=== design 1 ===
Fig. 1: design 1, metal 1
The bar under the picture is 20 µm long. Supply wires on this layer in grey.
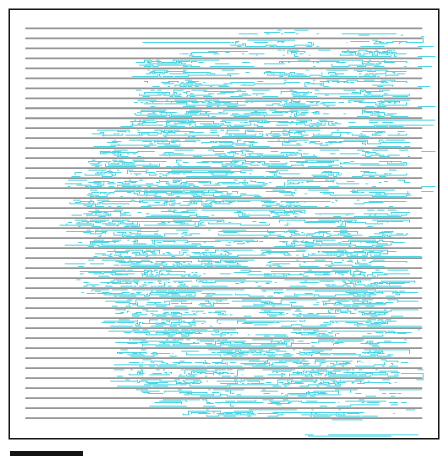
Fig. 2: design 1, metal 2
Cells faint in the background.
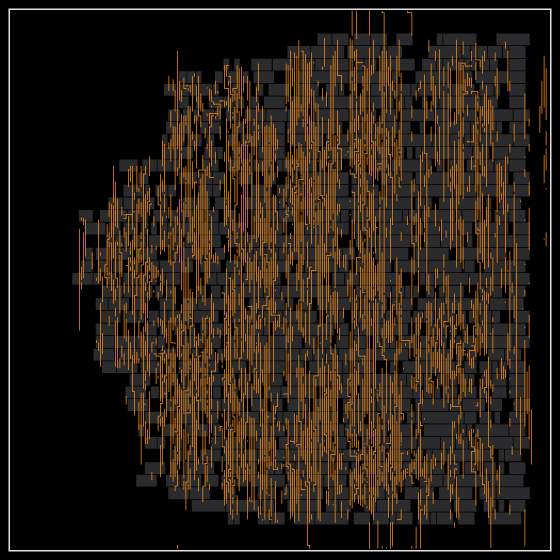
$ cat config.mk
export PLATFORM = sky130hd
export DESIGN_NAME = rotation_parser_flat
export DESIGN_NICKNAME = d
export VERILOG_FILES = /design/src/rtl/rotation_parser_pkg.sv /design/src/rtl/rotation_parser_if.sv /design/src/rtl/rotation_parser_dec_accum.sv /design/src/rtl/rotation_parser.sv /design/src/flat_wrapper.sv
export SDC_FILE = /design/constraint.sdc
export NUM_CORES = 1
export LEC_CHECK = 0
export CAP_MARGIN = 5
export CORE_MARGIN = 4
export CORE_UTILIZATION = 52
export CTS_CLUSTER_SIZE = 8
export DETAILED_ROUTE_END_ITERATION = 7
export PLACE_DENSITY = 0.89
export SLEW_MARGIN = 20
export SYNTH_ARGS = -nofsm -noshare
export SYNTH_HDL_FRONTEND = slang
export SYNTH_SLANG_ARGS = --single-unit
$ cat constraint.sdc
create_clock -name clk -period 3.7 [get_ports clk]
set_input_delay 0.555 -clock clk [delete_from_list [all_inputs] [get_ports clk]]
set_output_delay 0.555 -clock clk [all_outputs]
set_load 0.01 [all_outputs]
$ cat src/rtl/rotation_parser_pkg.sv
// Shared definitions for the rotation record parser: ASCII codes, FSM states and defaults.
package rotation_parser_pkg;

  localparam int unsigned W_DEFAULT = 32;

  localparam logic [7:0] ChL    = 8'h4C;
  localparam logic [7:0] ChR    = 8'h52;
  localparam logic [7:0] ChLf   = 8'h0A;
  localparam logic [7:0] ChCr   = 8'h0D;
  localparam logic [7:0] ChNul  = 8'h00;
  localparam logic [7:0] ChEot  = 8'h04;
  localparam logic [7:0] ChZero = 8'h30;
  localparam logic [7:0] ChNine = 8'h39;

  typedef enum logic [1:0] {
    StIdle,
    StDigits,
    StSkip,
    StFin
  } state_e;

  function automatic logic is_end(logic [7:0] b);
    return (b == ChNul) || (b == ChEot);
  endfunction

  function automatic logic is_digit(logic [7:0] b);
    return (b >= ChZero) && (b <= ChNine);
  endfunction

endpackage

$ cat src/rtl/rotation_parser_if.sv
// Byte-stream input and signed-record output handshakes of the rotation parser.
interface rotation_parser_if
  import rotation_parser_pkg::*;
#(
  parameter int unsigned W = W_DEFAULT
) ();

  logic         in_valid;
  logic [7:0]   in_data;
  logic         in_ready;
  logic         out_valid;
  logic [W-1:0] out_n;
  logic         out_ready;

  modport master (
    output in_valid, in_data, out_ready,
    input  in_ready, out_valid, out_n
  );

  modport slave (
    input  in_valid, in_data, out_ready,
    output in_ready, out_valid, out_n
  );

endinterface

$ cat src/rtl/rotation_parser_dec_accum.sv
// Decimal accumulate step: acc*10 + digit, clamped to the all-ones accumulator value.
module dec_accum #(
  parameter int unsigned AW = 31
) (
  input  logic [AW-1:0] acc_i,
  input  logic [3:0]    digit_i,
  output logic [AW-1:0] acc_o,
  output logic          sat_o
);

  // Four guard bits hold acc*10+9 for any AW-bit acc.
  localparam int unsigned XW = AW + 4;
  localparam logic [XW-1:0] MaxVal = {4'b0000, {AW{1'b1}}};

  logic [XW-1:0] acc_x;
  logic [XW-1:0] wide;

  always_comb begin
    acc_x = {4'b0000, acc_i};
    wide  = (acc_x << 3) + (acc_x << 1) + {{AW{1'b0}}, digit_i};
    sat_o = wide > MaxVal;
    acc_o = sat_o ? {AW{1'b1}} : wide[AW-1:0];
  end

endmodule

$ cat src/rtl/rotation_parser.sv
// Parses "L<n>\n" / "R<n>\n" ASCII lines into signed rotation records with a single
// bubble-free output register, sticky done/err flags and a record counter.
module rotation_parser
  import rotation_parser_pkg::*;
#(
  parameter int unsigned W  = W_DEFAULT,
  parameter int unsigned CW = 16
) (
  input  logic          clk,
  input  logic          reset,
  rotation_parser_if.slave bus,
  output logic          done,
  output logic          err,
  output logic [CW-1:0] rec_count
);

  state_e        state_q, state_d;
  logic [W-2:0]  acc_q, acc_d;
  logic          dir_q, dir_d;     // 1 = 'L'
  logic          seen_q, seen_d;
  logic          out_valid_q, out_valid_d;
  logic [W-1:0]  out_n_q, out_n_d;
  logic          done_q, done_d;
  logic          err_q, err_d;
  logic [CW-1:0] cnt_q, cnt_d;

  logic          in_ready;
  logic          accept;
  logic          emit;
  logic [7:0]    b;
  logic [W-2:0]  acc_nxt;
  logic          acc_sat;
  logic [W-1:0]  mag;

  dec_accum #(
    .AW (W - 1)
  ) u_dec_accum (
    .acc_i   (acc_q),
    .digit_i (bus.in_data[3:0]),
    .acc_o   (acc_nxt),
    .sat_o   (acc_sat)
  );

  // A pending record being consumed this cycle frees the register for a new one.
  assign in_ready = !(out_valid_q && !bus.out_ready) && (state_q != StFin);
  assign accept   = bus.in_valid && in_ready;
  assign b        = bus.in_data;
  assign mag      = {1'b0, acc_q};

  always_comb begin
    state_d     = state_q;
    acc_d       = acc_q;
    dir_d       = dir_q;
    seen_d      = seen_q;
    out_valid_d = out_valid_q;
    out_n_d     = out_n_q;
    done_d      = done_q;
    err_d       = err_q;
    cnt_d       = cnt_q;
    emit        = 1'b0;

    if (out_valid_q && bus.out_ready) begin
      out_valid_d = 1'b0;
      cnt_d       = cnt_q + CW'(1);
    end

    if (accept) begin
      unique case (state_q)
        StIdle: begin
          if (b == ChL || b == ChR) begin
            state_d = StDigits;
            dir_d   = (b == ChL);
            acc_d   = '0;
            seen_d  = 1'b0;
          end else if (b == ChLf || b == ChCr) begin
            state_d = StIdle;
          end else if (is_end(b)) begin
            state_d = StFin;
          end else begin
            err_d   = 1'b1;
            state_d = StSkip;
          end
        end
        StDigits: begin
          if (is_digit(b)) begin
            acc_d  = acc_nxt;
            seen_d = 1'b1;
            if (acc_sat) err_d = 1'b1;
          end else if (b == ChCr) begin
            state_d = StDigits;
          end else if (b == ChLf || is_end(b)) begin
            if (seen_q) emit = 1'b1;
            else        err_d = 1'b1;
            state_d = (b == ChLf) ? StIdle : StFin;
          end else begin
            err_d   = 1'b1;
            state_d = StSkip;
          end
        end
        StSkip: begin
          if (b == ChLf)     state_d = StIdle;
          else if (is_end(b)) state_d = StFin;
        end
        StFin: state_d = StFin;
      endcase
    end

    if (emit) begin
      out_valid_d = 1'b1;
      out_n_d     = dir_q ? ('0 - mag) : mag;
    end

    if (state_q == StFin && !out_valid_q) done_d = 1'b1;
  end

  always_ff @(posedge clk) begin
    if (reset) begin
      state_q     <= StIdle;
      acc_q       <= '0;
      dir_q       <= 1'b0;
      seen_q      <= 1'b0;
      out_valid_q <= 1'b0;
      out_n_q     <= '0;
      done_q      <= 1'b0;
      err_q       <= 1'b0;
      cnt_q       <= '0;
    end else begin
      state_q     <= state_d;
      acc_q       <= acc_d;
      dir_q       <= dir_d;
      seen_q      <= seen_d;
      out_valid_q <= out_valid_d;
      out_n_q     <= out_n_d;
      done_q      <= done_d;
      err_q       <= err_d;
      cnt_q       <= cnt_d;
    end
  end

  assign bus.in_ready  = in_ready;
  assign bus.out_valid = out_valid_q;
  assign bus.out_n     = out_n_q;
  assign done          = done_q;
  assign err           = err_q;
  assign rec_count     = cnt_q;

endmodule
$ cat src/flat_wrapper.sv
// flat-port wrapper written by rule: the top's interface ports become plain ports
module rotation_parser_flat import rotation_parser_pkg::*;
#(
  parameter int unsigned W  = W_DEFAULT,
  parameter int unsigned CW = 16
)
  (clk, reset, done, err, rec_count, bus_in_valid, bus_in_data, bus_out_ready, bus_in_ready, bus_out_valid, bus_out_n);
  rotation_parser_if #(.W(W)) bus_i ();
  input  logic clk;
  input  logic reset;
  output logic done;
  output logic err;
  output logic [CW-1:0] rec_count;
  input wire logic [$bits(bus_i.in_valid)-1:0] bus_in_valid;
  input wire logic [$bits(bus_i.in_data)-1:0] bus_in_data;
  input wire logic [$bits(bus_i.out_ready)-1:0] bus_out_ready;
  output wire logic [$bits(bus_i.in_ready)-1:0] bus_in_ready;
  output wire logic [$bits(bus_i.out_valid)-1:0] bus_out_valid;
  output wire logic [$bits(bus_i.out_n)-1:0] bus_out_n;
  assign bus_i.in_valid = bus_in_valid;
  assign bus_i.in_data = bus_in_data;
  assign bus_i.out_ready = bus_out_ready;
  assign bus_in_ready = bus_i.in_ready;
  assign bus_out_valid = bus_i.out_valid;
  assign bus_out_n = bus_i.out_n;
  rotation_parser #(.W(W), .CW(CW)) u_core (.clk(clk), .reset(reset), .bus(bus_i), .done(done), .err(err), .rec_count(rec_count));
endmodule
==> flow_summary.json <==
{
  "wl_met2_mm": 8.61,
  "antenna_found_initial": 0,
  "topCellsByArea": "dfxtp_1 (28%), ha_1 (13%), xor2_1 (6.4%), nand2_1 (5.9%), a21oi_1 (4.4%)",
  "critPathTopFamily": "AND-OR/OR-AND gates",
  "status": "complete, no violations",
  "clk_pin_slew_ns": 0.06,
  "edf_count": 0,
  "crit_type": "in2reg",
  "drv_cap": 0,
  "r2r-start": "u_core.acc_q[2]",
  "p_per_area_nw_per_um2": 275,
  "yosys_warnings": 0,
  "die_width_um": 117,
  "path_max_fanout": 5,
  "clockBufferDepth": 2,
  "vias": 6234,
  "via_per_inst": 6.28,
  "synthDistinctLibCells": 67,
  "fillers": 877,
  "tns_ns": 0,
  "period_needed_ns": 3.61,
  "combinationalPowerShare_pct": 2.6,
  "seq_share_pct": 22.5,
  "slew_headroom_pct": 62.9,
  "max_freq_ghz": 0.277,
  "register_area_um2": 1730,
  "cts_tree": "yes",
  "gp_congestion": 0.942,
  "drtPass1Iterations": 5,
  "num-multi-input-gates": 616,
  "drt_iter0_markers": 742,
  "met1_usage_pct": 33.2,
  "fp.dieH_um": 117,
  "drive_gt1_share_pct": 11.7,
  "worst_pin_slew_ns": 0.553,
  "core-area_um2": 11500,
  "async_reset_ff_share_pct": 0,
  "hold_buffers": 0,
  "cp-start-kind": "primary input",
  "clockPowerShare_pct": 53.2,
  "worstPathRequired_ns": 3.90,
  "pg_seq_mw": 0.931,
  "fp-utilization_pct": 53.4
}
About Fig. 1:
wire length on this layer: 7570 µm
longest straight run: 24.8 µm
nets with wire on the layer: 854
share of all routed wire: 42%
main direction: horizontal

About Fig. 2:
wire length on this layer: 8610 µm
main direction: vertical
longest straight run: 43.2 µm
nets with wire on the layer: 815


=== design 2 ===
$ cat src/rtl/serial_sub.sv
// Multi-cycle subtractor: a - b - bin over WIDTH bits, DIGIT bits per clock,
// reusing one DIGIT-wide ripple-borrow slice with a start/busy/done handshake.
module serial_sub #(
  parameter int WIDTH = 8,
  parameter int DIGIT = 1
) (
  input  logic             clk,
  input  logic             rst,
  input  logic             start,
  input  logic [WIDTH-1:0] a,
  input  logic [WIDTH-1:0] b,
  input  logic             bin,
  output logic [WIDTH-1:0] d,
  output logic             bout,
  output logic             ovf,
  output logic             busy,
  output logic             done
);

  localparam int STEPS = WIDTH / DIGIT;
  localparam int CW = (STEPS > 1) ? $clog2(STEPS) : 1;
  localparam logic [CW-1:0] LAST = CW'(STEPS - 1);

  typedef enum logic {IDLE, RUN} state_t;

  state_t           state_q;
  logic [WIDTH-1:0] workA_q;
  logic [WIDTH-1:0] workB_q;
  logic [WIDTH-1:0] workDiff_q;
  logic             borrow_q;
  logic             aSign_q;
  logic             bSign_q;
  logic [CW-1:0]    count_q;

  logic [DIGIT-1:0] digitDiff_d;
  logic             borrow_d;
  logic [WIDTH-1:0] workDiff_d;

  // One DIGIT-wide ripple-borrow slice, fed from the low end of the operands
  always_comb begin
    borrow_d    = borrow_q;
    digitDiff_d = '0;
    for (int i = 0; i < DIGIT; i++) begin
      digitDiff_d[i] = workA_q[i] ^ workB_q[i] ^ borrow_d;
      borrow_d = (~workA_q[i] & workB_q[i]) | (~(workA_q[i] ^ workB_q[i]) & borrow_d);
    end
  end

  assign workDiff_d = (workDiff_q >> DIGIT) | (WIDTH'(digitDiff_d) << (WIDTH - DIGIT));

  always_ff @(posedge clk) begin
    if (rst) begin
      state_q    <= IDLE;
      workA_q    <= '0;
      workB_q    <= '0;
      workDiff_q <= '0;
      borrow_q   <= 1'b0;
      aSign_q    <= 1'b0;
      bSign_q    <= 1'b0;
      count_q    <= '0;
      d          <= '0;
      bout       <= 1'b0;
      ovf        <= 1'b0;
      busy       <= 1'b0;
      done       <= 1'b0;
    end else begin
      done <= 1'b0;
      case (state_q)
        IDLE: begin
          if (start) begin
            workA_q    <= a;
            workB_q    <= b;
            workDiff_q <= '0;
            borrow_q   <= bin;
            aSign_q    <= a[WIDTH-1];
            bSign_q    <= b[WIDTH-1];
            count_q    <= '0;
            busy       <= 1'b1;
            state_q    <= RUN;
          end
        end
        RUN: begin
          workA_q    <= workA_q >> DIGIT;
          workB_q    <= workB_q >> DIGIT;
          workDiff_q <= workDiff_d;
          borrow_q   <= borrow_d;
          count_q    <= count_q + CW'(1);
          // Operand sign bits were saved at capture since the shifters lose them
          if (count_q == LAST) begin
            d       <= workDiff_d;
            bout    <= borrow_d;
            ovf     <= (aSign_q ^ bSign_q) & (workDiff_d[WIDTH-1] ^ aSign_q);
            done    <= 1'b1;
            busy    <= 1'b0;
            state_q <= IDLE;
          end
        end
        default: state_q <= IDLE;
      endcase
    end
  end

endmodule
$ cat config.mk
export PLATFORM = sky130hd
export DESIGN_NAME = serial_sub
export DESIGN_NICKNAME = d
export VERILOG_FILES = /design/src/rtl/serial_sub.sv
export SDC_FILE = /design/constraint.sdc
export NUM_CORES = 1
export LEC_CHECK = 0
export CAP_MARGIN = 20
export CORE_MARGIN = 3
export CORE_UTILIZATION = 51
export DETAILED_ROUTE_END_ITERATION = 6
export PLACE_DENSITY = 0.78
export SYNTH_ARGS = -nofsm -noshare
export SYNTH_HDL_FRONTEND = slang
export SYNTH_SLANG_ARGS = --single-unit
$ cat constraint.sdc
create_clock -name clk -period 1.96 [get_ports clk]
set_input_delay 0.294 -clock clk [delete_from_list [all_inputs] [get_ports clk]]
set_output_delay 0.294 -clock clk [all_outputs]
set_load 0.005 [all_outputs]
Fig. 3: design 2, congestion heat map
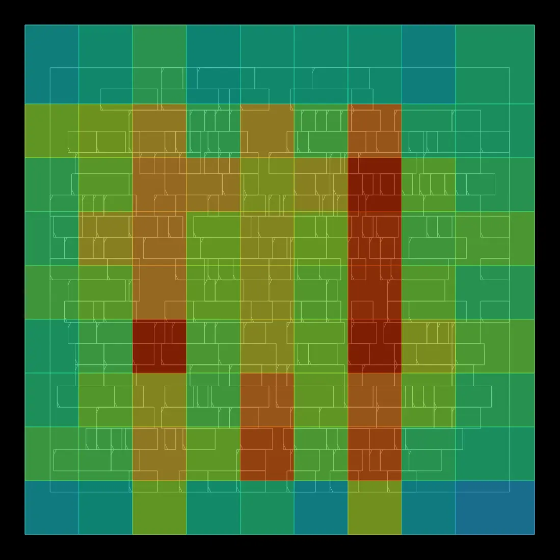
met3 Usage GRT: 4.27%
Total Routing Usage GR: 16.6%
Avg WL per Cell: 12.2 µm
met1 Track Usage GR: 19.2%
Finished Core Util: 67.5%

Fig. 4: design 2, signal wires on met3
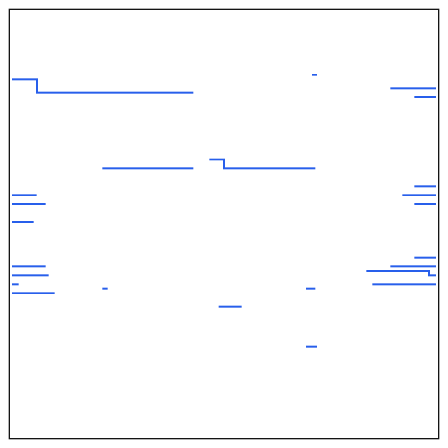
share of all routed wire: 4.6%
longest straight run: 23.7 µm
nets with wire on the layer: 20
main direction: horizontal

==> flow_summary.json <==
{
  "status": "complete, no violations",
  "dpl-instance-area_um2": 2120,
  "numCtsBuffers": 5,
  "worstPathRequired_ns": 2.23,
  "register_area_um2": 841,
  "antenna_found_initial": 0,
  "clock_skew_ns": 0.00762,
  "synth-adder-area-share_pct": 3.21,
  "finalSetupViolCount": 0,
  "syn_avg_cell_area_um2": 9.70,
  "nClkBuffers": 7,
  "cp-start-kind": "flop",
  "hold_path.class": "reg2reg",
  "hold_buffers": 0,
  "synth-area-yosys_um2": 1790,
  "drv_cap": 0,
  "post-cts-setup-buffers": 0,
  "vias": 1333,
  "top_cells_by_count": "dfxtp_1 (42), nor2_1 (32), a21oi_1 (19), mux2i_1 (19), nand2_1 (18)",
  "fin_nets": 238,
  "topCellsByArea": "dfxtp_1 (47%), mux2i_1 (11%), mux2_2 (7.5%), nor2_1 (6.7%), a21oi_1 (5.3%)",
  "crit_buf_inv": 1,
  "synth_area_um2": 1790,
  "dieArea_um2": 4270,
  "fp.dieH_um": 65.3,
  "synthDistinctLibCells": 24,
  "synthCells": 185,
  "final_common_cell": "dfxtp_1",
  "grt-ovfl-total": 0,
  "antenna_cells": 0,
  "r2r-end": "ovf",
  "grt_pass1_vias": 1274,
  "die_width_um": 65.3,
  "fillers": 279
}

=== design 3 ===
Fig. 5: design 3, signal wires on met3
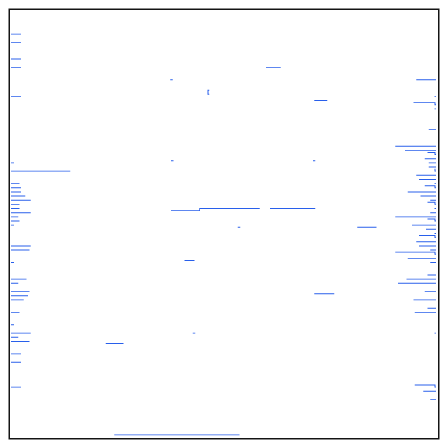
Fig. 6: design 3, metal 2
Cells faint in the background.
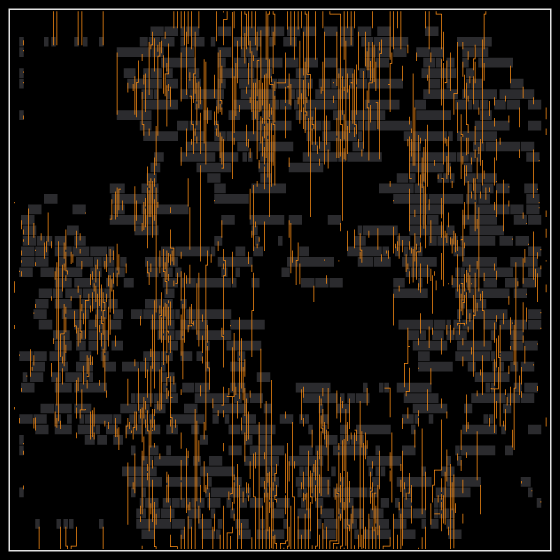
$ cat config.mk
export PLATFORM = sky130hd
export DESIGN_NAME = fragment_writer
export DESIGN_NICKNAME = d
export VERILOG_FILES = /design/src/rtl/fragment_writer.sv
export SDC_FILE = /design/constraint.sdc
export NUM_CORES = 1
export LEC_CHECK = 0
export CORE_MARGIN = 2
export CORE_UTILIZATION = 30
export CTS_CLUSTER_DIAMETER = 40
export DETAILED_ROUTE_END_ITERATION = 10
export PLACE_DENSITY = 0.56
export SLEW_MARGIN = 10
export SYNTH_ARGS = -nofsm -noshare
export SYNTH_HDL_FRONTEND = slang
export SYNTH_SLANG_ARGS = --single-unit
export TNS_END_PERCENT = 100
$ cat constraint.sdc
create_clock -name clk -period 4.15 [get_ports clk]
set_clock_uncertainty 0.15 [all_clocks]
set_input_delay 0.6225 -clock clk [delete_from_list [all_inputs] [get_ports clk]]
set_output_delay 0.6225 -clock clk [all_outputs]
set_load 0.01 [all_outputs]
$ cat src/rtl/fragment_writer.sv
// fragment_writer: fragment sink for the Celery3D pixel back end.
// Takes rasterizer fragments over valid/ready, optionally depth-tests them
// against an external Z-buffer, and writes survivors to the colour framebuffer.
// Optional feature macro: CELERY_DEPTH_TEST_EN (depth test + Z-buffer clear).
// With the macro undefined the Z-buffer port is tied off and fragments go
// straight from IDLE to WRITE.

package celery_pkg;
    typedef struct packed {
        logic [15:0] x;
        logic [15:0] y;
        logic [15:0] z;
        logic [15:0] color;
    } fragment_t;
endpackage

module fragment_writer #(
    parameter int FB_WIDTH  = 640,
    parameter int FB_HEIGHT = 480,
    parameter int ADDR_W    = 19,
    parameter int Z_W       = 16,
    parameter int COLOR_W   = 16
) (
    input  logic                  clk,
    input  logic                  rst_n,
    input  celery_pkg::fragment_t frag_in,
    input  logic                  frag_valid,
    output logic                  frag_ready,
    input  logic                  clear_start,
    output logic                  clear_done,
    output logic                  zb_re,
    output logic                  zb_we,
    output logic [ADDR_W-1:0]     zb_addr,
    output logic [Z_W-1:0]        zb_wdata,
    input  logic [Z_W-1:0]        zb_rdata,
    output logic                  fb_we,
    output logic [ADDR_W-1:0]     fb_addr,
    output logic [COLOR_W-1:0]    fb_wdata,
    input  logic                  fb_ready,
    output logic [31:0]           pass_count,
    output logic [31:0]           kill_count,
    output logic                  busy
);

    localparam logic [31:0] FB_W32 = 32'(FB_WIDTH);
    localparam logic [31:0] FB_H32 = 32'(FB_HEIGHT);

    typedef enum logic [2:0] {IDLE, READ_Z, TEST, WRITE, CLEAR} state_t;

    state_t              state, state_nxt;
    logic [ADDR_W-1:0]   addr_r;
    logic [COLOR_W-1:0]  color_r;
    logic [ADDR_W-1:0]   addr_calc;
    logic                oob;
    logic                accept;
    logic                kill;
    logic                pass;

    assign oob       = ({16'd0, frag_in.x} >= FB_W32) || ({16'd0, frag_in.y} >= FB_H32);
    assign addr_calc = ADDR_W'(frag_in.y) * ADDR_W'(FB_WIDTH) + ADDR_W'(frag_in.x);
    assign busy      = (state != IDLE);

`ifdef CELERY_DEPTH_TEST_EN
    localparam logic [ADDR_W-1:0] CLR_LAST = ADDR_W'(FB_WIDTH * FB_HEIGHT - 1);

    logic [Z_W-1:0]    z_r;
    logic [ADDR_W-1:0] clr_addr;
    logic              clr_fin;
`else
    // Depth inputs have no consumer in this build.
    logic unused_depth;
    assign unused_depth = ^{zb_rdata, clear_start, frag_in.z};
`endif

    // State register; reset aborts any in-flight access immediately.
    always_ff @(posedge clk or negedge rst_n) begin
        if (!rst_n) state <= IDLE;
        else        state <= state_nxt;
    end

    // Next-state and all port drives; every enable defaults low, data to 0.
    always_comb begin
        state_nxt  = state;
        frag_ready = 1'b0;
        clear_done = 1'b0;
        zb_re      = 1'b0;
        zb_we      = 1'b0;
        zb_addr    = '0;
        zb_wdata   = '0;
        fb_we      = 1'b0;
        fb_addr    = '0;
        fb_wdata   = '0;
        accept     = 1'b0;
        kill       = 1'b0;
        pass       = 1'b0;
        case (state)
            IDLE: begin
`ifdef CELERY_DEPTH_TEST_EN
                // A clear request wins over a fragment offered the same cycle.
                frag_ready = !clear_start;
                if (clear_start) begin
                    state_nxt = CLEAR;
                end else if (frag_valid) begin
                    accept = 1'b1;
                    if (oob) kill = 1'b1;
                    else     state_nxt = READ_Z;
                end
`else
                frag_ready = 1'b1;
                if (frag_valid) begin
                    accept = 1'b1;
                    if (oob) kill = 1'b1;
                    else     state_nxt = WRITE;
                end
`endif
            end
`ifdef CELERY_DEPTH_TEST_EN
            READ_Z: begin
                zb_re     = 1'b1;
                zb_addr   = addr_r;
                state_nxt = TEST;
            end
            TEST: begin
                // Strict less-than: an equal depth is killed.
                if (z_r < zb_rdata) begin
                    state_nxt = WRITE;
                end else begin
                    kill      = 1'b1;
                    state_nxt = IDLE;
                end
            end
            CLEAR: begin
                if (clr_fin) begin
                    clear_done = 1'b1;
                    state_nxt  = IDLE;
                end else begin
                    zb_we    = 1'b1;
                    zb_addr  = clr_addr;
                    zb_wdata = '1;
                end
            end
`endif
            WRITE: begin
                fb_we    = 1'b1;
                fb_addr  = addr_r;
                fb_wdata = color_r;
                if (fb_ready) begin
                    pass      = 1'b1;
                    state_nxt = IDLE;
`ifdef CELERY_DEPTH_TEST_EN
                    zb_we     = 1'b1;
                    zb_addr   = addr_r;
                    zb_wdata  = z_r;
`endif
                end
            end
            default: state_nxt = IDLE;
        endcase
    end

    // Capture the fragment on accept; held through the whole transaction.
    always_ff @(posedge clk or negedge rst_n) begin
        if (!rst_n) begin
            addr_r  <= '0;
            color_r <= '0;
`ifdef CELERY_DEPTH_TEST_EN
            z_r     <= '0;
`endif
        end else if (accept) begin
            addr_r  <= addr_calc;
            color_r <= frag_in.color[COLOR_W-1:0];
`ifdef CELERY_DEPTH_TEST_EN
            z_r     <= frag_in.z[Z_W-1:0];
`endif
        end
    end

`ifdef CELERY_DEPTH_TEST_EN
    // Clear address walker; clr_fin marks the extra cycle that pulses done.
    always_ff @(posedge clk or negedge rst_n) begin
        if (!rst_n) begin
            clr_addr <= '0;
            clr_fin  <= 1'b0;
        end else if (state == CLEAR) begin
            if (clr_addr == CLR_LAST) clr_fin  <= 1'b1;
            else                      clr_addr <= clr_addr + 1'b1;
        end else begin
            clr_addr <= '0;
            clr_fin  <= 1'b0;
        end
    end
`endif

    // Statistics, updated the cycle after the deciding event.
    always_ff @(posedge clk or negedge rst_n) begin
        if (!rst_n) begin
            pass_count <= '0;
            kill_count <= '0;
        end else begin
            if (pass) pass_count <= pass_count + 32'd1;
            if (kill) kill_count <= kill_count + 32'd1;
        end
    end

endmodule

==> flow_summary.json <==
{
  "status": "finished with violations",
  "failed_checks": "DRC",
  "largestRegisters": "kill_count x32, pass_count x32, addr_r x19",
  "grt_max_degree": 80,
  "final_cell_mix": "clkdlybuf4s50_1 (152), nand2_1 (112), dfrtp_1 (100), xnor2_1 (62), conb_1 (38)",
  "power_leader": "registers",
  "dp_cells": 960,
  "p_sw_mw": 0.738,
  "portBuffers": 153,
  "met1_usage_pct": 17.9,
  "use_met2_pct": 23.8,
  "crit_buf_inv": 3,
  "via_per_inst": 4.56,
  "timing.final.crit_share_pct": 93.0,
  "n_all_inverters": 9,
  "groute.usage.overall_pct": 13.9,
  "numCtsBuffers": 9,
  "intPower_mw": 1.79,
  "worstPathRequired_ns": 4.27,
  "crit_cells": 14,
  "finalSetupViolCount": 0,
  "tns_ns": 0,
  "comb_area_share_pct": 37.2,
  "fp-utilization_pct": 30.8,
  "p_per_area_nw_per_um2": 332,
  "syn_avg_cell_area_um2": 9.66,
  "grt_pass1_wl_mm": 22.2,
  "dpl-instance-area_um2": 7310,
  "largest_class": "combinational gates",
  "drc": 9,
  "area_growth_pct": 36.8,
  "switching_share_pct": 29.2,
  "synth-adder-area-share_pct": 7.24,
  "slew_viol_final": 0,
  "clockBufferDepth": 2,
  "fin_nets": 858,
  "signal_buffers": 171,
  "gp_congestion": 0.760,
  "async_reset_ff_share_pct": 100
}
About Fig. 5:
share of all routed wire: 3.5%
longest straight run: 40.7 µm
wire length on this layer: 463 µm
nets with wire on the layer: 85

About Fig. 6:
share of all routed wire: 49%
nets with wire on the layer: 713
main direction: vertical
wire length on this layer: 6470 µm


=== design 4 ===
Fig. 7: design 4, metal 1
The bar under the picture is 20 µm long. Supply wires on this layer in grey.
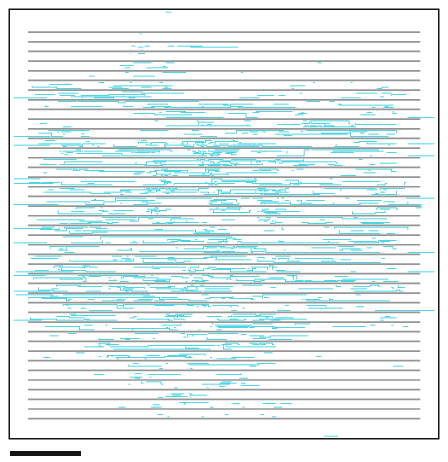
Fig. 8: design 4, metal 2
Cells faint in the background.
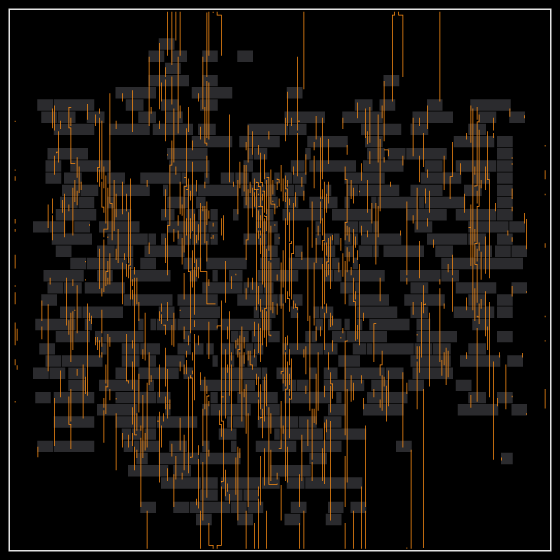
Fig. 9: design 4, signal wires on met3
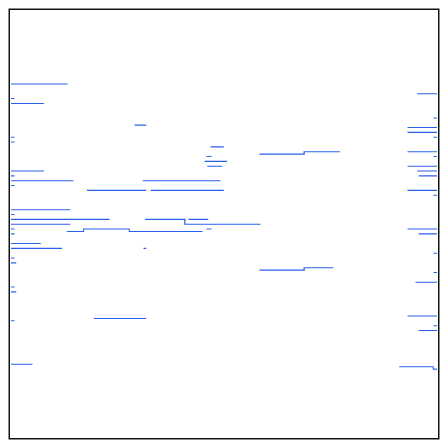
## src/rtl/toggle_period_meter_if.sv

```systemverilog
// Signal bundle for toggle_period_meter: toggling input plus tick/measurement outputs.
// slave = meter side (sig_in in, results out); master = source/monitor side.
interface toggle_period_meter_if #(
  parameter int WIDTH = 32
);
  logic             sig_in;
  logic             rise_tick;
  logic             fall_tick;
  logic [WIDTH-1:0] period;
  logic             period_valid;
  logic [WIDTH-1:0] high_cycles;
  logic             stalled;

  modport slave (
    input  sig_in,
    output rise_tick,
    output fall_tick,
    output period,
    output period_valid,
    output high_cycles,
    output stalled
  );

  modport master (
    output sig_in,
    input  rise_tick,
    input  fall_tick,
    input  period,
    input  period_valid,
    input  high_cycles,
    input  stalled
  );
endinterface

```

## src/rtl/toggle_period_meter.sv

```systemverilog
// Edge ticks, period/high-time measurement and stall flag for a slow toggling input.
// Ports: clk, nRst (async low), bus (slave): sig_in -> rise/fall_tick, period(_valid), high_cycles, stalled.
// Build option: TOGGLE_METER_SYNC_EN adds a 2-flop synchronizer in front of the edge detector.
module toggle_period_meter #(
  parameter int          WIDTH          = 32,
  parameter int unsigned TIMEOUT_CYCLES = 4000000
) (
  input  logic                  clk,
  input  logic                  nRst,
  toggle_period_meter_if.slave  bus
);

  localparam logic [WIDTH-1:0] TMO    = WIDTH'(TIMEOUT_CYCLES);
  localparam logic [WIDTH-1:0] TMO_M1 = WIDTH'(TIMEOUT_CYCLES - 1);
  localparam logic [WIDTH-1:0] ONE    = WIDTH'(1);

  logic             s_q;
  logic             d_q;
  logic             rise;
  logic             fall;
  logic [WIDTH-1:0] cnt_q;
  logic             armed_q;
  logic             rise_q;
  logic             fall_q;
  logic [WIDTH-1:0] period_q;
  logic             pv_q;
  logic [WIDTH-1:0] high_q;
  logic             stall_q;

`ifdef TOGGLE_METER_SYNC_EN
  logic meta_q;

  always_ff @(posedge clk or negedge nRst) begin
    if (!nRst) begin
      meta_q <= 1'b0;
      s_q    <= 1'b0;
    end else begin
      meta_q <= bus.sig_in;
      s_q    <= meta_q;
    end
  end
`else
  always_ff @(posedge clk or negedge nRst) begin
    if (!nRst) s_q <= 1'b0;
    else       s_q <= bus.sig_in;
  end
`endif

  assign rise = s_q & ~d_q;
  assign fall = ~s_q & d_q;

  always_ff @(posedge clk or negedge nRst) begin
    if (!nRst) begin
      d_q      <= 1'b0;
      rise_q   <= 1'b0;
      fall_q   <= 1'b0;
      cnt_q    <= '0;
      armed_q  <= 1'b0;
      period_q <= '0;
      pv_q     <= 1'b0;
      high_q   <= '0;
      stall_q  <= 1'b0;
    end else begin
      d_q    <= s_q;
      rise_q <= rise;
      fall_q <= fall;

      // saturate at the timeout so a dead source never wraps
      if (rise)              cnt_q <= ONE;
      else if (cnt_q != TMO) cnt_q <= cnt_q + ONE;

      if (rise) begin
        // interval ending a stall is untrusted: re-arm only
        if (armed_q && !stall_q) begin
          period_q <= cnt_q;
          pv_q     <= 1'b1;
        end
        armed_q <= 1'b1;
        stall_q <= 1'b0;
      end else begin
        if (cnt_q == TMO_M1) begin
          stall_q <= 1'b1;
          pv_q    <= 1'b0;
        end
        if (fall && armed_q) high_q <= cnt_q;
      end
    end
  end

  assign bus.rise_tick    = rise_q;
  assign bus.fall_tick    = fall_q;
  assign bus.period       = period_q;
  assign bus.period_valid = pv_q;
  assign bus.high_cycles  = high_q;
  assign bus.stalled      = stall_q;

endmodule

```

## src/flat_wrapper.sv

```systemverilog
// flat-port wrapper written by rule: the top's interface ports become plain ports
module toggle_period_meter_flat 
#(
  parameter int          WIDTH          = 32,
  parameter int unsigned TIMEOUT_CYCLES = 4000000
)
  (clk, nRst, bus_sig_in, bus_rise_tick, bus_fall_tick, bus_period, bus_period_valid, bus_high_cycles, bus_stalled);
  toggle_period_meter_if #(.WIDTH(WIDTH)) bus_i ();
  input  logic clk;
  input  logic nRst;
  input wire logic [$bits(bus_i.sig_in)-1:0] bus_sig_in;
  output wire logic [$bits(bus_i.rise_tick)-1:0] bus_rise_tick;
  output wire logic [$bits(bus_i.fall_tick)-1:0] bus_fall_tick;
  output wire logic [$bits(bus_i.period)-1:0] bus_period;
  output wire logic [$bits(bus_i.period_valid)-1:0] bus_period_valid;
  output wire logic [$bits(bus_i.high_cycles)-1:0] bus_high_cycles;
  output wire logic [$bits(bus_i.stalled)-1:0] bus_stalled;
  assign bus_i.sig_in = bus_sig_in;
  assign bus_rise_tick = bus_i.rise_tick;
  assign bus_fall_tick = bus_i.fall_tick;
  assign bus_period = bus_i.period;
  assign bus_period_valid = bus_i.period_valid;
  assign bus_high_cycles = bus_i.high_cycles;
  assign bus_stalled = bus_i.stalled;
  toggle_period_meter #(.WIDTH(WIDTH), .TIMEOUT_CYCLES(TIMEOUT_CYCLES)) u_core (.clk(clk), .nRst(nRst), .bus(bus_i));
endmodule
```

## config.mk

```make
export PLATFORM = sky130hd
export DESIGN_NAME = toggle_period_meter_flat
export DESIGN_NICKNAME = d
export VERILOG_FILES = /design/src/rtl/toggle_period_meter_if.sv /design/src/rtl/toggle_period_meter.sv /design/src/flat_wrapper.sv
export SDC_FILE = /design/constraint.sdc
export NUM_CORES = 1
export LEC_CHECK = 0
export ABC_AREA = 0
export CORE_MARGIN = 5
export CORE_UTILIZATION = 35
export DETAILED_ROUTE_END_ITERATION = 12
export SLEW_MARGIN = 10
export SYNTH_ARGS = -nofsm -noshare
export SYNTH_HDL_FRONTEND = slang
export SYNTH_SLANG_ARGS = --single-unit
```

## constraint.sdc

```tcl
create_clock -name clk -period 2.65 [get_ports clk]
set_input_delay 0.3975 -clock clk [delete_from_list [all_inputs] [get_ports clk]]
set_output_delay 0.3975 -clock clk [all_outputs]
set_load 0.01 [all_outputs]
```

==> flow_summary.json <==
{
  "warning_count": 27,
  "r2r-start": "u_core.cnt_q[7]",
  "power_leader": "registers",
  "drive_gt1_share_pct": 21.2,
  "gp_congestion": 0.827,
  "fin_cells": 563,
  "portBuffers": 70,
  "post-route-util_pct": 45.3,
  "topCellsByArea": "dfrtp_1 (60%), mux2_2 (16%), xor2_1 (3.5%), nor2_1 (2.6%), nand4_1 (2.1%)",
  "path_cells": "nand4_4 > nor4_4 > nand3_2 > or3_1 > a21oi_1",
  "status": "complete, no violations",
  "post-cts-setup-buffers": 0,
  "die_width_um": 120,
  "largest_class": "registers",
  "use_met3_pct": 4.02,
  "worst_pin_slew_ns": 0.674,
  "drc": 0,
  "insertion_delay_ns": 0.34,
  "grt_pass1_vias": 2958,
  "fillers": 1133,
  "period_needed_ns": 2.10,
  "groute.usage.overall_pct": 13.7,
  "fin_nets": 416,
  "n_tap_cell": 147,
  "crit_type": "reg2reg",
  "clock_skew_ns": 0.00696,
  "use_met2_pct": 19.9,
  "busiest_layer": "met2",
  "route.met3.wl_um": 465,
  "ios": 71,
  "edf_count": 0,
  "grt-ovfl-total": 0,
  "ys_sh_mux_pct": 15.8,
  "pwr-share-seq_pct": 51.9,
  "synth_area_um2": 4270
}
About Fig. 7:
wire length on this layer: 4580 µm
share of all routed wire: 50%
main direction: horizontal
nets with wire on the layer: 360

About Fig. 8:
share of all routed wire: 44%
nets with wire on the layer: 371

About Fig. 9:
longest straight run: 27.4 µm
share of all routed wire: 5.0%
nets with wire on the layer: 50
main direction: horizontal
wire length on this layer: 465 µm


=== design 5 ===
Fig. 10: design 5, metal 1
The bar under the picture is 20 µm long. Supply wires on this layer in grey.
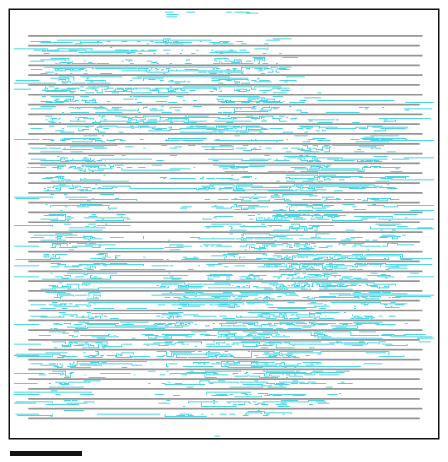
Fig. 11: design 5, metal 2
Cells faint in the background.
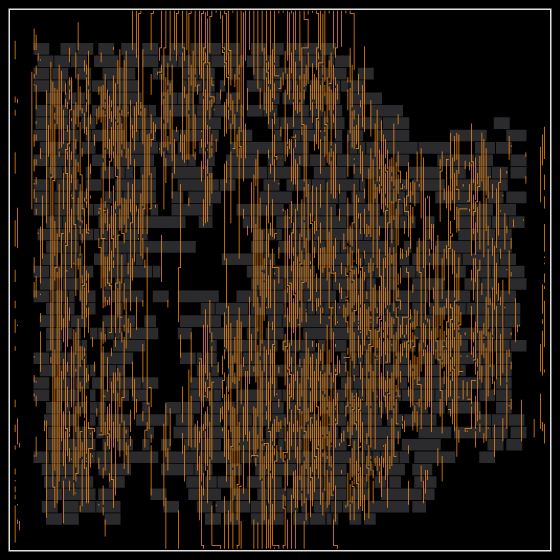
### config.mk
export PLATFORM = sky130hd
export DESIGN_NAME = regfile_wb_arbiter
export DESIGN_NICKNAME = d
export VERILOG_FILES = /design/src/rtl/regfile_wb_arbiter.sv
export SDC_FILE = /design/constraint.sdc
export NUM_CORES = 1
export LEC_CHECK = 0
export CORE_MARGIN = 5
export CORE_UTILIZATION = 38
export DETAILED_ROUTE_END_ITERATION = 7
export PLACE_DENSITY = 0.78
export SETUP_SLACK_MARGIN = 0.2
export SYNTH_ARGS = -nofsm -noshare
export SYNTH_HDL_FRONTEND = slang
export SYNTH_SLANG_ARGS = --single-unit
### constraint.sdc
create_clock -name clk -period 2.8 [get_ports clk]
set_input_delay 0.28 -clock clk [delete_from_list [all_inputs] [get_ports clk]]
set_output_delay 0.28 -clock clk [all_outputs]
set_load 0.05 [all_outputs]
### src/rtl/regfile_wb_arbiter.sv
// Purpose : round-robin arbiter sharing the register-file write port between ALU, load and mul/div.
// Latency : 1 cycle from accepted request to rf_we/rf_rdc/rf_rd; hazard is combinational from busy_map.
// Backpr. : one req_ready per cycle, in rotating order; a source waits at most NREQ-1 cycles.
//
// Ports:
//   clk, rst                   rising-edge clock, synchronous active-high reset
//   ena                        block enable; when low nothing changes and req_ready is 0
//   req_valid/req_rdc/req_rd   per-source write-back request: valid, destination, data (packed per source)
//   req_ready                  one-hot grant, combinational
//   issue_valid/issue_rdc      decode marks a destination register as pending
//   chk_rsc/chk_rtc, hazard    decode source registers and their pending-write indication
//   rf_we/rf_rdc/rf_rd         registered register-file write port
//   busy_map                   pending-write scoreboard, bit 0 always 0
module regfile_wb_arbiter #(
    parameter int NREQ = 3,
    parameter int DW   = 32,
    parameter int AW   = 5
) (
    input  logic                  clk,
    input  logic                  rst,
    input  logic                  ena,
    input  logic [NREQ-1:0]       req_valid,
    input  logic [NREQ*AW-1:0]    req_rdc,
    input  logic [NREQ*DW-1:0]    req_rd,
    output logic [NREQ-1:0]       req_ready,
    input  logic                  issue_valid,
    input  logic [AW-1:0]         issue_rdc,
    input  logic [AW-1:0]         chk_rsc,
    input  logic [AW-1:0]         chk_rtc,
    output logic                  hazard,
    output logic                  rf_we,
    output logic [AW-1:0]         rf_rdc,
    output logic [DW-1:0]         rf_rd,
    output logic [(1<<AW)-1:0]    busy_map
);

    localparam int NREG = 1 << AW;

    logic [1:0]      last_q,   last_d;
    logic            rf_we_q,  rf_we_d;
    logic [AW-1:0]   rf_rdc_q, rf_rdc_d;
    logic [DW-1:0]   rf_rd_q,  rf_rd_d;
    logic [NREG-1:0] busy_q,   busy_d;

    logic            xfer;
    logic [1:0]      gnt_idx;
    logic [AW-1:0]   gnt_rdc;
    logic [DW-1:0]   gnt_rd;

    // Round-robin search starting one past the last winner. Since ready is only
    // raised on a valid source, any ready bit means a transfer at the next edge.
    always_comb begin
        logic [2:0] sum;
        logic [1:0] idx;
        req_ready = '0;
        xfer      = 1'b0;
        gnt_idx   = '0;
        sum       = '0;
        idx       = '0;
        if (ena) begin
            for (int k = 1; k <= NREQ; k++) begin
                sum = {1'b0, last_q} + 3'(k);
                if (sum >= 3'(NREQ)) begin
                    sum = sum - 3'(NREQ);
                end
                idx = sum[1:0];
                if (!xfer && req_valid[idx]) begin
                    xfer           = 1'b1;
                    gnt_idx        = idx;
                    req_ready[idx] = 1'b1;
                end
            end
        end
    end

    // Select the winner's destination and data.
    always_comb begin
        gnt_rdc = '0;
        gnt_rd  = '0;
        for (int i = 0; i < NREQ; i++) begin
            if (req_ready[i]) begin
                gnt_rdc = req_rdc[i*AW +: AW];
                gnt_rd  = req_rd[i*DW +: DW];
            end
        end
    end

    always_comb begin
        last_d   = last_q;
        rf_we_d  = rf_we_q;
        rf_rdc_d = rf_rdc_q;
        rf_rd_d  = rf_rd_q;
        busy_d   = busy_q;
        if (ena) begin
            rf_we_d = 1'b0;
            if (xfer) begin
                last_d = gnt_idx;
                // r0 is hardwired zero: the request is consumed but never written.
                if (gnt_rdc != '0) begin
                    rf_we_d  = 1'b1;
                    rf_rdc_d = gnt_rdc;
                    rf_rd_d  = gnt_rd;
                end
                busy_d[gnt_rdc] = 1'b0;
            end
            // Applied after the clear so a same-cycle issue to the same register keeps it pending.
            if (issue_valid && (issue_rdc != '0)) begin
                busy_d[issue_rdc] = 1'b1;
            end
            busy_d[0] = 1'b0;
        end
    end

    always_ff @(posedge clk) begin
        if (rst) begin
            last_q   <= 2'(NREQ - 1);
            rf_we_q  <= 1'b0;
            rf_rdc_q <= '0;
            rf_rd_q  <= '0;
            busy_q   <= '0;
        end else begin
            last_q   <= last_d;
            rf_we_q  <= rf_we_d;
            rf_rdc_q <= rf_rdc_d;
            rf_rd_q  <= rf_rd_d;
            busy_q   <= busy_d;
        end
    end

    // No bypass: a clear takes effect on the registered map, i.e. next cycle.
    assign hazard   = busy_q[chk_rsc] | busy_q[chk_rtc];
    assign rf_we    = rf_we_q;
    assign rf_rdc   = rf_rdc_q;
    assign rf_rd    = rf_rd_q;
    assign busy_map = busy_q;

endmodule

==> flow_summary.json <==
{
  "insertion_delay_ns": 0.32,
  "busiest_layer": "met2",
  "worst_pin_slew_ns": 0.615,
  "grt_pass1_vias": 5657,
  "post-route-util_pct": 69.5,
  "r2r-end": "busy_map[10]",
  "wl_met2_mm": 9.55,
  "ys_cells": 556,
  "final_area_um2": 8000,
  "ys_sh_aoi_pct": 27.4,
  "dpl-instance-area_um2": 6950,
  "nClkBuffers": 9,
  "crit_type": "reg2reg",
  "groute.usage.overall_pct": 24.5,
  "finalSetupViolCount": 52,
  "drive_gt1_share_pct": 25.9,
  "r2r-start": "last_q[0]",
  "warning_count": 35,
  "holdWs_ns": 0.467,
  "setup_slack_ns": -0.0839,
  "p_per_area_nw_per_um2": 1060,
  "clk_pin_slew_ns": 0.06,
  "failed_checks": "setup timing",
  "power_leader": "combinational logic",
  "fp-utilization_pct": 39.0,
  "ys_seq_elements": 71,
  "ir_drop_v": 0.000592,
  "wire_per_inst_um": 20.2,
  "hold_buffers": 0,
  "edf_count": 0,
  "status": "finished with violations",
  "comb_area_share_pct": 39.8,
  "clock_area_share_pct": 3.72,
  "pg_seq_mw": 1.42
}
## Picture notes: Fig. 10
wire length on this layer: 7000 µm
main direction: horizontal

## Picture notes: Fig. 11
share of all routed wire: 50%
wire length on this layer: 9550 µm
nets with wire on the layer: 811
longest straight run: 67.5 µm
main direction: vertical


=== design 6 ===
==> src/rtl/button_event_pkg.sv <==
// Shared types and helpers for the button_event decoder.
package button_event_pkg;

    typedef enum logic [1:0] {
        IDLE   = 2'd0,
        HOLD   = 2'd1,
        REPEAT = 2'd2
    } state_t;

    // Milliseconds to clock cycles; widened so 25 MHz * 800 ms does not overflow.
    function automatic int ms_to_cycles(input int clk_freq, input int ms);
        longint prod;
        prod = longint'(clk_freq) * longint'(ms);
        return int'(prod / longint'(1000));
    endfunction

endpackage

==> src/rtl/ms_timer.sv <==
// Saturating up-counter with synchronous clear and an expire flag at a compare value.
module ms_timer #(
    parameter int               WIDTH     = 4,
    parameter logic [WIDTH-1:0] MAX_COUNT = '1
) (
    input  logic             clk_i,
    input  logic             rst_i,
    input  logic             clr_i,
    input  logic             en_i,
    input  logic [WIDTH-1:0] cmp_i,
    output logic             expired_o
);

    logic [WIDTH-1:0] r_count;

    // NOTE: sequential state is assigned with <= so every flop samples pre-edge values.
    always_ff @(posedge clk_i or posedge rst_i) begin
        if (rst_i) begin
            r_count <= '0;
        end else if (clr_i) begin
            r_count <= '0;
        end else if (en_i && (r_count != MAX_COUNT)) begin
            r_count <= r_count + 1'b1;
        end
    end

    assign expired_o = (r_count == cmp_i);

endmodule

==> src/rtl/button_event.sv <==
// Debounced button level to press/release/short/long/repeat event pulses.
// Define BUTTON_EVENT_DOUBLE_EN to build the double-click detector on double_o.
module button_event
    import button_event_pkg::*;
#(
    parameter int CLK_FREQ      = 25_000_000,
    parameter int LONG_PRESS_MS = 800,
    parameter int REPEAT_MS     = 200,
    parameter int DOUBLE_MS     = 300
) (
    input  logic clk_i,
    input  logic rst_i,
    input  logic level_i,
    output logic held_o,
    output logic press_o,
    output logic release_o,
    output logic short_o,
    output logic long_o,
    output logic repeat_o,
    output logic double_o
);

    localparam int LONG_CYCLES   = ms_to_cycles(CLK_FREQ, LONG_PRESS_MS);
    localparam int REPEAT_CYCLES = ms_to_cycles(CLK_FREQ, REPEAT_MS);
    localparam int MAX_CYCLES    = (LONG_CYCLES > REPEAT_CYCLES) ? LONG_CYCLES : REPEAT_CYCLES;
    localparam int CNT_W         = $clog2(MAX_CYCLES);

    localparam logic [CNT_W-1:0] LONG_CMP   = CNT_W'(LONG_CYCLES - 1);
    localparam logic [CNT_W-1:0] REPEAT_CMP = CNT_W'(REPEAT_CYCLES - 1);

    state_t           r_state;
    state_t           w_state_nxt;
    logic             r_level_q;
    logic             w_rise;
    logic             w_fall;
    logic             w_cnt_clr;
    logic             w_cnt_en;
    logic             w_cnt_hit;
    logic [CNT_W-1:0] w_cnt_cmp;

    logic w_held_nxt, w_press_nxt, w_release_nxt, w_short_nxt, w_long_nxt, w_repeat_nxt;
    logic r_held, r_press, r_release, r_short, r_long, r_repeat;

    assign w_rise    = level_i & ~r_level_q;
    assign w_fall    = ~level_i & r_level_q;
    assign w_cnt_en  = (r_state != IDLE);
    assign w_cnt_cmp = (r_state == REPEAT) ? REPEAT_CMP : LONG_CMP;

    ms_timer #(
        .WIDTH (CNT_W)
    ) u_hold_timer (
        .clk_i     (clk_i),
        .rst_i     (rst_i),
        .clr_i     (w_cnt_clr),
        .en_i      (w_cnt_en),
        .cmp_i     (w_cnt_cmp),
        .expired_o (w_cnt_hit)
    );

    // NOTE: every output of this block gets a default first, so no path can infer a latch.
    always_comb begin
        w_state_nxt   = r_state;
        w_held_nxt    = r_held;
        w_press_nxt   = 1'b0;
        w_release_nxt = 1'b0;
        w_short_nxt   = 1'b0;
        w_long_nxt    = 1'b0;
        w_repeat_nxt  = 1'b0;
        w_cnt_clr     = 1'b0;
        case (r_state)
            IDLE: begin
                w_cnt_clr = 1'b1;
                if (w_rise) begin
                    w_press_nxt = 1'b1;
                    w_held_nxt  = 1'b1;
                    w_state_nxt = HOLD;
                end
            end
            HOLD: begin
                // Release wins over the long threshold landing in the same cycle.
                if (w_fall) begin
                    w_release_nxt = 1'b1;
                    w_short_nxt   = 1'b1;
                    w_held_nxt    = 1'b0;
                    w_state_nxt   = IDLE;
                end else if (w_cnt_hit) begin
                    w_long_nxt  = 1'b1;
                    w_cnt_clr   = 1'b1;
                    w_state_nxt = REPEAT;
                end
            end
            REPEAT: begin
                if (w_fall) begin
                    w_release_nxt = 1'b1;
                    w_held_nxt    = 1'b0;
                    w_state_nxt   = IDLE;
                end else if (w_cnt_hit) begin
                    w_repeat_nxt = 1'b1;
                    w_cnt_clr    = 1'b1;
                end
            end
            default: begin
                w_state_nxt = IDLE;
                w_held_nxt  = 1'b0;
            end
        endcase
    end

    always_ff @(posedge clk_i or posedge rst_i) begin
        if (rst_i) begin
            r_state   <= IDLE;
            r_level_q <= 1'b0;
            r_held    <= 1'b0;
            r_press   <= 1'b0;
            r_release <= 1'b0;
            r_short   <= 1'b0;
            r_long    <= 1'b0;
            r_repeat  <= 1'b0;
        end else begin
            r_state   <= w_state_nxt;
            r_level_q <= level_i;
            r_held    <= w_held_nxt;
            r_press   <= w_press_nxt;
            r_release <= w_release_nxt;
            r_short   <= w_short_nxt;
            r_long    <= w_long_nxt;
            r_repeat  <= w_repeat_nxt;
        end
    end

    assign held_o    = r_held;
    assign press_o   = r_press;
    assign release_o = r_release;
    assign short_o   = r_short;
    assign long_o    = r_long;
    assign repeat_o  = r_repeat;

`ifdef BUTTON_EVENT_DOUBLE_EN
    localparam int               DOUBLE_CYCLES = ms_to_cycles(CLK_FREQ, DOUBLE_MS);
    localparam int               GAP_W         = $clog2(DOUBLE_CYCLES + 1);
    localparam logic [GAP_W-1:0] GAP_MAX       = GAP_W'(DOUBLE_CYCLES);

    logic w_gap_expired;
    logic w_double_nxt;
    logic r_armed;
    logic r_pair;
    logic r_double;

    ms_timer #(
        .WIDTH     (GAP_W),
        .MAX_COUNT (GAP_MAX)
    ) u_gap_timer (
        .clk_i     (clk_i),
        .rst_i     (rst_i),
        .clr_i     (w_short_nxt),
        .en_i      (1'b1),
        .cmp_i     (GAP_MAX),
        .expired_o (w_gap_expired)
    );

    assign w_double_nxt = w_press_nxt & r_armed & ~w_gap_expired;

    // r_pair marks the second click of a pair so its release does not re-arm the window.
    always_ff @(posedge clk_i or posedge rst_i) begin
        if (rst_i) begin
            r_armed  <= 1'b0;
            r_pair   <= 1'b0;
            r_double <= 1'b0;
        end else begin
            r_double <= w_double_nxt;
            if (w_double_nxt) begin
                r_armed <= 1'b0;
                r_pair  <= 1'b1;
            end else if (w_short_nxt) begin
                r_armed <= ~r_pair;
                r_pair  <= 1'b0;
            end else if (w_release_nxt) begin
                r_armed <= 1'b0;
                r_pair  <= 1'b0;
            end
        end
    end

    assign double_o = r_double;
`else
    assign double_o = 1'b0;
`endif

endmodule

==> config.mk <==
export PLATFORM = sky130hd
export DESIGN_NAME = button_event
export DESIGN_NICKNAME = d
export VERILOG_FILES = /design/src/rtl/button_event_pkg.sv /design/src/rtl/ms_timer.sv /design/src/rtl/button_event.sv
export SDC_FILE = /design/constraint.sdc
export NUM_CORES = 1
export LEC_CHECK = 0
export CORE_UTILIZATION = 51
export CTS_CLUSTER_SIZE = 10
export DETAILED_ROUTE_END_ITERATION = 7
export PLACE_DENSITY = 0.68
export SYNTH_ARGS = -nofsm -noshare
export SYNTH_HDL_FRONTEND = slang
export SYNTH_HIERARCHICAL = 1
export SYNTH_SLANG_ARGS = --single-unit
==> constraint.sdc <==
create_clock -name clk_i -period 3.7 [get_ports clk_i]
set_input_delay 0.555 -clock clk_i [delete_from_list [all_inputs] [get_ports clk_i]]
set_output_delay 0.555 -clock clk_i [all_outputs]
set_load 0.02 [all_outputs]
Fig. 12: design 6, metal 1
The bar under the picture is 20 µm long. Supply wires on this layer in grey.
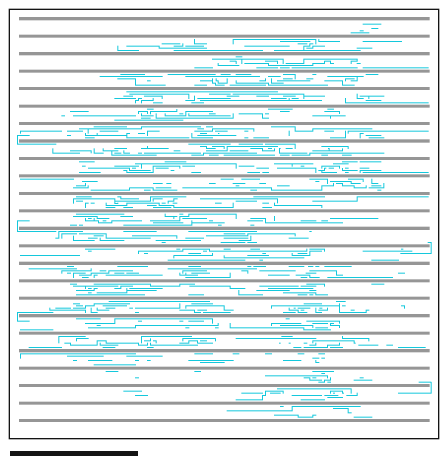
nets with wire on the layer: 222
longest straight run: 23.5 µm

==> flow_summary.json <==
{
  "status": "complete, no violations",
  "holdWs_ns": 0.519,
  "yosys_warnings": 6,
  "groute.usage.overall_pct": 22.9,
  "met1_usage_pct": 30.0,
  "num-multi-input-gates": 179,
  "final_cell_mix": "dfrtp_1 (34), nor2_1 (30), xnor2_1 (23), xor2_1 (19), conb_1 (12)",
  "nClkBuffers": 7,
  "finalSetupViolCount": 0,
  "dpl-instance-area_um2": 2280,
  "numCtsBuffers": 5,
  "ff_type": "dfrtp_1",
  "period_needed_ns": 3.26,
  "top_area_share_pct": 39.9,
  "largestRegisters": "u_hold_timer/r_count x25, r_state x2"
}

=== design 7 ===
Fig. 13: design 7, metal 1
The bar under the picture is 20 µm long. Supply wires on this layer in grey.
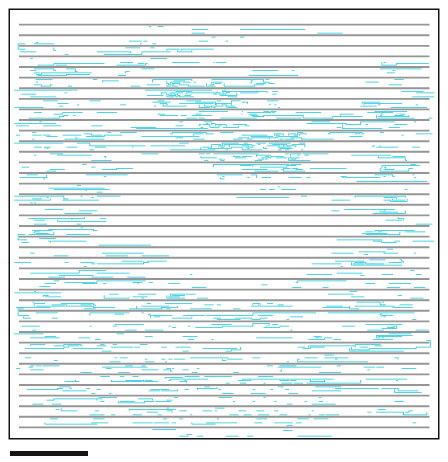
--- config.mk ---
export PLATFORM = sky130hd
export DESIGN_NAME = latch_array_ctrl
export DESIGN_NICKNAME = d
export VERILOG_FILES = /design/src/rtl/latch_array_ctrl.sv
export SDC_FILE = /design/constraint.sdc
export NUM_CORES = 1
export LEC_CHECK = 0
export CAP_MARGIN = 20
export CORE_MARGIN = 2
export CORE_UTILIZATION = 33
export CTS_BUF_LIST = sky130_fd_sc_hd__clkbuf_16
export DETAILED_ROUTE_END_ITERATION = 12
export HOLD_SLACK_MARGIN = 0.02
export PLACE_DENSITY = 0.7
export SETUP_SLACK_MARGIN = 0.05
export SLEW_MARGIN = 20
export SYNTH_ARGS = -nofsm -noshare
export SYNTH_HDL_FRONTEND = slang
export SYNTH_SLANG_ARGS = --single-unit
--- constraint.sdc ---
create_clock -name clk -period 4.13 [get_ports clk]
set_clock_uncertainty 0.2 [all_clocks]
set_input_delay 1.239 -clock clk [delete_from_list [all_inputs] [get_ports clk]]
set_output_delay 1.239 -clock clk [all_outputs]
set_load 0.005 [all_outputs]
--- src/rtl/latch_array_ctrl.sv ---
// Write sequencer for the 8 x 32-bit latch array (SETUP / PULSE / HOLD) and
// arbiter for its single read port, shared by playback (priority) and host reads.
module latch_array_ctrl #(
    parameter int SETUP_CYCLES = 2,
    parameter int PULSE_CYCLES = 1,
    parameter int HOLD_CYCLES  = 1
) (
    input  logic        clk,
    input  logic        rst_n,
    input  logic        wr_valid,
    output logic        wr_ready,
    input  logic [2:0]  wr_addr,
    input  logic [31:0] wr_data,
    output logic        busy,
    input  logic        host_rd_req,
    input  logic [2:0]  host_rd_addr,
    output logic        host_rd_valid,
    output logic [31:0] host_rd_data,
    input  logic        pb_rd_en,
    input  logic [2:0]  pb_rd_addr,
    output logic [31:0] pb_rd_data,
    output logic        la_write,
    output logic [2:0]  la_write_address,
    output logic [31:0] la_data_in,
    output logic [2:0]  la_read_address,
    input  logic [31:0] la_data_out
);

    localparam int CW = 8;

    typedef enum logic [1:0] {IDLE, SETUP, PULSE, HOLD} state_t;

    state_t        state;
    logic [CW-1:0] cnt;
    logic          hazard;
    logic          host_gnt;

    assign wr_ready = (state == IDLE);
    assign busy     = (state != IDLE);

    // Each phase reloads cnt on entry and leaves when it reaches 1,
    // so a phase lasts exactly its parameter's number of cycles.
    always_ff @(posedge clk or negedge rst_n) begin
        if (!rst_n) begin
            state            <= IDLE;
            cnt              <= '0;
            la_write         <= 1'b0;
            la_write_address <= '0;
            la_data_in       <= '0;
        end else begin
            case (state)
                IDLE: begin
                    if (wr_valid) begin
                        la_write_address <= wr_addr;
                        la_data_in       <= wr_data;
                        cnt              <= CW'(SETUP_CYCLES);
                        state            <= SETUP;
                    end
                end
                SETUP: begin
                    if (cnt == CW'(1)) begin
                        state    <= PULSE;
                        cnt      <= CW'(PULSE_CYCLES);
                        la_write <= 1'b1;
                    end else begin
                        cnt <= cnt - CW'(1);
                    end
                end
                PULSE: begin
                    if (cnt == CW'(1)) begin
                        state    <= HOLD;
                        cnt      <= CW'(HOLD_CYCLES);
                        la_write <= 1'b0;
                    end else begin
                        cnt <= cnt - CW'(1);
                    end
                end
                HOLD: begin
                    if (cnt == CW'(1)) state <= IDLE;
                    else               cnt   <= cnt - CW'(1);
                end
                default: begin
                    state    <= IDLE;
                    la_write <= 1'b0;
                end
            endcase
        end
    end

    // A host read of the word being written waits for IDLE so it sees the new data.
    assign hazard          = (state != IDLE) && (host_rd_addr == la_write_address);
    assign host_gnt        = host_rd_req && !pb_rd_en && !host_rd_valid && !hazard;
    assign la_read_address = host_gnt ? host_rd_addr : pb_rd_addr;
    assign pb_rd_data      = la_data_out;

    always_ff @(posedge clk or negedge rst_n) begin
        if (!rst_n) begin
            host_rd_valid <= 1'b0;
            host_rd_data  <= '0;
        end else begin
            host_rd_valid <= host_gnt;
            if (host_gnt) host_rd_data <= la_data_out;
        end
    end

endmodule

==> flow_summary.json <==
{
  "synthCells": 257,
  "n_tap_cell": 140,
  "cp-endpoint": "la_read_address[1]",
  "ys_sh_aoi_pct": 5.04,
  "fillers": 949,
  "drt_iter0_markers": 66,
  "synth-xor-area-share_pct": 0.948,
  "p_per_area_nw_per_um2": 679,
  "cts_tree": "yes",
  "synthSimpleGateAreaFrac_pct": 4.67,
  "fin_cells": 560,
  "comb_area_share_pct": 24.5,
  "setup_slack_ns": 0.106,
  "grt_pass1_wl_mm": 13.6,
  "yosys.area.top_type": "dfrtp_1",
  "switching_share_pct": 30.1,
  "cpPeakStageDelay_ns": 0.34,
  "period_needed_ns": 4.02,
  "fin_nets": 499,
  "async_reset_ff_share_pct": 100,
  "register_area_um2": 1980,
  "fp-row-count": 38,
  "yosys.stat.seqShare_pct": 53.5,
  "synth-adder-area-share_pct": 2.03,
  "numCtsBuffers": 9,
  "synth-area-yosys_um2": 3700,
  "met1_usage_pct": 16.3,
  "portBuffers": 183,
  "dieArea_um2": 12100,
  "ff_type": "dfrtp_1",
  "syn_avg_cell_area_um2": 14.4,
  "tns_ns": 0,
  "via_per_inst": 4.63,
  "crit_cells": 8,
  "route.met3.wl_um": 860,
  "h-tree-depth": 3,
  "status": "complete, no violations",
  "wire_per_inst_um": 15.4,
  "synth_area_um2": 3700,
  "reg2regPathDepth": 9,
  "max_freq_ghz": 0.249,
  "r2r-end": "host_rd_data[29]",
  "path_max_fanout": 3,
  "insertion_delay_ns": 0.32
}
## Picture notes: Fig. 13
main direction: horizontal
share of all routed wire: 39%


=== design 8 ===
Fig. 14: design 8, metal 1
The bar under the picture is 20 µm long. Supply wires on this layer in grey.
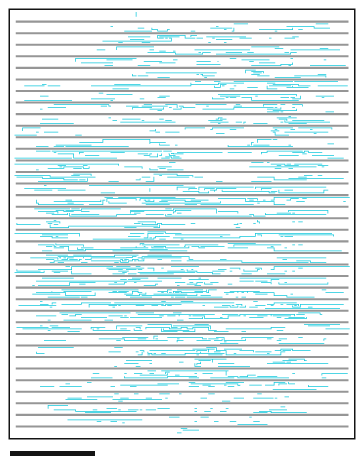
Fig. 15: design 8, metal 2
Cells faint in the background.
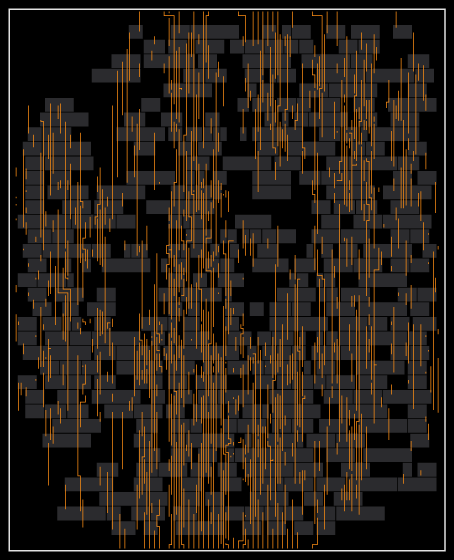
Fig. 16: design 8, signal wires on met3
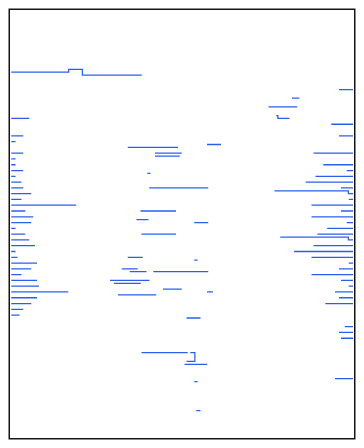
**config.mk**
```make
export PLATFORM = sky130hd
export DESIGN_NAME = wb_stage
export DESIGN_NICKNAME = d
export VERILOG_FILES = /design/src/rtl/core_pkg.sv /design/src/rtl/wb_stage_load_align.sv /design/src/rtl/wb_stage.sv
export SDC_FILE = /design/constraint.sdc
export NUM_CORES = 1
export LEC_CHECK = 0
export CAP_MARGIN = 20
export CORE_ASPECT_RATIO = 1.25
export CORE_UTILIZATION = 40
export CTS_CLUSTER_SIZE = 24
export DETAILED_ROUTE_END_ITERATION = 12
export MAX_ROUTING_LAYER = met4
export PLACE_DENSITY = 0.74
export SKIP_CTS_REPAIR_TIMING = 1
export SYNTH_ARGS = -nofsm -noshare
export SYNTH_HDL_FRONTEND = slang
export SYNTH_HIERARCHICAL = 1
export SYNTH_SLANG_ARGS = --single-unit
```
**constraint.sdc**
```tcl
create_clock -name i_clk -period 2.1 [get_ports i_clk]
set_clock_uncertainty 0.15 [all_clocks]
set_input_delay 0.42 -clock i_clk [delete_from_list [all_inputs] [get_ports i_clk]]
set_output_delay 0.42 -clock i_clk [all_outputs]
set_load 0.05 [all_outputs]
```
**src/rtl/core_pkg.sv**
```systemverilog
// Shared core definitions: load funct3 encodings and writeback-stage FSM states.
package core_pkg;

    localparam logic [2:0] LD_LB  = 3'b000;
    localparam logic [2:0] LD_LH  = 3'b001;
    localparam logic [2:0] LD_LW  = 3'b010;
    localparam logic [2:0] LD_LBU = 3'b100;
    localparam logic [2:0] LD_LHU = 3'b101;

    typedef enum logic [0:0] {
        WB_IDLE,
        WB_WAIT_LOAD
    } wb_state_e;

endpackage

```
**src/rtl/wb_stage_load_align.sv**
```systemverilog
// load_align: combinational byte/half/word selection and extension of a raw
// 32-bit dmem word by byte offset and funct3, plus misalignment detection.
// Unlisted funct3 codes (3/6/7) behave as LW.
module load_align
    import core_pkg::*;
#(
    parameter int XLEN = 32
) (
    input  logic [XLEN-1:0] i_rdata,
    input  logic [1:0]      i_off,
    input  logic [2:0]      i_funct3,
    output logic [XLEN-1:0] o_data,
    output logic            o_misalign
);

    logic [7:0]  byte_v;
    logic [15:0] half_v;

    // Select the addressed byte/half and extend according to the load type
    always_comb begin
        byte_v     = 8'(i_rdata >> {i_off, 3'b000});
        half_v     = i_off[1] ? i_rdata[31:16] : i_rdata[15:0];
        o_data     = i_rdata;
        o_misalign = 1'b0;
        case (i_funct3)
            LD_LB: begin
                o_data = {{(XLEN-8){byte_v[7]}}, byte_v};
            end
            LD_LBU: begin
                o_data = {{(XLEN-8){1'b0}}, byte_v};
            end
            LD_LH: begin
                o_data     = {{(XLEN-16){half_v[15]}}, half_v};
                o_misalign = i_off[0];
            end
            LD_LHU: begin
                o_data     = {{(XLEN-16){1'b0}}, half_v};
                o_misalign = i_off[0];
            end
            default: begin
                o_data     = i_rdata;
                o_misalign = (i_off != 2'b00);
            end
        endcase
    end

endmodule

```
**src/rtl/wb_stage.sv**
```systemverilog
// wb_stage: execute->writeback pipeline stage. Retires ALU results the cycle
// after accept; loads wait in WB_WAIT_LOAD (stalling the front end) until the
// dmem response arrives, then write back aligned/extended data.
// Optional feature macro: WB_PERF_CNT_EN adds o_load_stall_cnt, a saturating
// count of cycles spent waiting for load data.
module wb_stage
    import core_pkg::*;
#(
    parameter int XLEN = 32,
    parameter int RD_W = 5
) (
    input  logic            i_clk,
    input  logic            i_rst_n,
    input  logic            i_ex_valid,
    output logic            o_ex_ready,
    input  logic            i_ex_reg_write,
    input  logic [RD_W-1:0] i_ex_rd,
    input  logic [XLEN-1:0] i_ex_alu_result,
    input  logic            i_ex_mem_read,
    input  logic [2:0]      i_ex_funct3,
    input  logic            i_dmem_rsp_valid,
    input  logic [XLEN-1:0] i_dmem_rdata,
    output logic            o_wb_reg_write,
    output logic [RD_W-1:0] o_wb_rd,
    output logic [XLEN-1:0] o_wb_data,
    output logic            o_misalign,
    output logic            o_stall
`ifdef WB_PERF_CNT_EN
    ,
    output logic [31:0]     o_load_stall_cnt
`endif
);

    wb_state_e       state_q, state_d;
    logic            wb_reg_write_q, wb_reg_write_d;
    logic [RD_W-1:0] wb_rd_q, wb_rd_d;
    logic [XLEN-1:0] wb_data_q, wb_data_d;
    logic            misalign_q, misalign_d;
    logic [RD_W-1:0] pend_rd_q, pend_rd_d;
    logic            pend_we_q, pend_we_d;
    logic [2:0]      pend_f3_q, pend_f3_d;
    logic [1:0]      pend_off_q, pend_off_d;

    logic [XLEN-1:0] al_data;
    logic            al_misalign;

    load_align #(
        .XLEN (XLEN)
    ) u_load_align (
        .i_rdata    (i_dmem_rdata),
        .i_off      (pend_off_q),
        .i_funct3   (pend_f3_q),
        .o_data     (al_data),
        .o_misalign (al_misalign)
    );

    // Next-state logic: accept in IDLE, retire loads on the dmem response
    always_comb begin
        state_d        = state_q;
        wb_reg_write_d = 1'b0;
        wb_rd_d        = wb_rd_q;
        wb_data_d      = wb_data_q;
        misalign_d     = 1'b0;
        pend_rd_d      = pend_rd_q;
        pend_we_d      = pend_we_q;
        pend_f3_d      = pend_f3_q;
        pend_off_d     = pend_off_q;
        case (state_q)
            WB_IDLE: begin
                // A response arriving here is spurious and deliberately ignored
                if (i_ex_valid) begin
                    if (i_ex_mem_read) begin
                        pend_rd_d  = i_ex_rd;
                        pend_we_d  = i_ex_reg_write;
                        pend_f3_d  = i_ex_funct3;
                        pend_off_d = i_ex_alu_result[1:0];
                        state_d    = WB_WAIT_LOAD;
                    end else begin
                        wb_data_d      = i_ex_alu_result;
                        wb_rd_d        = i_ex_rd;
                        wb_reg_write_d = i_ex_reg_write & (i_ex_rd != '0);
                    end
                end
            end
            WB_WAIT_LOAD: begin
                if (i_dmem_rsp_valid) begin
                    state_d = WB_IDLE;
                    if (al_misalign) begin
                        // Misaligned load is dropped: no RF write, rd/data hold
                        misalign_d = 1'b1;
                    end else begin
                        wb_data_d      = al_data;
                        wb_rd_d        = pend_rd_q;
                        wb_reg_write_d = pend_we_q & (pend_rd_q != '0);
                    end
                end
            end
            default: state_d = WB_IDLE;
        endcase
    end

    // State and output registers; async reset abandons any outstanding load
    always_ff @(posedge i_clk or negedge i_rst_n) begin
        if (!i_rst_n) begin
            state_q        <= WB_IDLE;
            wb_reg_write_q <= 1'b0;
            wb_rd_q        <= '0;
            wb_data_q      <= '0;
            misalign_q     <= 1'b0;
            pend_rd_q      <= '0;
            pend_we_q      <= 1'b0;
            pend_f3_q      <= '0;
            pend_off_q     <= '0;
        end else begin
            state_q        <= state_d;
            wb_reg_write_q <= wb_reg_write_d;
            wb_rd_q        <= wb_rd_d;
            wb_data_q      <= wb_data_d;
            misalign_q     <= misalign_d;
            pend_rd_q      <= pend_rd_d;
            pend_we_q      <= pend_we_d;
            pend_f3_q      <= pend_f3_d;
            pend_off_q     <= pend_off_d;
        end
    end

    assign o_ex_ready     = (state_q == WB_IDLE);
    assign o_stall        = (state_q == WB_WAIT_LOAD);
    assign o_wb_reg_write = wb_reg_write_q;
    assign o_wb_rd        = wb_rd_q;
    assign o_wb_data      = wb_data_q;
    assign o_misalign     = misalign_q;

`ifdef WB_PERF_CNT_EN
    logic [31:0] load_stall_cnt_q, load_stall_cnt_d;

    // Saturating count of cycles spent waiting for load data
    always_comb begin
        load_stall_cnt_d = load_stall_cnt_q;
        if ((state_q == WB_WAIT_LOAD) && (load_stall_cnt_q != '1)) begin
            load_stall_cnt_d = load_stall_cnt_q + 32'd1;
        end
    end

    // Stall counter register
    always_ff @(posedge i_clk or negedge i_rst_n) begin
        if (!i_rst_n) begin
            load_stall_cnt_q <= '0;
        end else begin
            load_stall_cnt_q <= load_stall_cnt_d;
        end
    end

    assign o_load_stall_cnt = load_stall_cnt_q;
`endif

endmodule

```
==> flow_summary.json <==
{
  "setup_slack_ns": -0.220,
  "ys_sh_mux_pct": 37.8,
  "p_per_area_nw_per_um2": 1140,
  "fp.dieH_um": 101,
  "dp_slack_ns": -0.627,
  "failed_checks": "setup timing",
  "top_cells_by_count": "mux2_2 (60), dfrtp_1 (51), nand2_1 (42)",
  "critPathTopFamily": "multiplexers",
  "fillers": 619,
  "fin_nets": 485,
  "signal_buffers": 150,
  "status": "finished with violations",
  "n_all_inverters": 3,
  "comb_area_um2": 1820,
  "finalSetupViolCount": 22,
  "worst_pin_slew_ns": 0.541,
  "dpl-instance-area_um2": 4600,
  "hold_end": "o_wb_data[11]",
  "drv_cap": 0,
  "cp-start-kind": "flop",
  "warning_count": 28,
  "final_common_cell": "clkdlybuf4s50_1",
  "drc": 0,
  "nClkBuffers": 5,
  "area_growth_pct": 55.4,
  "wire_per_inst_um": 17.6,
  "ios": 119
}
About Fig. 14:
wire length on this layer: 3710 µm
nets with wire on the layer: 415
share of all routed wire: 42%
longest straight run: 29.4 µm

About Fig. 15:
wire length on this layer: 4430 µm
longest straight run: 44.2 µm
share of all routed wire: 50%
nets with wire on the layer: 436

About Fig. 16:
share of all routed wire: 5.6%
main direction: horizontal
longest straight run: 17.3 µm


=== design 9 ===
Fig. 17: design 9, metal 1
The bar under the picture is 100 µm long. Supply wires on this layer in grey.
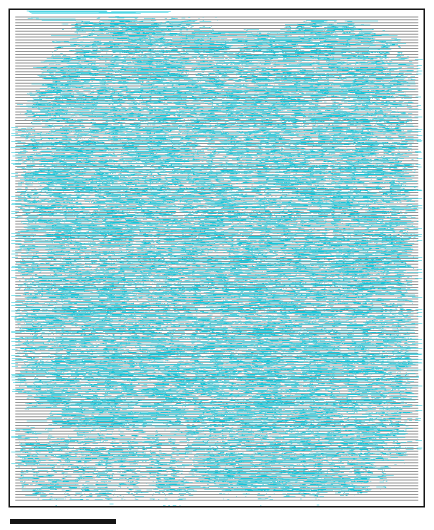
`src/rtl/y86_pkg.sv`:
```
// rtl/y86_pkg.sv - shared Y86-64 status, icode and register-id constants
package y86_pkg;

    // Processor status codes carried down the pipeline
    localparam logic [2:0] STAT_BUB = 3'd0;
    localparam logic [2:0] STAT_AOK = 3'd1;
    localparam logic [2:0] STAT_HLT = 3'd2;
    localparam logic [2:0] STAT_ADR = 3'd3;
    localparam logic [2:0] STAT_INS = 3'd4;

    // Instruction codes
    localparam logic [3:0] I_HALT   = 4'h0;
    localparam logic [3:0] I_NOP    = 4'h1;
    localparam logic [3:0] I_RRMOVQ = 4'h2;
    localparam logic [3:0] I_IRMOVQ = 4'h3;
    localparam logic [3:0] I_RMMOVQ = 4'h4;
    localparam logic [3:0] I_MRMOVQ = 4'h5;
    localparam logic [3:0] I_OPQ    = 4'h6;
    localparam logic [3:0] I_JXX    = 4'h7;
    localparam logic [3:0] I_CALL   = 4'h8;
    localparam logic [3:0] I_RET    = 4'h9;
    localparam logic [3:0] I_PUSHQ  = 4'hA;
    localparam logic [3:0] I_POPQ   = 4'hB;

    // Register identifiers; 4'hF is the "no register" encoding
    localparam logic [3:0] R_RAX = 4'h0;
    localparam logic [3:0] R_RCX = 4'h1;
    localparam logic [3:0] R_RDX = 4'h2;
    localparam logic [3:0] R_RBX = 4'h3;
    localparam logic [3:0] R_RSP = 4'h4;
    localparam logic [3:0] R_RBP = 4'h5;
    localparam logic [3:0] R_RSI = 4'h6;
    localparam logic [3:0] R_RDI = 4'h7;
    localparam logic [3:0] R_R8  = 4'h8;
    localparam logic [3:0] R_R9  = 4'h9;
    localparam logic [3:0] R_R10 = 4'hA;
    localparam logic [3:0] R_R11 = 4'hB;
    localparam logic [3:0] R_R12 = 4'hC;
    localparam logic [3:0] R_R13 = 4'hD;
    localparam logic [3:0] R_R14 = 4'hE;
    localparam logic [3:0] RRSP  = R_RSP;
    localparam logic [3:0] RNONE = 4'hF;

    localparam int NREGS = 15;

    // Writeback status machine states
    typedef enum logic {
        S_RUN,
        S_HALTED
    } wb_state_e;

endpackage

```
`src/rtl/y86_rf_core.sv`:
```
// rtl/y86_rf_core.sv - 15x64 register storage, two write ports, three read ports
module y86_rf_core
    import y86_pkg::*;
#(
    parameter logic [63:0] STACK_INIT = 64'h0
) (
    input  logic        clk,
    input  logic        rst_n,
    input  logic        we_e,
    input  logic [3:0]  dst_e,
    input  logic [63:0] val_e,
    input  logic        we_m,
    input  logic [3:0]  dst_m,
    input  logic [63:0] val_m,
    input  logic [3:0]  src_a,
    input  logic [3:0]  src_b,
    input  logic [3:0]  src_dbg,
    output logic [63:0] rval_a,
    output logic [63:0] rval_b,
    output logic [63:0] rval_dbg
);

    logic [63:0] regs_q [NREGS];
    logic [63:0] regs_d [NREGS];

    // Next register values; the M port is applied last so it wins a shared destination
    always_comb begin
        for (int i = 0; i < NREGS; i++) begin
            regs_d[i] = regs_q[i];
            if (we_e && (dst_e == 4'(i))) regs_d[i] = val_e;
            if (we_m && (dst_m == 4'(i))) regs_d[i] = val_m;
        end
    end

    // Storage update; %rsp comes out of reset at the configured stack top
    always_ff @(posedge clk) begin
        if (!rst_n) begin
            for (int i = 0; i < NREGS; i++)
                regs_q[i] <= (4'(i) == RRSP) ? STACK_INIT : 64'h0;
        end else begin
            for (int i = 0; i < NREGS; i++)
                regs_q[i] <= regs_d[i];
        end
    end

    // Read ports see stored state only; decode forwards in-flight W values itself
    always_comb begin
        rval_a   = 64'h0;
        rval_b   = 64'h0;
        rval_dbg = 64'h0;
        if (src_a   != RNONE) rval_a   = regs_q[src_a];
        if (src_b   != RNONE) rval_b   = regs_q[src_b];
        if (src_dbg != RNONE) rval_dbg = regs_q[src_dbg];
    end

endmodule

```
`src/rtl/wb_regfile.sv`:
```
// rtl/wb_regfile.sv - Y86-64 writeback stage: commit, status machine, retire counter
module wb_regfile
    import y86_pkg::*;
#(
    parameter logic [63:0] STACK_INIT = 64'h0
) (
    input  logic        clk,
    input  logic        rst_n,
    input  logic [2:0]  W_stat,
    input  logic [3:0]  W_icode,
    input  logic [3:0]  W_dstE,
    input  logic [63:0] W_valE,
    input  logic [3:0]  W_dstM,
    input  logic [63:0] W_valM,
    input  logic [3:0]  d_srcA,
    input  logic [3:0]  d_srcB,
    output logic [63:0] d_rvalA,
    output logic [63:0] d_rvalB,
    input  logic [3:0]  dbg_sel,
    output logic [63:0] dbg_val,
    output logic [2:0]  cpu_stat,
    output logic        halted,
    output logic [63:0] retired
);

    wb_state_e   state_q, state_d;
    logic [2:0]  stat_q, stat_d;
    logic [63:0] retired_q, retired_d;
    logic        we_e, we_m;

    // State, status and retire count registers
    always_ff @(posedge clk) begin
        if (!rst_n) begin
            state_q   <= S_RUN;
            stat_q    <= STAT_AOK;
            retired_q <= 64'h0;
        end else begin
            state_q   <= state_d;
            stat_q    <= stat_d;
            retired_q <= retired_d;
        end
    end

    // Next state: any halting status freezes the machine; unknown codes 5-7 report INS
    always_comb begin
        state_d = state_q;
        stat_d  = stat_q;
        if (state_q == S_RUN) begin
            case (W_stat)
                STAT_BUB, STAT_AOK: ;
                STAT_HLT: begin
                    state_d = S_HALTED;
                    stat_d  = STAT_HLT;
                end
                STAT_ADR: begin
                    state_d = S_HALTED;
                    stat_d  = STAT_ADR;
                end
                default: begin
                    state_d = S_HALTED;
                    stat_d  = STAT_INS;
                end
            endcase
        end
    end

    // Commit controls: only AOK writes; AOK non-NOP and HLT retire
    always_comb begin
        we_e      = 1'b0;
        we_m      = 1'b0;
        retired_d = retired_q;
        if (state_q == S_RUN) begin
            if (W_stat == STAT_AOK) begin
                we_e = (W_dstE != RNONE);
                we_m = (W_dstM != RNONE);
                if (W_icode != I_NOP) retired_d = retired_q + 64'd1;
            end else if (W_stat == STAT_HLT) begin
                retired_d = retired_q + 64'd1;
            end
        end
    end

    y86_rf_core #(
        .STACK_INIT(STACK_INIT)
    ) u_rf (
        .clk      (clk),
        .rst_n    (rst_n),
        .we_e     (we_e),
        .dst_e    (W_dstE),
        .val_e    (W_valE),
        .we_m     (we_m),
        .dst_m    (W_dstM),
        .val_m    (W_valM),
        .src_a    (d_srcA),
        .src_b    (d_srcB),
        .src_dbg  (dbg_sel),
        .rval_a   (d_rvalA),
        .rval_b   (d_rvalB),
        .rval_dbg (dbg_val)
    );

    assign cpu_stat = stat_q;
    assign halted   = (state_q == S_HALTED);
    assign retired  = retired_q;

endmodule

```
`config.mk`:
```
export PLATFORM = sky130hd
export DESIGN_NAME = wb_regfile
export DESIGN_NICKNAME = d
export VERILOG_FILES = /design/src/rtl/y86_pkg.sv /design/src/rtl/y86_rf_core.sv /design/src/rtl/wb_regfile.sv
export SDC_FILE = /design/constraint.sdc
export NUM_CORES = 2
export LEC_CHECK = 0
export CAP_MARGIN = 30
export CELL_PAD_IN_SITES_DETAIL_PLACEMENT = 2
export CELL_PAD_IN_SITES_GLOBAL_PLACEMENT = 2
export CORE_AREA = 5 5 386 464
export CTS_CLUSTER_SIZE = 20
export DETAILED_ROUTE_END_ITERATION = 10
export DIE_AREA = 0 0 391 469
export PLACE_DENSITY_LB_ADDON = 0.1
export SLEW_MARGIN = 20
export SYNTH_ARGS = -nofsm -noshare
export SYNTH_HDL_FRONTEND = slang
export SYNTH_SLANG_ARGS = --single-unit
```
`constraint.sdc`:
```
create_clock -name clk -period 7.8 [get_ports clk]
set_input_delay 1.95 -clock clk [delete_from_list [all_inputs] [get_ports clk]]
set_output_delay 1.95 -clock clk [all_outputs]
set_load 0.05 [all_outputs]
```
==> flow_summary.json <==
{
  "status": "complete, no violations",
  "pg_seq_mw": 6.51,
  "final_cell_mix": "nand2_1 (2149), a21oi_1 (1004), edfxtp_1 (960), mux4_2 (768), clkdlybuf4s50_1 (403)",
  "grt_pass1_wl_mm": 515,
  "switching_share_pct": 31.0,
  "period_needed_ns": 7.02,
  "crit_cells": 6,
  "synthDistinctLibCells": 42,
  "cp-endpoint": "d_rvalB[14]",
  "signal_buffers": 625,
  "wl_met2_mm": 172,
  "p_sw_mw": 4.81,
  "cp_common_cell": "mux4_2",
  "vias": 64300,
  "setup_slack_ns": 0.778,
  "final_area_um2": 80400,
  "num-multi-input-gates": 4809,
  "cts_tree": "yes",
  "comb_area_um2": 36800,
  "yosys_warnings": 0,
  "holdWs_ns": 0.461,
  "synth-adder-area-share_pct": 0.0181,
  "edf_count": 960,
  "yosys.area.top_type": "edfxtp_1",
  "finalSetupViolCount": 0,
  "synth-xor-area-share_pct": 0.240,
  "power_leader": "registers",
  "dieArea_um2": 183000,
  "r2r-start": "halted"
}
Notes on Fig. 17 above:
longest straight run: 118 µm
main direction: horizontal
nets with wire on the layer: 6200
wire length on this layer: 132 mm


=== design 10 ===
## config.mk

```make
export PLATFORM = sky130hd
export DESIGN_NAME = scan_test_ctrl_flat
export DESIGN_NICKNAME = d
export VERILOG_FILES = /design/src/rtl/scan_test_ctrl_if.sv /design/src/rtl/scan_test_ctrl.sv /design/src/flat_wrapper.sv
export SDC_FILE = /design/constraint.sdc
export NUM_CORES = 1
export LEC_CHECK = 0
export CAP_MARGIN = 10
export CORE_MARGIN = 3
export CORE_UTILIZATION = 50
export CTS_BUF_LIST = sky130_fd_sc_hd__clkbuf_4 sky130_fd_sc_hd__clkbuf_8
export DETAILED_ROUTE_END_ITERATION = 12
export PLACE_DENSITY = 0.87
export SYNTH_ARGS = -nofsm -noshare
export SYNTH_HDL_FRONTEND = slang
export SYNTH_SLANG_ARGS = --single-unit
```

## constraint.sdc

```tcl
create_clock -name clk -period 1.5 [get_ports clk]
set_input_delay 0.3 -clock clk [delete_from_list [all_inputs] [get_ports clk]]
set_output_delay 0.3 -clock clk [all_outputs]
set_load 0.02 [all_outputs]
```

## src/rtl/scan_test_ctrl_if.sv

```systemverilog
// Control/observe bundle between a host and scan_test_ctrl.
// With SCAN_CMP_EN defined it also carries the expected signature and the pass flag.
interface scan_test_ctrl_if #(
  parameter int PAT_W  = 16,
  parameter int LFSR_W = 16
);
  logic              i_start;
  logic              i_abort;
  logic [PAT_W-1:0]  i_num_patterns;
  logic [LFSR_W-1:0] i_seed;
  logic              i_scan_out;
  logic              o_se;
  logic              o_scan_in;
  logic              o_busy;
  logic              o_done;
  logic [LFSR_W-1:0] o_signature;
`ifdef SCAN_CMP_EN
  logic [LFSR_W-1:0] i_expected_sig;
  logic              o_pass;
`endif

  modport slave (
`ifdef SCAN_CMP_EN
    input  i_expected_sig,
    output o_pass,
`endif
    input  i_start, i_abort, i_num_patterns, i_seed, i_scan_out,
    output o_se, o_scan_in, o_busy, o_done, o_signature
  );

  modport master (
`ifdef SCAN_CMP_EN
    output i_expected_sig,
    input  o_pass,
`endif
    output i_start, i_abort, i_num_patterns, i_seed, i_scan_out,
    input  o_se, o_scan_in, o_busy, o_done, o_signature
  );
endinterface

```

## src/rtl/scan_test_ctrl.sv

```systemverilog
// Scan test controller: PRPG drives the chain, SISR compacts its output over a pattern run.
// Optional signature comparator enabled by defining SCAN_CMP_EN.
module scan_test_ctrl #(
  parameter int                CHAIN_LEN = 211,
  parameter int                PAT_W     = 16,
  parameter int                LFSR_W    = 16,
  parameter logic [LFSR_W-1:0] POLY      = 16'h1021
) (
  input logic             clk,
  input logic             rst_n,
  scan_test_ctrl_if.slave bus
);
  localparam int             CNT_W = $clog2(CHAIN_LEN + 1);
  localparam logic [CNT_W-1:0] LAST_CNT = CNT_W'(CHAIN_LEN - 1);

  typedef enum logic [2:0] {
    S_IDLE    = 3'd0,
    S_SHIFT   = 3'd1,
    S_CAPTURE = 3'd2,
    S_UNLOAD  = 3'd3,
    S_DONE    = 3'd4
  } state_t;

  function automatic logic [LFSR_W-1:0] lfsr_step(input logic [LFSR_W-1:0] v, input logic din);
    lfsr_step = {v[LFSR_W-2:0], 1'b0} ^ (v[LFSR_W-1] ? POLY : {LFSR_W{1'b0}})
              ^ {{(LFSR_W-1){1'b0}}, din};
  endfunction

  state_t            r_state, w_state_nxt;
  logic [LFSR_W-1:0] r_prpg, w_prpg_nxt;
  logic [LFSR_W-1:0] r_sisr, w_sisr_nxt;
  logic [PAT_W-1:0]  r_pat_cnt, w_pat_nxt;
  logic [CNT_W-1:0]  r_shift_cnt, w_cnt_nxt;
  logic              r_first_load, w_first_nxt;
  logic              r_se, r_scan_in, r_busy, r_done;
  logic              w_busy, w_busy_nxt;
`ifdef SCAN_CMP_EN
  logic [LFSR_W-1:0] r_exp_sig, w_exp_nxt;
  logic              r_pass;
`endif

  // Next-state, pattern/shift counters, PRPG and SISR updates
  always_comb begin
    w_state_nxt = r_state;
    w_prpg_nxt  = r_prpg;
    w_sisr_nxt  = r_sisr;
    w_pat_nxt   = r_pat_cnt;
    w_cnt_nxt   = r_shift_cnt;
    w_first_nxt = r_first_load;
`ifdef SCAN_CMP_EN
    w_exp_nxt   = r_exp_sig;
`endif
    w_busy = (r_state == S_SHIFT) || (r_state == S_CAPTURE) || (r_state == S_UNLOAD);
    if (w_busy && bus.i_abort) begin
      w_state_nxt = S_IDLE;
      w_cnt_nxt   = {CNT_W{1'b0}};
    end else begin
      case (r_state)
        S_IDLE, S_DONE: begin
          if (bus.i_start) begin
            w_pat_nxt   = bus.i_num_patterns;
            w_sisr_nxt  = {LFSR_W{1'b0}};
            w_prpg_nxt  = (bus.i_seed == {LFSR_W{1'b0}}) ? LFSR_W'(1) : bus.i_seed;
            w_first_nxt = 1'b1;
            w_cnt_nxt   = {CNT_W{1'b0}};
`ifdef SCAN_CMP_EN
            w_exp_nxt   = bus.i_expected_sig;
`endif
            w_state_nxt = (bus.i_num_patterns == {PAT_W{1'b0}}) ? S_DONE : S_SHIFT;
          end else begin
            w_state_nxt = r_state;
          end
        end
        S_SHIFT: begin
          w_prpg_nxt = lfsr_step(r_prpg, 1'b0);
          // the first load unloads power-up contents, not responses
          if (r_first_load) begin
            w_sisr_nxt = r_sisr;
          end else begin
            w_sisr_nxt = lfsr_step(r_sisr, bus.i_scan_out);
          end
          if (r_shift_cnt == LAST_CNT) begin
            w_cnt_nxt   = {CNT_W{1'b0}};
            w_state_nxt = S_CAPTURE;
          end else begin
            w_cnt_nxt   = r_shift_cnt + CNT_W'(1);
          end
        end
        S_CAPTURE: begin
          w_pat_nxt   = r_pat_cnt - PAT_W'(1);
          w_first_nxt = 1'b0;
          w_state_nxt = (r_pat_cnt == PAT_W'(1)) ? S_UNLOAD : S_SHIFT;
        end
        S_UNLOAD: begin
          w_sisr_nxt = lfsr_step(r_sisr, bus.i_scan_out);
          if (r_shift_cnt == LAST_CNT) begin
            w_cnt_nxt   = {CNT_W{1'b0}};
            w_state_nxt = S_DONE;
          end else begin
            w_cnt_nxt   = r_shift_cnt + CNT_W'(1);
          end
        end
        default: w_state_nxt = S_IDLE;
      endcase
    end
    w_busy_nxt = (w_state_nxt == S_SHIFT) || (w_state_nxt == S_CAPTURE) || (w_state_nxt == S_UNLOAD);
  end

  // State, datapath and registered chain-facing outputs
  always_ff @(posedge clk or negedge rst_n) begin
    if (!rst_n) begin
      r_state      <= S_IDLE;
      r_prpg       <= LFSR_W'(1);
      r_sisr       <= {LFSR_W{1'b0}};
      r_pat_cnt    <= {PAT_W{1'b0}};
      r_shift_cnt  <= {CNT_W{1'b0}};
      r_first_load <= 1'b0;
      r_se         <= 1'b0;
      r_scan_in    <= 1'b0;
      r_busy       <= 1'b0;
      r_done       <= 1'b0;
`ifdef SCAN_CMP_EN
      r_exp_sig    <= {LFSR_W{1'b0}};
      r_pass       <= 1'b0;
`endif
    end else begin
      r_state      <= w_state_nxt;
      r_prpg       <= w_prpg_nxt;
      r_sisr       <= w_sisr_nxt;
      r_pat_cnt    <= w_pat_nxt;
      r_shift_cnt  <= w_cnt_nxt;
      r_first_load <= w_first_nxt;
      r_se         <= (w_state_nxt == S_SHIFT) || (w_state_nxt == S_UNLOAD);
      r_scan_in    <= (w_state_nxt == S_SHIFT) ? w_prpg_nxt[LFSR_W-1] : 1'b0;
      r_busy       <= w_busy_nxt;
      r_done       <= (w_state_nxt == S_DONE);
`ifdef SCAN_CMP_EN
      r_exp_sig    <= w_exp_nxt;
      r_pass       <= (w_state_nxt == S_DONE) && (w_sisr_nxt == w_exp_nxt);
`endif
    end
  end

  assign bus.o_se        = r_se;
  assign bus.o_scan_in   = r_scan_in;
  assign bus.o_busy      = r_busy;
  assign bus.o_done      = r_done;
  assign bus.o_signature = r_sisr;
`ifdef SCAN_CMP_EN
  assign bus.o_pass      = r_pass;
`endif
endmodule
```

## src/flat_wrapper.sv

```systemverilog
// flat-port wrapper written by rule: the top's interface ports become plain ports
module scan_test_ctrl_flat 
#(
  parameter int                CHAIN_LEN = 211,
  parameter int                PAT_W     = 16,
  parameter int                LFSR_W    = 16,
  parameter logic [LFSR_W-1:0] POLY      = 16'h1021
)
  (clk, rst_n, bus_i_start, bus_i_abort, bus_i_num_patterns, bus_i_seed, bus_i_scan_out, bus_o_se, bus_o_scan_in, bus_o_busy, bus_o_done, bus_o_signature);
  scan_test_ctrl_if #(.PAT_W(PAT_W), .LFSR_W(LFSR_W)) bus_i ();
  input logic clk;
  input logic rst_n;
  input wire logic [$bits(bus_i.i_start)-1:0] bus_i_start;
  input wire logic [$bits(bus_i.i_abort)-1:0] bus_i_abort;
  input wire logic [$bits(bus_i.i_num_patterns)-1:0] bus_i_num_patterns;
  input wire logic [$bits(bus_i.i_seed)-1:0] bus_i_seed;
  input wire logic [$bits(bus_i.i_scan_out)-1:0] bus_i_scan_out;
  output wire logic [$bits(bus_i.o_se)-1:0] bus_o_se;
  output wire logic [$bits(bus_i.o_scan_in)-1:0] bus_o_scan_in;
  output wire logic [$bits(bus_i.o_busy)-1:0] bus_o_busy;
  output wire logic [$bits(bus_i.o_done)-1:0] bus_o_done;
  output wire logic [$bits(bus_i.o_signature)-1:0] bus_o_signature;
  assign bus_i.i_start = bus_i_start;
  assign bus_i.i_abort = bus_i_abort;
  assign bus_i.i_num_patterns = bus_i_num_patterns;
  assign bus_i.i_seed = bus_i_seed;
  assign bus_i.i_scan_out = bus_i_scan_out;
  assign bus_o_se = bus_i.o_se;
  assign bus_o_scan_in = bus_i.o_scan_in;
  assign bus_o_busy = bus_i.o_busy;
  assign bus_o_done = bus_i.o_done;
  assign bus_o_signature = bus_i.o_signature;
  scan_test_ctrl #(.CHAIN_LEN(CHAIN_LEN), .PAT_W(PAT_W), .LFSR_W(LFSR_W), .POLY(POLY)) u_core (.clk(clk), .rst_n(rst_n), .bus(bus_i));
endmodule
```

Fig. 18: design 10, signal wires on met3
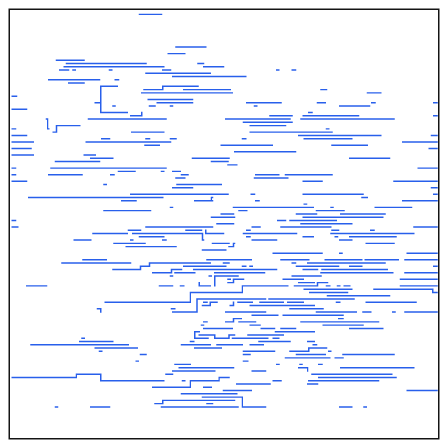
wire length on this layer: 1840 µm
share of all routed wire: 11%
longest straight run: 27.8 µm

==> flow_summary.json <==
{
  "fin_nets": 575,
  "critPathSlowestCell": "or3b_4",
  "min_path_cells": 4,
  "ys_cells": 372,
  "vias": 4408,
  "wirelength_mm": 17.1,
  "dp_slack_ns": -0.503,
  "critPathLaunch": "u_core.r_state[0]",
  "top_logic_kind": "AND-OR/OR-AND gates",
  "post-cts-setup-buffers": 18,
  "cts_sinks": 64,
  "status": "finished with violations",
  "min_from": "bus_i_num_patterns[9]",
  "p_per_area_nw_per_um2": 1070,
  "final_common_cell": "buf_4",
  "r2r-end": "u_core.r_pat_cnt[7]",
  "finalPower_mw": 6.45,
  "crit_path_end_kind": "flop",
  "setup_slack_ns": -0.306,
  "grt-ovfl-total": 0,
  "ir_drop_v": 0.00101,
  "signal_buffers": 175,
  "tns_ns": -8.01,
  "failed_checks": "setup timing",
  "r2r-start": "u_core.r_state[0]",
  "wl_met2_mm": 8.26,
  "worstPathRequired_ns": 1.78,
  "die_width_um": 89.0,
  "fp.dieH_um": 89.0,
  "use_met3_pct": 7.65,
  "comb_area_um2": 2390,
  "cts_root_buf": "clkbuf_8",
  "leakage_nw": 2.73,
  "crit_type": "reg2reg",
  "final_cell_mix": "buf_4 (76), dfrtp_1 (61), nand2_1 (39), o21ai_1 (27), buf_6 (25)",
  "finalSetupViolCount": 63,
  "dp_cells": 563,
  "combinationalPowerShare_pct": 38.4
}
Fig. 19: design 10, metal 2
Cells faint in the background.
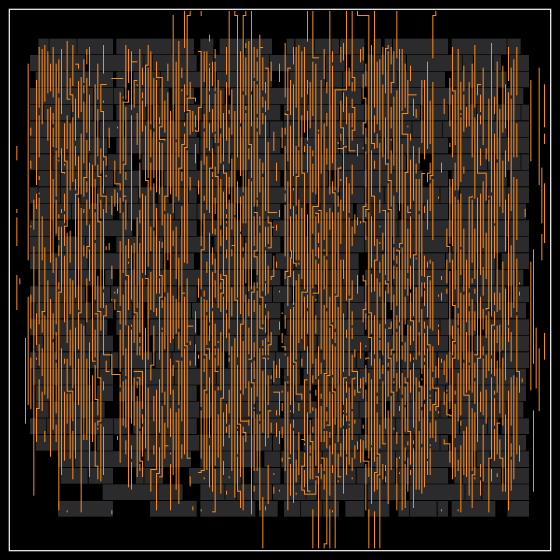
main direction: vertical
share of all routed wire: 48%


=== design 11 ===
Fig. 20: design 11, metal 1
The bar under the picture is 20 µm long. Supply wires on this layer in grey.
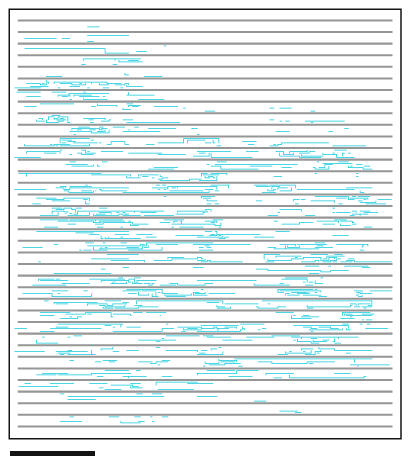
`config.mk`:
```
export PLATFORM = sky130hd
export DESIGN_NAME = kitchen_display_scan
export DESIGN_NICKNAME = d
export VERILOG_FILES = /design/src/rtl/kitchen_display_scan_pkg.sv /design/src/rtl/kitchen_display_scan_seg7_decode.sv /design/src/rtl/kitchen_display_scan.sv
export SDC_FILE = /design/constraint.sdc
export NUM_CORES = 1
export LEC_CHECK = 0
export CAP_MARGIN = 10
export CORE_ASPECT_RATIO = 1.1
export CORE_MARGIN = 1.5
export CORE_UTILIZATION = 35
export DETAILED_ROUTE_END_ITERATION = 16
export PLACE_DENSITY = 0.56
export SLEW_MARGIN = 0
export SYNTH_ARGS = -nofsm -noshare
export SYNTH_HDL_FRONTEND = slang
export SYNTH_SLANG_ARGS = --single-unit
```
`constraint.sdc`:
```
create_clock -name CLK -period 3.7 [get_ports CLK]
set_clock_uncertainty 0.15 [all_clocks]
set_input_delay 1.11 -clock CLK [delete_from_list [all_inputs] [get_ports CLK]]
set_output_delay 1.11 -clock CLK [all_outputs]
set_load 0.02 [all_outputs]
```
`src/rtl/kitchen_display_scan_pkg.sv`:
```
// Shared display definitions: 7-segment patterns {g,f,e,d,c,b,a}, scan slot codes and the BCD frame type.
// The down counter and the top level use the same constants.
package kitchen_display_scan_pkg;

    localparam logic [6:0] SEG_0     = 7'h3F;
    localparam logic [6:0] SEG_1     = 7'h06;
    localparam logic [6:0] SEG_2     = 7'h5B;
    localparam logic [6:0] SEG_3     = 7'h4F;
    localparam logic [6:0] SEG_4     = 7'h66;
    localparam logic [6:0] SEG_5     = 7'h6D;
    localparam logic [6:0] SEG_6     = 7'h7D;
    localparam logic [6:0] SEG_7     = 7'h07;
    localparam logic [6:0] SEG_8     = 7'h7F;
    localparam logic [6:0] SEG_9     = 7'h6F;
    localparam logic [6:0] SEG_BLANK = 7'h00;

    localparam logic [1:0] SLOT_MH = 2'd0;
    localparam logic [1:0] SLOT_ML = 2'd1;
    localparam logic [1:0] SLOT_SH = 2'd2;
    localparam logic [1:0] SLOT_SL = 2'd3;

    typedef struct packed {
        logic [3:0] m_hi;
        logic [3:0] m_lo;
        logic [3:0] s_hi;
        logic [3:0] s_lo;
    } bcd_frame_t;

endpackage

```
`src/rtl/kitchen_display_scan_seg7_decode.sv`:
```
// BCD to 7-segment pattern decoder. Codes 10..15 produce a blank pattern.
module seg7_decode
    import kitchen_display_scan_pkg::*;
(
    input  logic [3:0] bcd,
    output logic [6:0] seg
);

    always_comb begin
        seg = SEG_BLANK;
        case (bcd)
            4'd0:    seg = SEG_0;
            4'd1:    seg = SEG_1;
            4'd2:    seg = SEG_2;
            4'd3:    seg = SEG_3;
            4'd4:    seg = SEG_4;
            4'd5:    seg = SEG_5;
            4'd6:    seg = SEG_6;
            4'd7:    seg = SEG_7;
            4'd8:    seg = SEG_8;
            4'd9:    seg = SEG_9;
            default: seg = SEG_BLANK;
        endcase
    end

endmodule

```
`src/rtl/kitchen_display_scan.sv`:
```
// Four-digit MM:SS multiplexed 7-segment scanner with anti-ghost guard, leading-zero blanking and blink.
// Slot FSM:
//   state   | meaning
//   SLOT_MH | DIG_1 window, minutes tens (frame snapshot taken on entry)
//   SLOT_ML | DIG_2 window, minutes units
//   SLOT_SH | DIG_3 window, seconds tens
//   SLOT_SL | DIG_4 window, seconds units
module kitchen_display_scan
    import kitchen_display_scan_pkg::*;
#(
    parameter int SCAN_DIV  = 244,
    parameter int GUARD     = 8,
    parameter int BLINK_DIV = 122070
) (
    input  logic       CLK,
    input  logic       RES,
    input  logic [3:0] M_HI,
    input  logic [3:0] M_LO,
    input  logic [3:0] S_HI,
    input  logic [3:0] S_LO,
    input  logic       BLINK_EN,
    input  logic       LZ_BLANK,
    output logic       DIG_1,
    output logic       DIG_2,
    output logic       DIG_3,
    output logic       DIG_4,
    output logic [6:0] LIGHT_SEG
);

    localparam int PRE_W = $clog2(SCAN_DIV);
    localparam int BLK_W = $clog2(BLINK_DIV);

    logic [PRE_W-1:0] presc;
    logic [PRE_W-1:0] presc_nxt;
    logic             tick;
    logic             guard_end;

    logic [1:0]       slot;
    logic [1:0]       slot_nxt;
    logic             running;
    logic             load_frame;

    bcd_frame_t       live;
    bcd_frame_t       snap;
    bcd_frame_t       view;
    logic [3:0]       digit_nxt;
    logic [6:0]       seg_dec;
    logic             suppress;
    logic             suppress_nxt;

    logic [3:0]       dig_scan;
    logic [3:0]       dig_scan_nxt;
    logic [3:0]       dig_q;

    logic [BLK_W-1:0] blink_cnt;
    logic [BLK_W-1:0] blink_cnt_nxt;
    logic             blink_on;
    logic             blink_on_nxt;

    assign live = {M_HI, M_LO, S_HI, S_LO};

    seg7_decode u_seg7_decode (
        .bcd (digit_nxt),
        .seg (seg_dec)
    );

    always_comb begin
        tick       = (presc == PRE_W'(SCAN_DIV - 1));
        guard_end  = (presc == PRE_W'(GUARD - 1));
        presc_nxt  = tick ? '0 : presc + 1'b1;

        // Before the first tick nothing is loaded, so the first tick enters SLOT_MH rather than advancing.
        slot_nxt   = running ? slot + 2'd1 : SLOT_MH;
        load_frame = tick && (slot_nxt == SLOT_MH);

        // The frame-start slot reads the live inputs; the rest of the frame reads the snapshot.
        view = load_frame ? live : snap;

        digit_nxt = view.m_hi;
        case (slot_nxt)
            SLOT_MH: digit_nxt = view.m_hi;
            SLOT_ML: digit_nxt = view.m_lo;
            SLOT_SH: digit_nxt = view.s_hi;
            SLOT_SL: digit_nxt = view.s_lo;
            default: digit_nxt = view.m_hi;
        endcase

        suppress_nxt = (slot_nxt == SLOT_MH) && LZ_BLANK && (view.m_hi == 4'd0);

        dig_scan_nxt = dig_scan;
        if (tick) begin
            dig_scan_nxt = '0;
        end else if (guard_end && running && !suppress) begin
            dig_scan_nxt = 4'b0001 << slot;
        end

        blink_cnt_nxt = blink_cnt;
        blink_on_nxt  = blink_on;
        if (!BLINK_EN) begin
            blink_cnt_nxt = '0;
            blink_on_nxt  = 1'b1;
        end else if (blink_cnt == BLK_W'(BLINK_DIV - 1)) begin
            blink_cnt_nxt = '0;
            blink_on_nxt  = !blink_on;
        end else begin
            blink_cnt_nxt = blink_cnt + 1'b1;
        end
    end

    always_ff @(posedge CLK or negedge RES) begin
        if (!RES) begin
            presc     <= '0;
            slot      <= SLOT_MH;
            running   <= 1'b0;
            snap      <= '0;
            suppress  <= 1'b0;
            dig_scan  <= '0;
            dig_q     <= '0;
            LIGHT_SEG <= SEG_BLANK;
            blink_cnt <= '0;
            blink_on  <= 1'b1;
        end else begin
            presc     <= presc_nxt;
            blink_cnt <= blink_cnt_nxt;
            blink_on  <= blink_on_nxt;
            dig_scan  <= dig_scan_nxt;
            // Blink gates only the enables; the scan itself keeps running underneath.
            dig_q     <= dig_scan_nxt & {4{blink_on_nxt}};
            if (tick) begin
                slot      <= slot_nxt;
                running   <= 1'b1;
                suppress  <= suppress_nxt;
                LIGHT_SEG <= suppress_nxt ? SEG_BLANK : seg_dec;
            end
            if (load_frame) begin
                snap <= live;
            end
        end
    end

    assign DIG_1 = dig_q[0];
    assign DIG_2 = dig_q[1];
    assign DIG_3 = dig_q[2];
    assign DIG_4 = dig_q[3];

endmodule
```
==> flow_summary.json <==
{
  "post-cts-setup-buffers": 0,
  "p_per_area_nw_per_um2": 358,
  "highest_layer": "met4",
  "intPower_mw": 1.00,
  "grt_max_degree": 31,
  "worstPathRequired_ns": 3.80,
  "crit_cells": 9,
  "hold_viol": 0,
  "top_cell": "dfrtp_1",
  "status": "complete, no violations",
  "grt_pass1_vias": 2176,
  "yosys_warnings": 0,
  "wirelength_mm": 5.69,
  "fp-utilization_pct": 36.1,
  "crit_path_end_kind": "flop",
  "ff_type": "dfrtp_1",
  "route.met3.wl_um": 165,
  "comb_area_um2": 1390,
  "combinationalPowerShare_pct": 3.4,
  "drive_gt1_share_pct": 14.6,
  "min_path_cells": 1,
  "nClkBuffers": 10,
  "drtPass1Iterations": 4,
  "finalPower_mw": 1.29,
  "top_logic_kind": "simple AND/OR/NAND/NOR gates",
  "hold_path.class": "reg2reg",
  "clk_pin_slew_ns": 0.07,
  "gp_congestion": 0.826,
  "vias": 2070
}
About Fig. 20:
wire length on this layer: 2740 µm
main direction: horizontal


=== design 12 ===
Fig. 21: design 12, metal 2
Cells faint in the background.
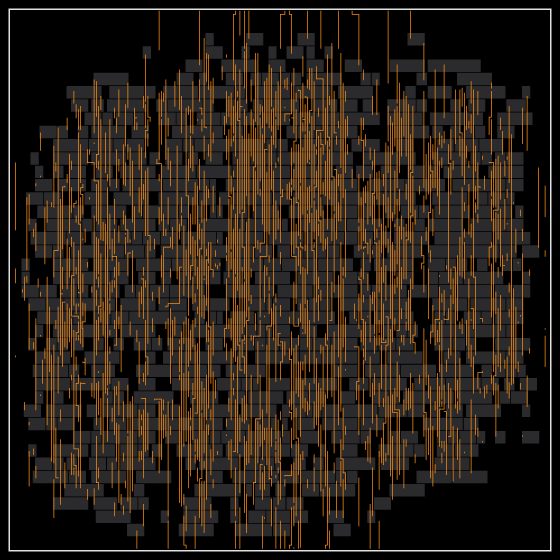
Fig. 22: design 12, signal wires on met3
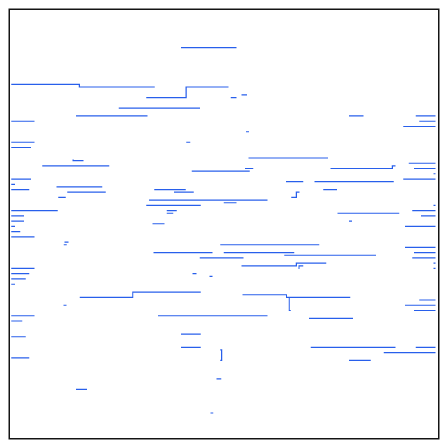
[src/rtl/valrdy_pkg.sv]
// Shared definitions for the valrdy queue library: pointer/count width
// helpers, default pointer/count types and the occupancy update encoding.
package valrdy_pkg;

  // Pointer width for a queue of the given depth; never narrower than 1 bit.
  function automatic int ptr_width(input int depth);
    return (depth <= 2) ? 1 : $clog2(depth);
  endfunction

  // Occupancy counter width: must represent 0..depth inclusive.
  function automatic int cnt_width(input int depth);
    return $clog2(depth + 1);
  endfunction

  localparam int DEFAULT_DEPTH = 4;
  localparam int DEFAULT_PTR_W = ptr_width(DEFAULT_DEPTH);
  localparam int DEFAULT_CNT_W = cnt_width(DEFAULT_DEPTH);

  typedef logic [DEFAULT_PTR_W-1:0] ptr_t;
  typedef logic [DEFAULT_CNT_W-1:0] cnt_t;

  // How the occupancy counter moves in a given cycle.
  typedef enum logic [1:0] {
    OCC_HOLD = 2'd0,
    OCC_INC  = 2'd1,
    OCC_DEC  = 2'd2
  } occ_op_e;

endpackage

[src/rtl/valrdy_regfile.sv]
// DEPTH x BITWIDTH storage for valrdy queues: one synchronous write port,
// one combinational read port, synchronous clear of every entry on RESET.
module valrdy_regfile
  import valrdy_pkg::*;
#(
  parameter int BITWIDTH = 32,
  parameter int DEPTH    = 4,
  parameter int ADDR_W   = ptr_width(DEPTH)
) (
  input  logic                CLK,
  input  logic                RESET,
  input  logic                wen,
  input  logic [ADDR_W-1:0]   waddr,
  input  logic [BITWIDTH-1:0] wdata,
  input  logic [ADDR_W-1:0]   raddr,
  output logic [BITWIDTH-1:0] rdata
);

  logic [BITWIDTH-1:0] mem_q [DEPTH];
  logic [BITWIDTH-1:0] mem_d [DEPTH];

  // Next storage contents: only the addressed entry changes on a write.
  always_comb begin
    mem_d = mem_q;
    if (wen) begin
      mem_d[waddr] = wdata;
    end
  end

  // Storage register with synchronous clear.
  always_ff @(posedge CLK) begin
    if (RESET) begin
      for (int i = 0; i < DEPTH; i++) begin
        mem_q[i] <= '0;
      end
    end else begin
      mem_q <= mem_d;
    end
  end

  assign rdata = mem_q[raddr];

endmodule

[src/rtl/valrdy_fifo.sv]
// Parametrised valid/ready FIFO queue (BITWIDTH x DEPTH).
// recv_rdy depends only on internal occupancy, so send_rdy never reaches
// recv_rdy combinationally. Pointers wrap by explicit compare, so DEPTH need
// not be a power of two.
// Optional build macro VALRDY_FIFO_BYPASS_EN: when empty, a valid incoming
// message is presented on the send side in the same cycle and, if accepted,
// never touches storage.
module valrdy_fifo
  import valrdy_pkg::*;
#(
  parameter int BITWIDTH = 32,
  parameter int DEPTH    = 4
) (
  input  logic                       CLK,
  input  logic                       RESET,
  input  logic                       recv_val,
  output logic                       recv_rdy,
  input  logic [BITWIDTH-1:0]        recv_msg,
  output logic                       send_val,
  input  logic                       send_rdy,
  output logic [BITWIDTH-1:0]        send_msg,
  output logic [$clog2(DEPTH+1)-1:0] count
);

  localparam int PTR_W = ptr_width(DEPTH);
  localparam int CNT_W = $clog2(DEPTH + 1);

  localparam logic [PTR_W-1:0] PTR_LAST = PTR_W'(DEPTH - 1);
  localparam logic [CNT_W-1:0] CNT_FULL = CNT_W'(DEPTH);

  logic [PTR_W-1:0] wr_ptr_q, wr_ptr_d;
  logic [PTR_W-1:0] rd_ptr_q, rd_ptr_d;
  logic [CNT_W-1:0] count_q,  count_d;

  logic                empty;
  logic                full;
  logic                enq;
  logic                deq;
  logic                bypass_take;
  logic [BITWIDTH-1:0] head_msg;
  occ_op_e             occ_op;

  // Advance a pointer, wrapping after the last storage entry.
  function automatic logic [PTR_W-1:0] ptr_inc(input logic [PTR_W-1:0] p);
    return (p == PTR_LAST) ? '0 : p + PTR_W'(1);
  endfunction

  assign empty    = (count_q == '0);
  assign full     = (count_q == CNT_FULL);
  assign recv_rdy = !full;
  assign count    = count_q;

`ifdef VALRDY_FIFO_BYPASS_EN
  // Empty queue: present the incoming message directly on the send side.
  always_comb begin
    send_val    = !empty;
    send_msg    = head_msg;
    bypass_take = 1'b0;
    if (empty && recv_val) begin
      send_val    = 1'b1;
      send_msg    = recv_msg;
      bypass_take = send_rdy;
    end
  end
`else
  // Send side is driven purely from stored state.
  always_comb begin
    send_val    = !empty;
    send_msg    = head_msg;
    bypass_take = 1'b0;
  end
`endif

  // Handshakes: a directly forwarded message is neither written nor popped.
  always_comb begin
    enq = recv_val && recv_rdy && !bypass_take;
    deq = send_val && send_rdy && !empty;
  end

  // Classify how occupancy changes this cycle.
  always_comb begin
    occ_op = OCC_HOLD;
    if (enq && !deq) begin
      occ_op = OCC_INC;
    end else if (deq && !enq) begin
      occ_op = OCC_DEC;
    end
  end

  // Next pointers and occupancy.
  always_comb begin
    wr_ptr_d = wr_ptr_q;
    rd_ptr_d = rd_ptr_q;
    count_d  = count_q;
    if (enq) begin
      wr_ptr_d = ptr_inc(wr_ptr_q);
    end
    if (deq) begin
      rd_ptr_d = ptr_inc(rd_ptr_q);
    end
    case (occ_op)
      OCC_INC: count_d = count_q + CNT_W'(1);
      OCC_DEC: count_d = count_q - CNT_W'(1);
      default: count_d = count_q;
    endcase
  end

  // Control state registers; reset wins over any handshake.
  always_ff @(posedge CLK) begin
    if (RESET) begin
      wr_ptr_q <= '0;
      rd_ptr_q <= '0;
      count_q  <= '0;
    end else begin
      wr_ptr_q <= wr_ptr_d;
      rd_ptr_q <= rd_ptr_d;
      count_q  <= count_d;
    end
  end

  valrdy_regfile #(
    .BITWIDTH (BITWIDTH),
    .DEPTH    (DEPTH),
    .ADDR_W   (PTR_W)
  ) u_regfile (
    .CLK   (CLK),
    .RESET (RESET),
    .wen   (enq),
    .waddr (wr_ptr_q),
    .wdata (recv_msg),
    .raddr (rd_ptr_q),
    .rdata (head_msg)
  );

endmodule

[config.mk]
export PLATFORM = sky130hd
export DESIGN_NAME = valrdy_fifo
export DESIGN_NICKNAME = d
export VERILOG_FILES = /design/src/rtl/valrdy_pkg.sv /design/src/rtl/valrdy_regfile.sv /design/src/rtl/valrdy_fifo.sv
export SDC_FILE = /design/constraint.sdc
export NUM_CORES = 1
export LEC_CHECK = 0
export ABC_CLOCK_PERIOD_IN_PS = 2860
export CAP_MARGIN = 20
export CORE_MARGIN = 2
export CORE_UTILIZATION = 55
export CTS_BUF_LIST = sky130_fd_sc_hd__clkbuf_8
export CTS_CLUSTER_DIAMETER = 40
export DETAILED_ROUTE_END_ITERATION = 8
export GPL_TIMING_DRIVEN = 0
export HOLD_SLACK_MARGIN = 0.15
export PLACE_DENSITY = 0.9
export SYNTH_ARGS = -nofsm -noshare
export SYNTH_HDL_FRONTEND = slang
export SYNTH_SLANG_ARGS = --single-unit
[constraint.sdc]
create_clock -name CLK -period 2.86 [get_ports CLK]
set_clock_uncertainty 0.2 [all_clocks]
set_input_delay 0.858 -clock CLK [delete_from_list [all_inputs] [get_ports CLK]]
set_output_delay 0.858 -clock CLK [all_outputs]
set_load 0.005 [all_outputs]
==> flow_summary.json <==
{
  "largest_class": "combinational gates",
  "dp_hpwl_mm": 9.94,
  "largest_reg_flops": 128,
  "cts-resized-gates": 148,
  "highest_layer": "met4",
  "edf_count": 0,
  "dp_cells": 749,
  "fp-row-count": 38,
  "fp.dieH_um": 111,
  "wire_per_inst_um": 19.1,
  "drv_cap": 0,
  "ios": 73,
  "ys_seq_elements": 135,
  "finalSetupViolCount": 11,
  "yosys.area.top_type": "dfxtp_1",
  "busiest_layer": "met2",
  "failed_checks": "setup timing",
  "h-tree-depth": 4,
  "via_per_inst": 5.57,
  "grt_pass1_vias": 4773,
  "clock_area_share_pct": 5.00,
  "setup_slack_ns": -0.0584,
  "switching_share_pct": 29.2,
  "wl_met2_mm": 7.73,
  "slew_headroom_pct": 56.0,
  "slew_viol_final": 0,
  "critPathLaunch": "rd_ptr_q[0]",
  "leakage_nw": 3.32,
  "status": "finished with violations"
}
About Fig. 21:
wire length on this layer: 7730 µm
main direction: vertical
nets with wire on the layer: 611
longest straight run: 51.3 µm

About Fig. 22:
share of all routed wire: 5.2%
nets with wire on the layer: 71
longest straight run: 30.4 µm
wire length on this layer: 786 µm


=== design 13 ===
Fig. 23: design 13, metal 1
The bar under the picture is 20 µm long. Supply wires on this layer in grey.
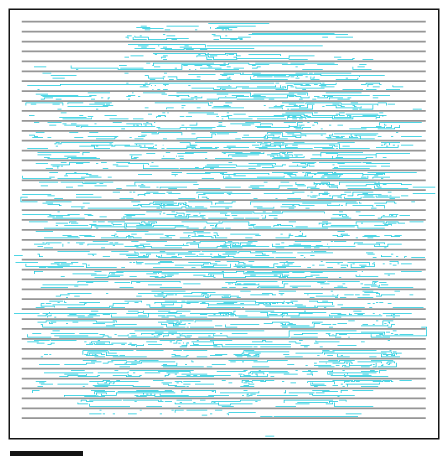
Fig. 24: design 13, metal 2
Cells faint in the background.
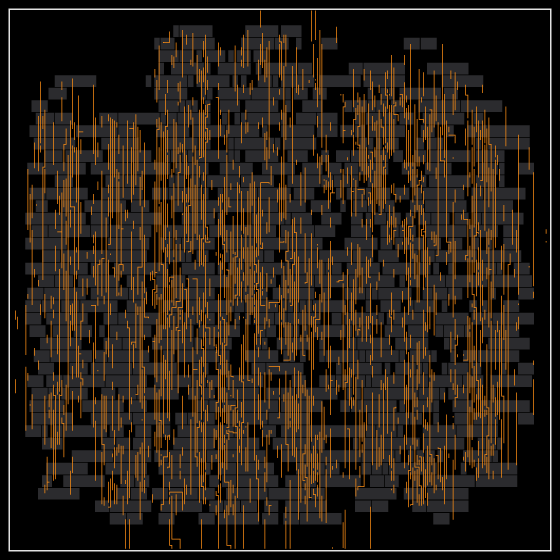
<file path="src/rtl/fir_mac_sequencer.sv">
// Sequential FIR filter: one shared multiply-accumulate unit walks NTAPS taps per sample,
// with a runtime-writable coefficient bank and a saturated 16-bit result.
module fir_mac_sequencer #(
    parameter int NTAPS = 4,
    parameter int CW    = 8
) (
    input  logic                     clk,
    input  logic                     rst_n,
    input  logic                     in_valid,
    output logic                     in_ready,
    input  logic [7:0]               x,
    output logic                     out_valid,
    input  logic                     out_ready,
    output logic [15:0]              y,
    input  logic                     cfg_we,
    input  logic [$clog2(NTAPS)-1:0] cfg_addr,
    input  logic [CW-1:0]            cfg_data,
    output logic                     cfg_err,
    input  logic                     flush,
    output logic                     busy
);

    localparam int AW   = $clog2(NTAPS);
    localparam int PW   = CW + 8;
    localparam int ACCW = CW + 8 + AW;
    localparam int EW   = (ACCW > 17) ? ACCW : 17;

    localparam logic signed [EW-1:0] SAT_MAX = EW'(32767);
    localparam logic signed [EW-1:0] SAT_MIN = EW'(-32768);

    typedef enum logic [1:0] {
        IDLE,
        RUN,
        OUT
    } state_t;

    state_t                 state_q, state_d;
    logic [AW-1:0]          k_q, k_d;
    logic signed [ACCW-1:0] acc_q, acc_d;
    logic [15:0]            y_q, y_d;
    logic                   cfg_err_q, cfg_err_d;
    logic signed [CW-1:0]   coeff_q [NTAPS];
    logic signed [CW-1:0]   coeff_d [NTAPS];
    logic signed [7:0]      dl_q [NTAPS];
    logic signed [7:0]      dl_d [NTAPS];

    logic signed [PW-1:0]   product;
    logic signed [ACCW-1:0] acc_sum;
    logic signed [EW-1:0]   sum_ext;
    logic [15:0]            sum_sat;
    logic                   addr_ok;
    logic                   last_tap;

    function automatic logic signed [CW-1:0] coeff_init(input int idx);
        case (idx)
            0:       coeff_init = CW'(2);
            1:       coeff_init = CW'(4);
            2:       coeff_init = CW'(4);
            3:       coeff_init = CW'(2);
            default: coeff_init = '0;
        endcase
    endfunction

    // Operands are widened before multiplying so the product never wraps.
    always_comb begin
        product  = PW'(coeff_q[k_q]) * PW'(dl_q[k_q]);
        acc_sum  = acc_q + ACCW'(product);
        sum_ext  = EW'(acc_sum);
        if (sum_ext > SAT_MAX) begin
            sum_sat = 16'h7fff;
        end else if (sum_ext < SAT_MIN) begin
            sum_sat = 16'h8000;
        end else begin
            sum_sat = sum_ext[15:0];
        end
        addr_ok  = ({1'b0, cfg_addr} < (AW+1)'(NTAPS));
        last_tap = (k_q == AW'(NTAPS - 1));
    end

    always_comb begin
        state_d   = state_q;
        k_d       = k_q;
        acc_d     = acc_q;
        y_d       = y_q;
        cfg_err_d = 1'b0;
        coeff_d   = coeff_q;
        dl_d      = dl_q;

        if (cfg_we) begin
            if (state_q == IDLE && addr_ok) begin
                coeff_d[cfg_addr] = $signed(cfg_data);
            end else begin
                cfg_err_d = 1'b1;
            end
        end

        case (state_q)
            IDLE: begin
                if (flush) begin
                    for (int i = 0; i < NTAPS; i++) begin
                        dl_d[i] = '0;
                    end
                end
                // A flush coinciding with an accept leaves only the new sample in the line.
                if (in_valid) begin
                    for (int i = NTAPS - 1; i > 0; i--) begin
                        dl_d[i] = flush ? '0 : dl_q[i-1];
                    end
                    dl_d[0] = $signed(x);
                    k_d     = '0;
                    acc_d   = '0;
                    state_d = RUN;
                end
            end
            RUN: begin
                acc_d = acc_sum;
                if (last_tap) begin
                    y_d     = sum_sat;
                    k_d     = '0;
                    state_d = OUT;
                end else begin
                    k_d = k_q + AW'(1);
                end
            end
            OUT: begin
                if (out_ready) begin
                    state_d = IDLE;
                end
            end
            default: state_d = IDLE;
        endcase
    end

    always_ff @(posedge clk or negedge rst_n) begin
        if (!rst_n) begin
            state_q   <= IDLE;
            k_q       <= '0;
            acc_q     <= '0;
            y_q       <= '0;
            cfg_err_q <= 1'b0;
            for (int i = 0; i < NTAPS; i++) begin
                coeff_q[i] <= coeff_init(i);
                dl_q[i]    <= '0;
            end
        end else begin
            state_q   <= state_d;
            k_q       <= k_d;
            acc_q     <= acc_d;
            y_q       <= y_d;
            cfg_err_q <= cfg_err_d;
            coeff_q   <= coeff_d;
            dl_q      <= dl_d;
        end
    end

    assign in_ready  = (state_q == IDLE);
    assign busy      = (state_q != IDLE);
    assign out_valid = (state_q == OUT);
    assign y         = y_q;
    assign cfg_err   = cfg_err_q;

endmodule
</file>
<file path="config.mk">
export PLATFORM = sky130hd
export DESIGN_NAME = fir_mac_sequencer
export DESIGN_NICKNAME = d
export VERILOG_FILES = /design/src/rtl/fir_mac_sequencer.sv
export SDC_FILE = /design/constraint.sdc
export NUM_CORES = 1
export LEC_CHECK = 0
export CAP_MARGIN = 20
export CORE_MARGIN = 3
export CORE_UTILIZATION = 61
export DETAILED_ROUTE_END_ITERATION = 16
export PLACE_DENSITY = 0.81
export SYNTH_ARGS = -nofsm -noshare
export SYNTH_HDL_FRONTEND = slang
export SYNTH_SLANG_ARGS = --single-unit
export TNS_END_PERCENT = 1
</file>
<file path="constraint.sdc">
create_clock -name clk -period 7.2 [get_ports clk]
set_clock_uncertainty 0.15 [all_clocks]
set_input_delay 1.08 -clock clk [delete_from_list [all_inputs] [get_ports clk]]
set_output_delay 1.08 -clock clk [all_outputs]
set_load 0.02 [all_outputs]
</file>
==> flow_summary.json <==
{
  "clk_pin_slew_ns": 0.07,
  "synthSimpleGateAreaFrac_pct": 8.22,
  "ys_sh_aoi_pct": 11.7,
  "hold_path.class": "reg2reg",
  "dieArea_um2": 13800,
  "min_from": "coeff_q[14]",
  "final_common_cell": "dfrtp_1",
  "status": "complete, no violations",
  "cp_common_cell": "fa_1",
  "crit_cells": 17,
  "rrSetupSlack_ns": 0.51,
  "cts_sinks": 103,
  "worst_pin_slew_ns": 0.837,
  "cts-resized-gates": 0,
  "groute.usage.overall_pct": 25.2,
  "worstPathRequired_ns": 7.28,
  "fin_cells": 863,
  "drtPass1Iterations": 5,
  "async_reset_ff_share_pct": 100,
  "wire_per_inst_um": 18.5,
  "die_width_um": 117,
  "signal_buffers": 55,
  "use_met2_pct": 40.2,
  "nonClkBufAreaFrac_pct": 6.14,
  "postRouteAntennaNets": 0,
  "synth_area_um2": 7580,
  "finalSetupViolCount": 0,
  "antenna_cells": 0,
  "synth-adder-area-share_pct": 28.2,
  "setup_slack_ns": 0.512
}
Notes on Fig. 23 above:
share of all routed wire: 44%
longest straight run: 39.6 µm
wire length on this layer: 7060 µm

Notes on Fig. 24 above:
share of all routed wire: 49%
longest straight run: 54.1 µm



## Gallery

Metal 2.
Cells faint in the background.
panel A
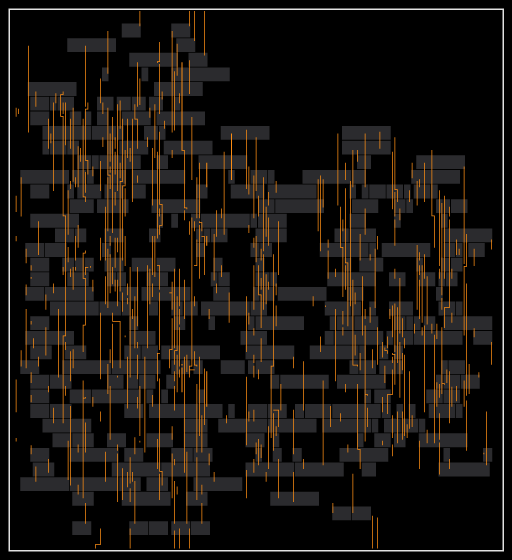
panel B
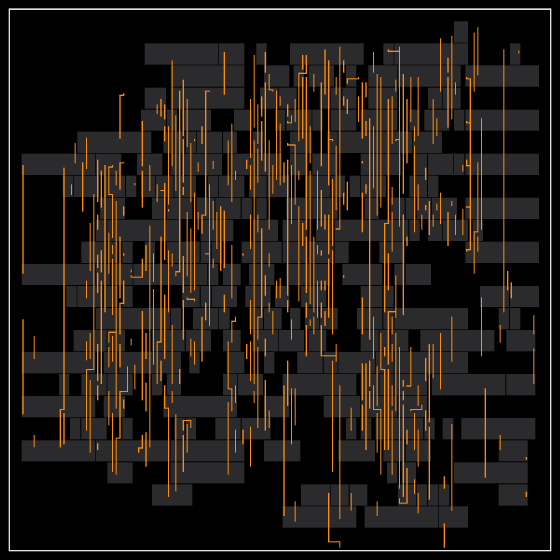
panel C
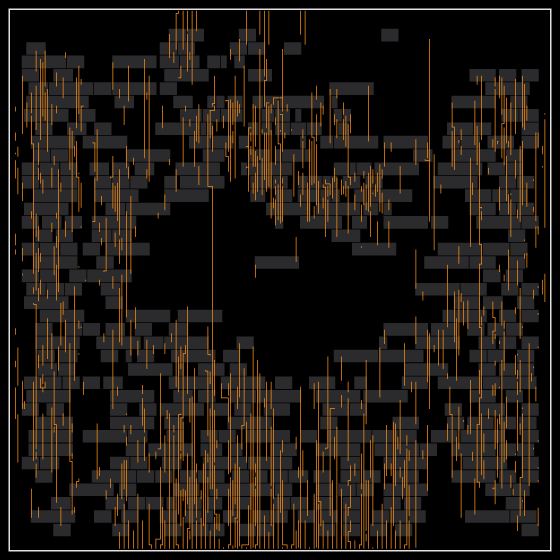
panel D
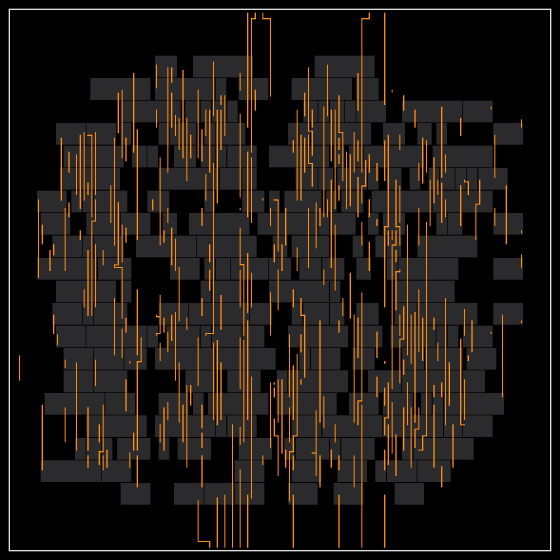
panel E
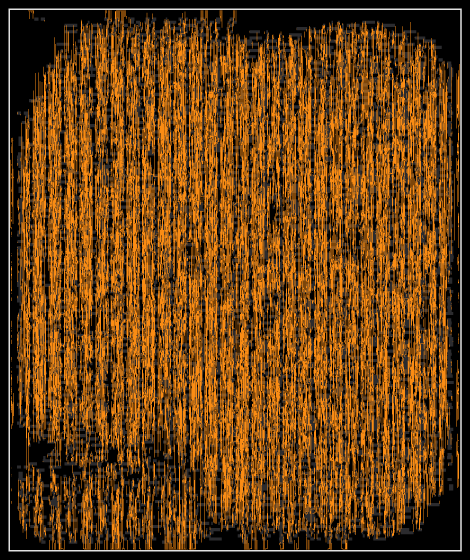
panel D: design 2
panel A: design 11
panel C: design 7
panel B: design 6
panel E: design 9


==> screenshots <==
Metal 1.
picture 1
The bar under the picture is 20 µm long. Supply wires on this layer in grey.
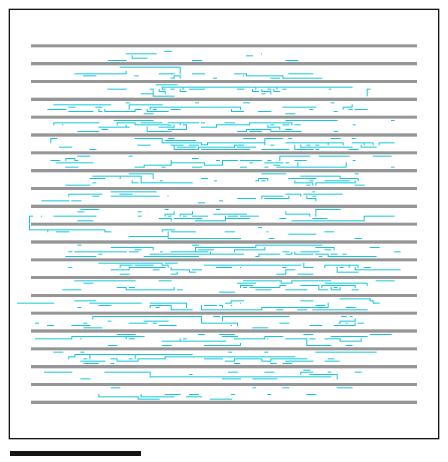
picture 2
The bar under the picture is 50 µm long. Supply wires on this layer in grey.
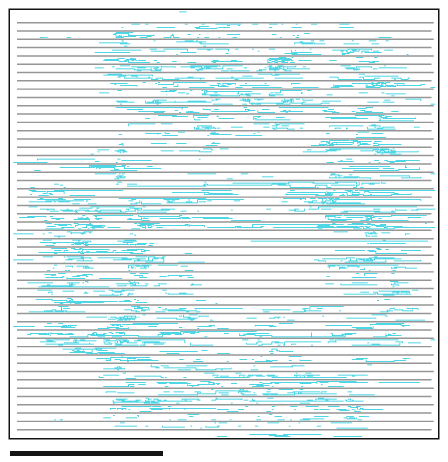
picture 3
The bar under the picture is 20 µm long. Supply wires on this layer in grey.
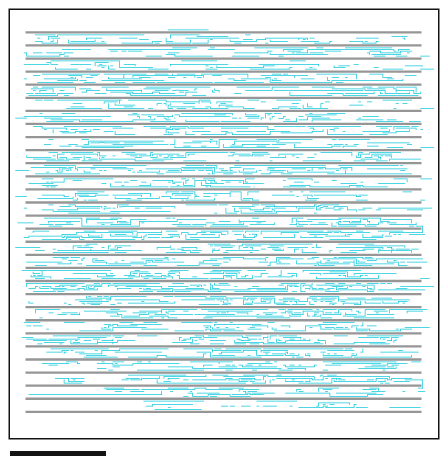
picture 4
The bar under the picture is 20 µm long. Supply wires on this layer in grey.
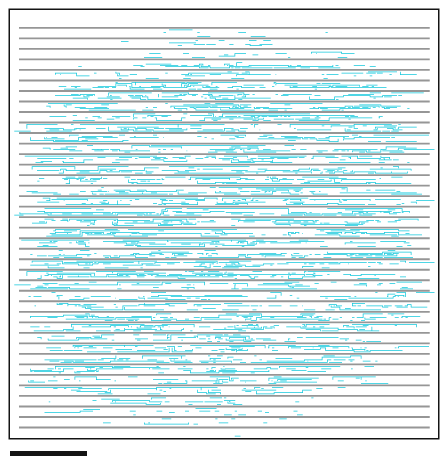
design 3 -> picture 2
design 10 -> picture 3
design 2 -> picture 1
design 12 -> picture 4
Of these, smallest die: picture 1

Key to picture 3:
longest straight run: 27.6 µm
wire length on this layer: 5510 µm
main direction: horizontal

Power is estimated from default activity; no workload was simulated.
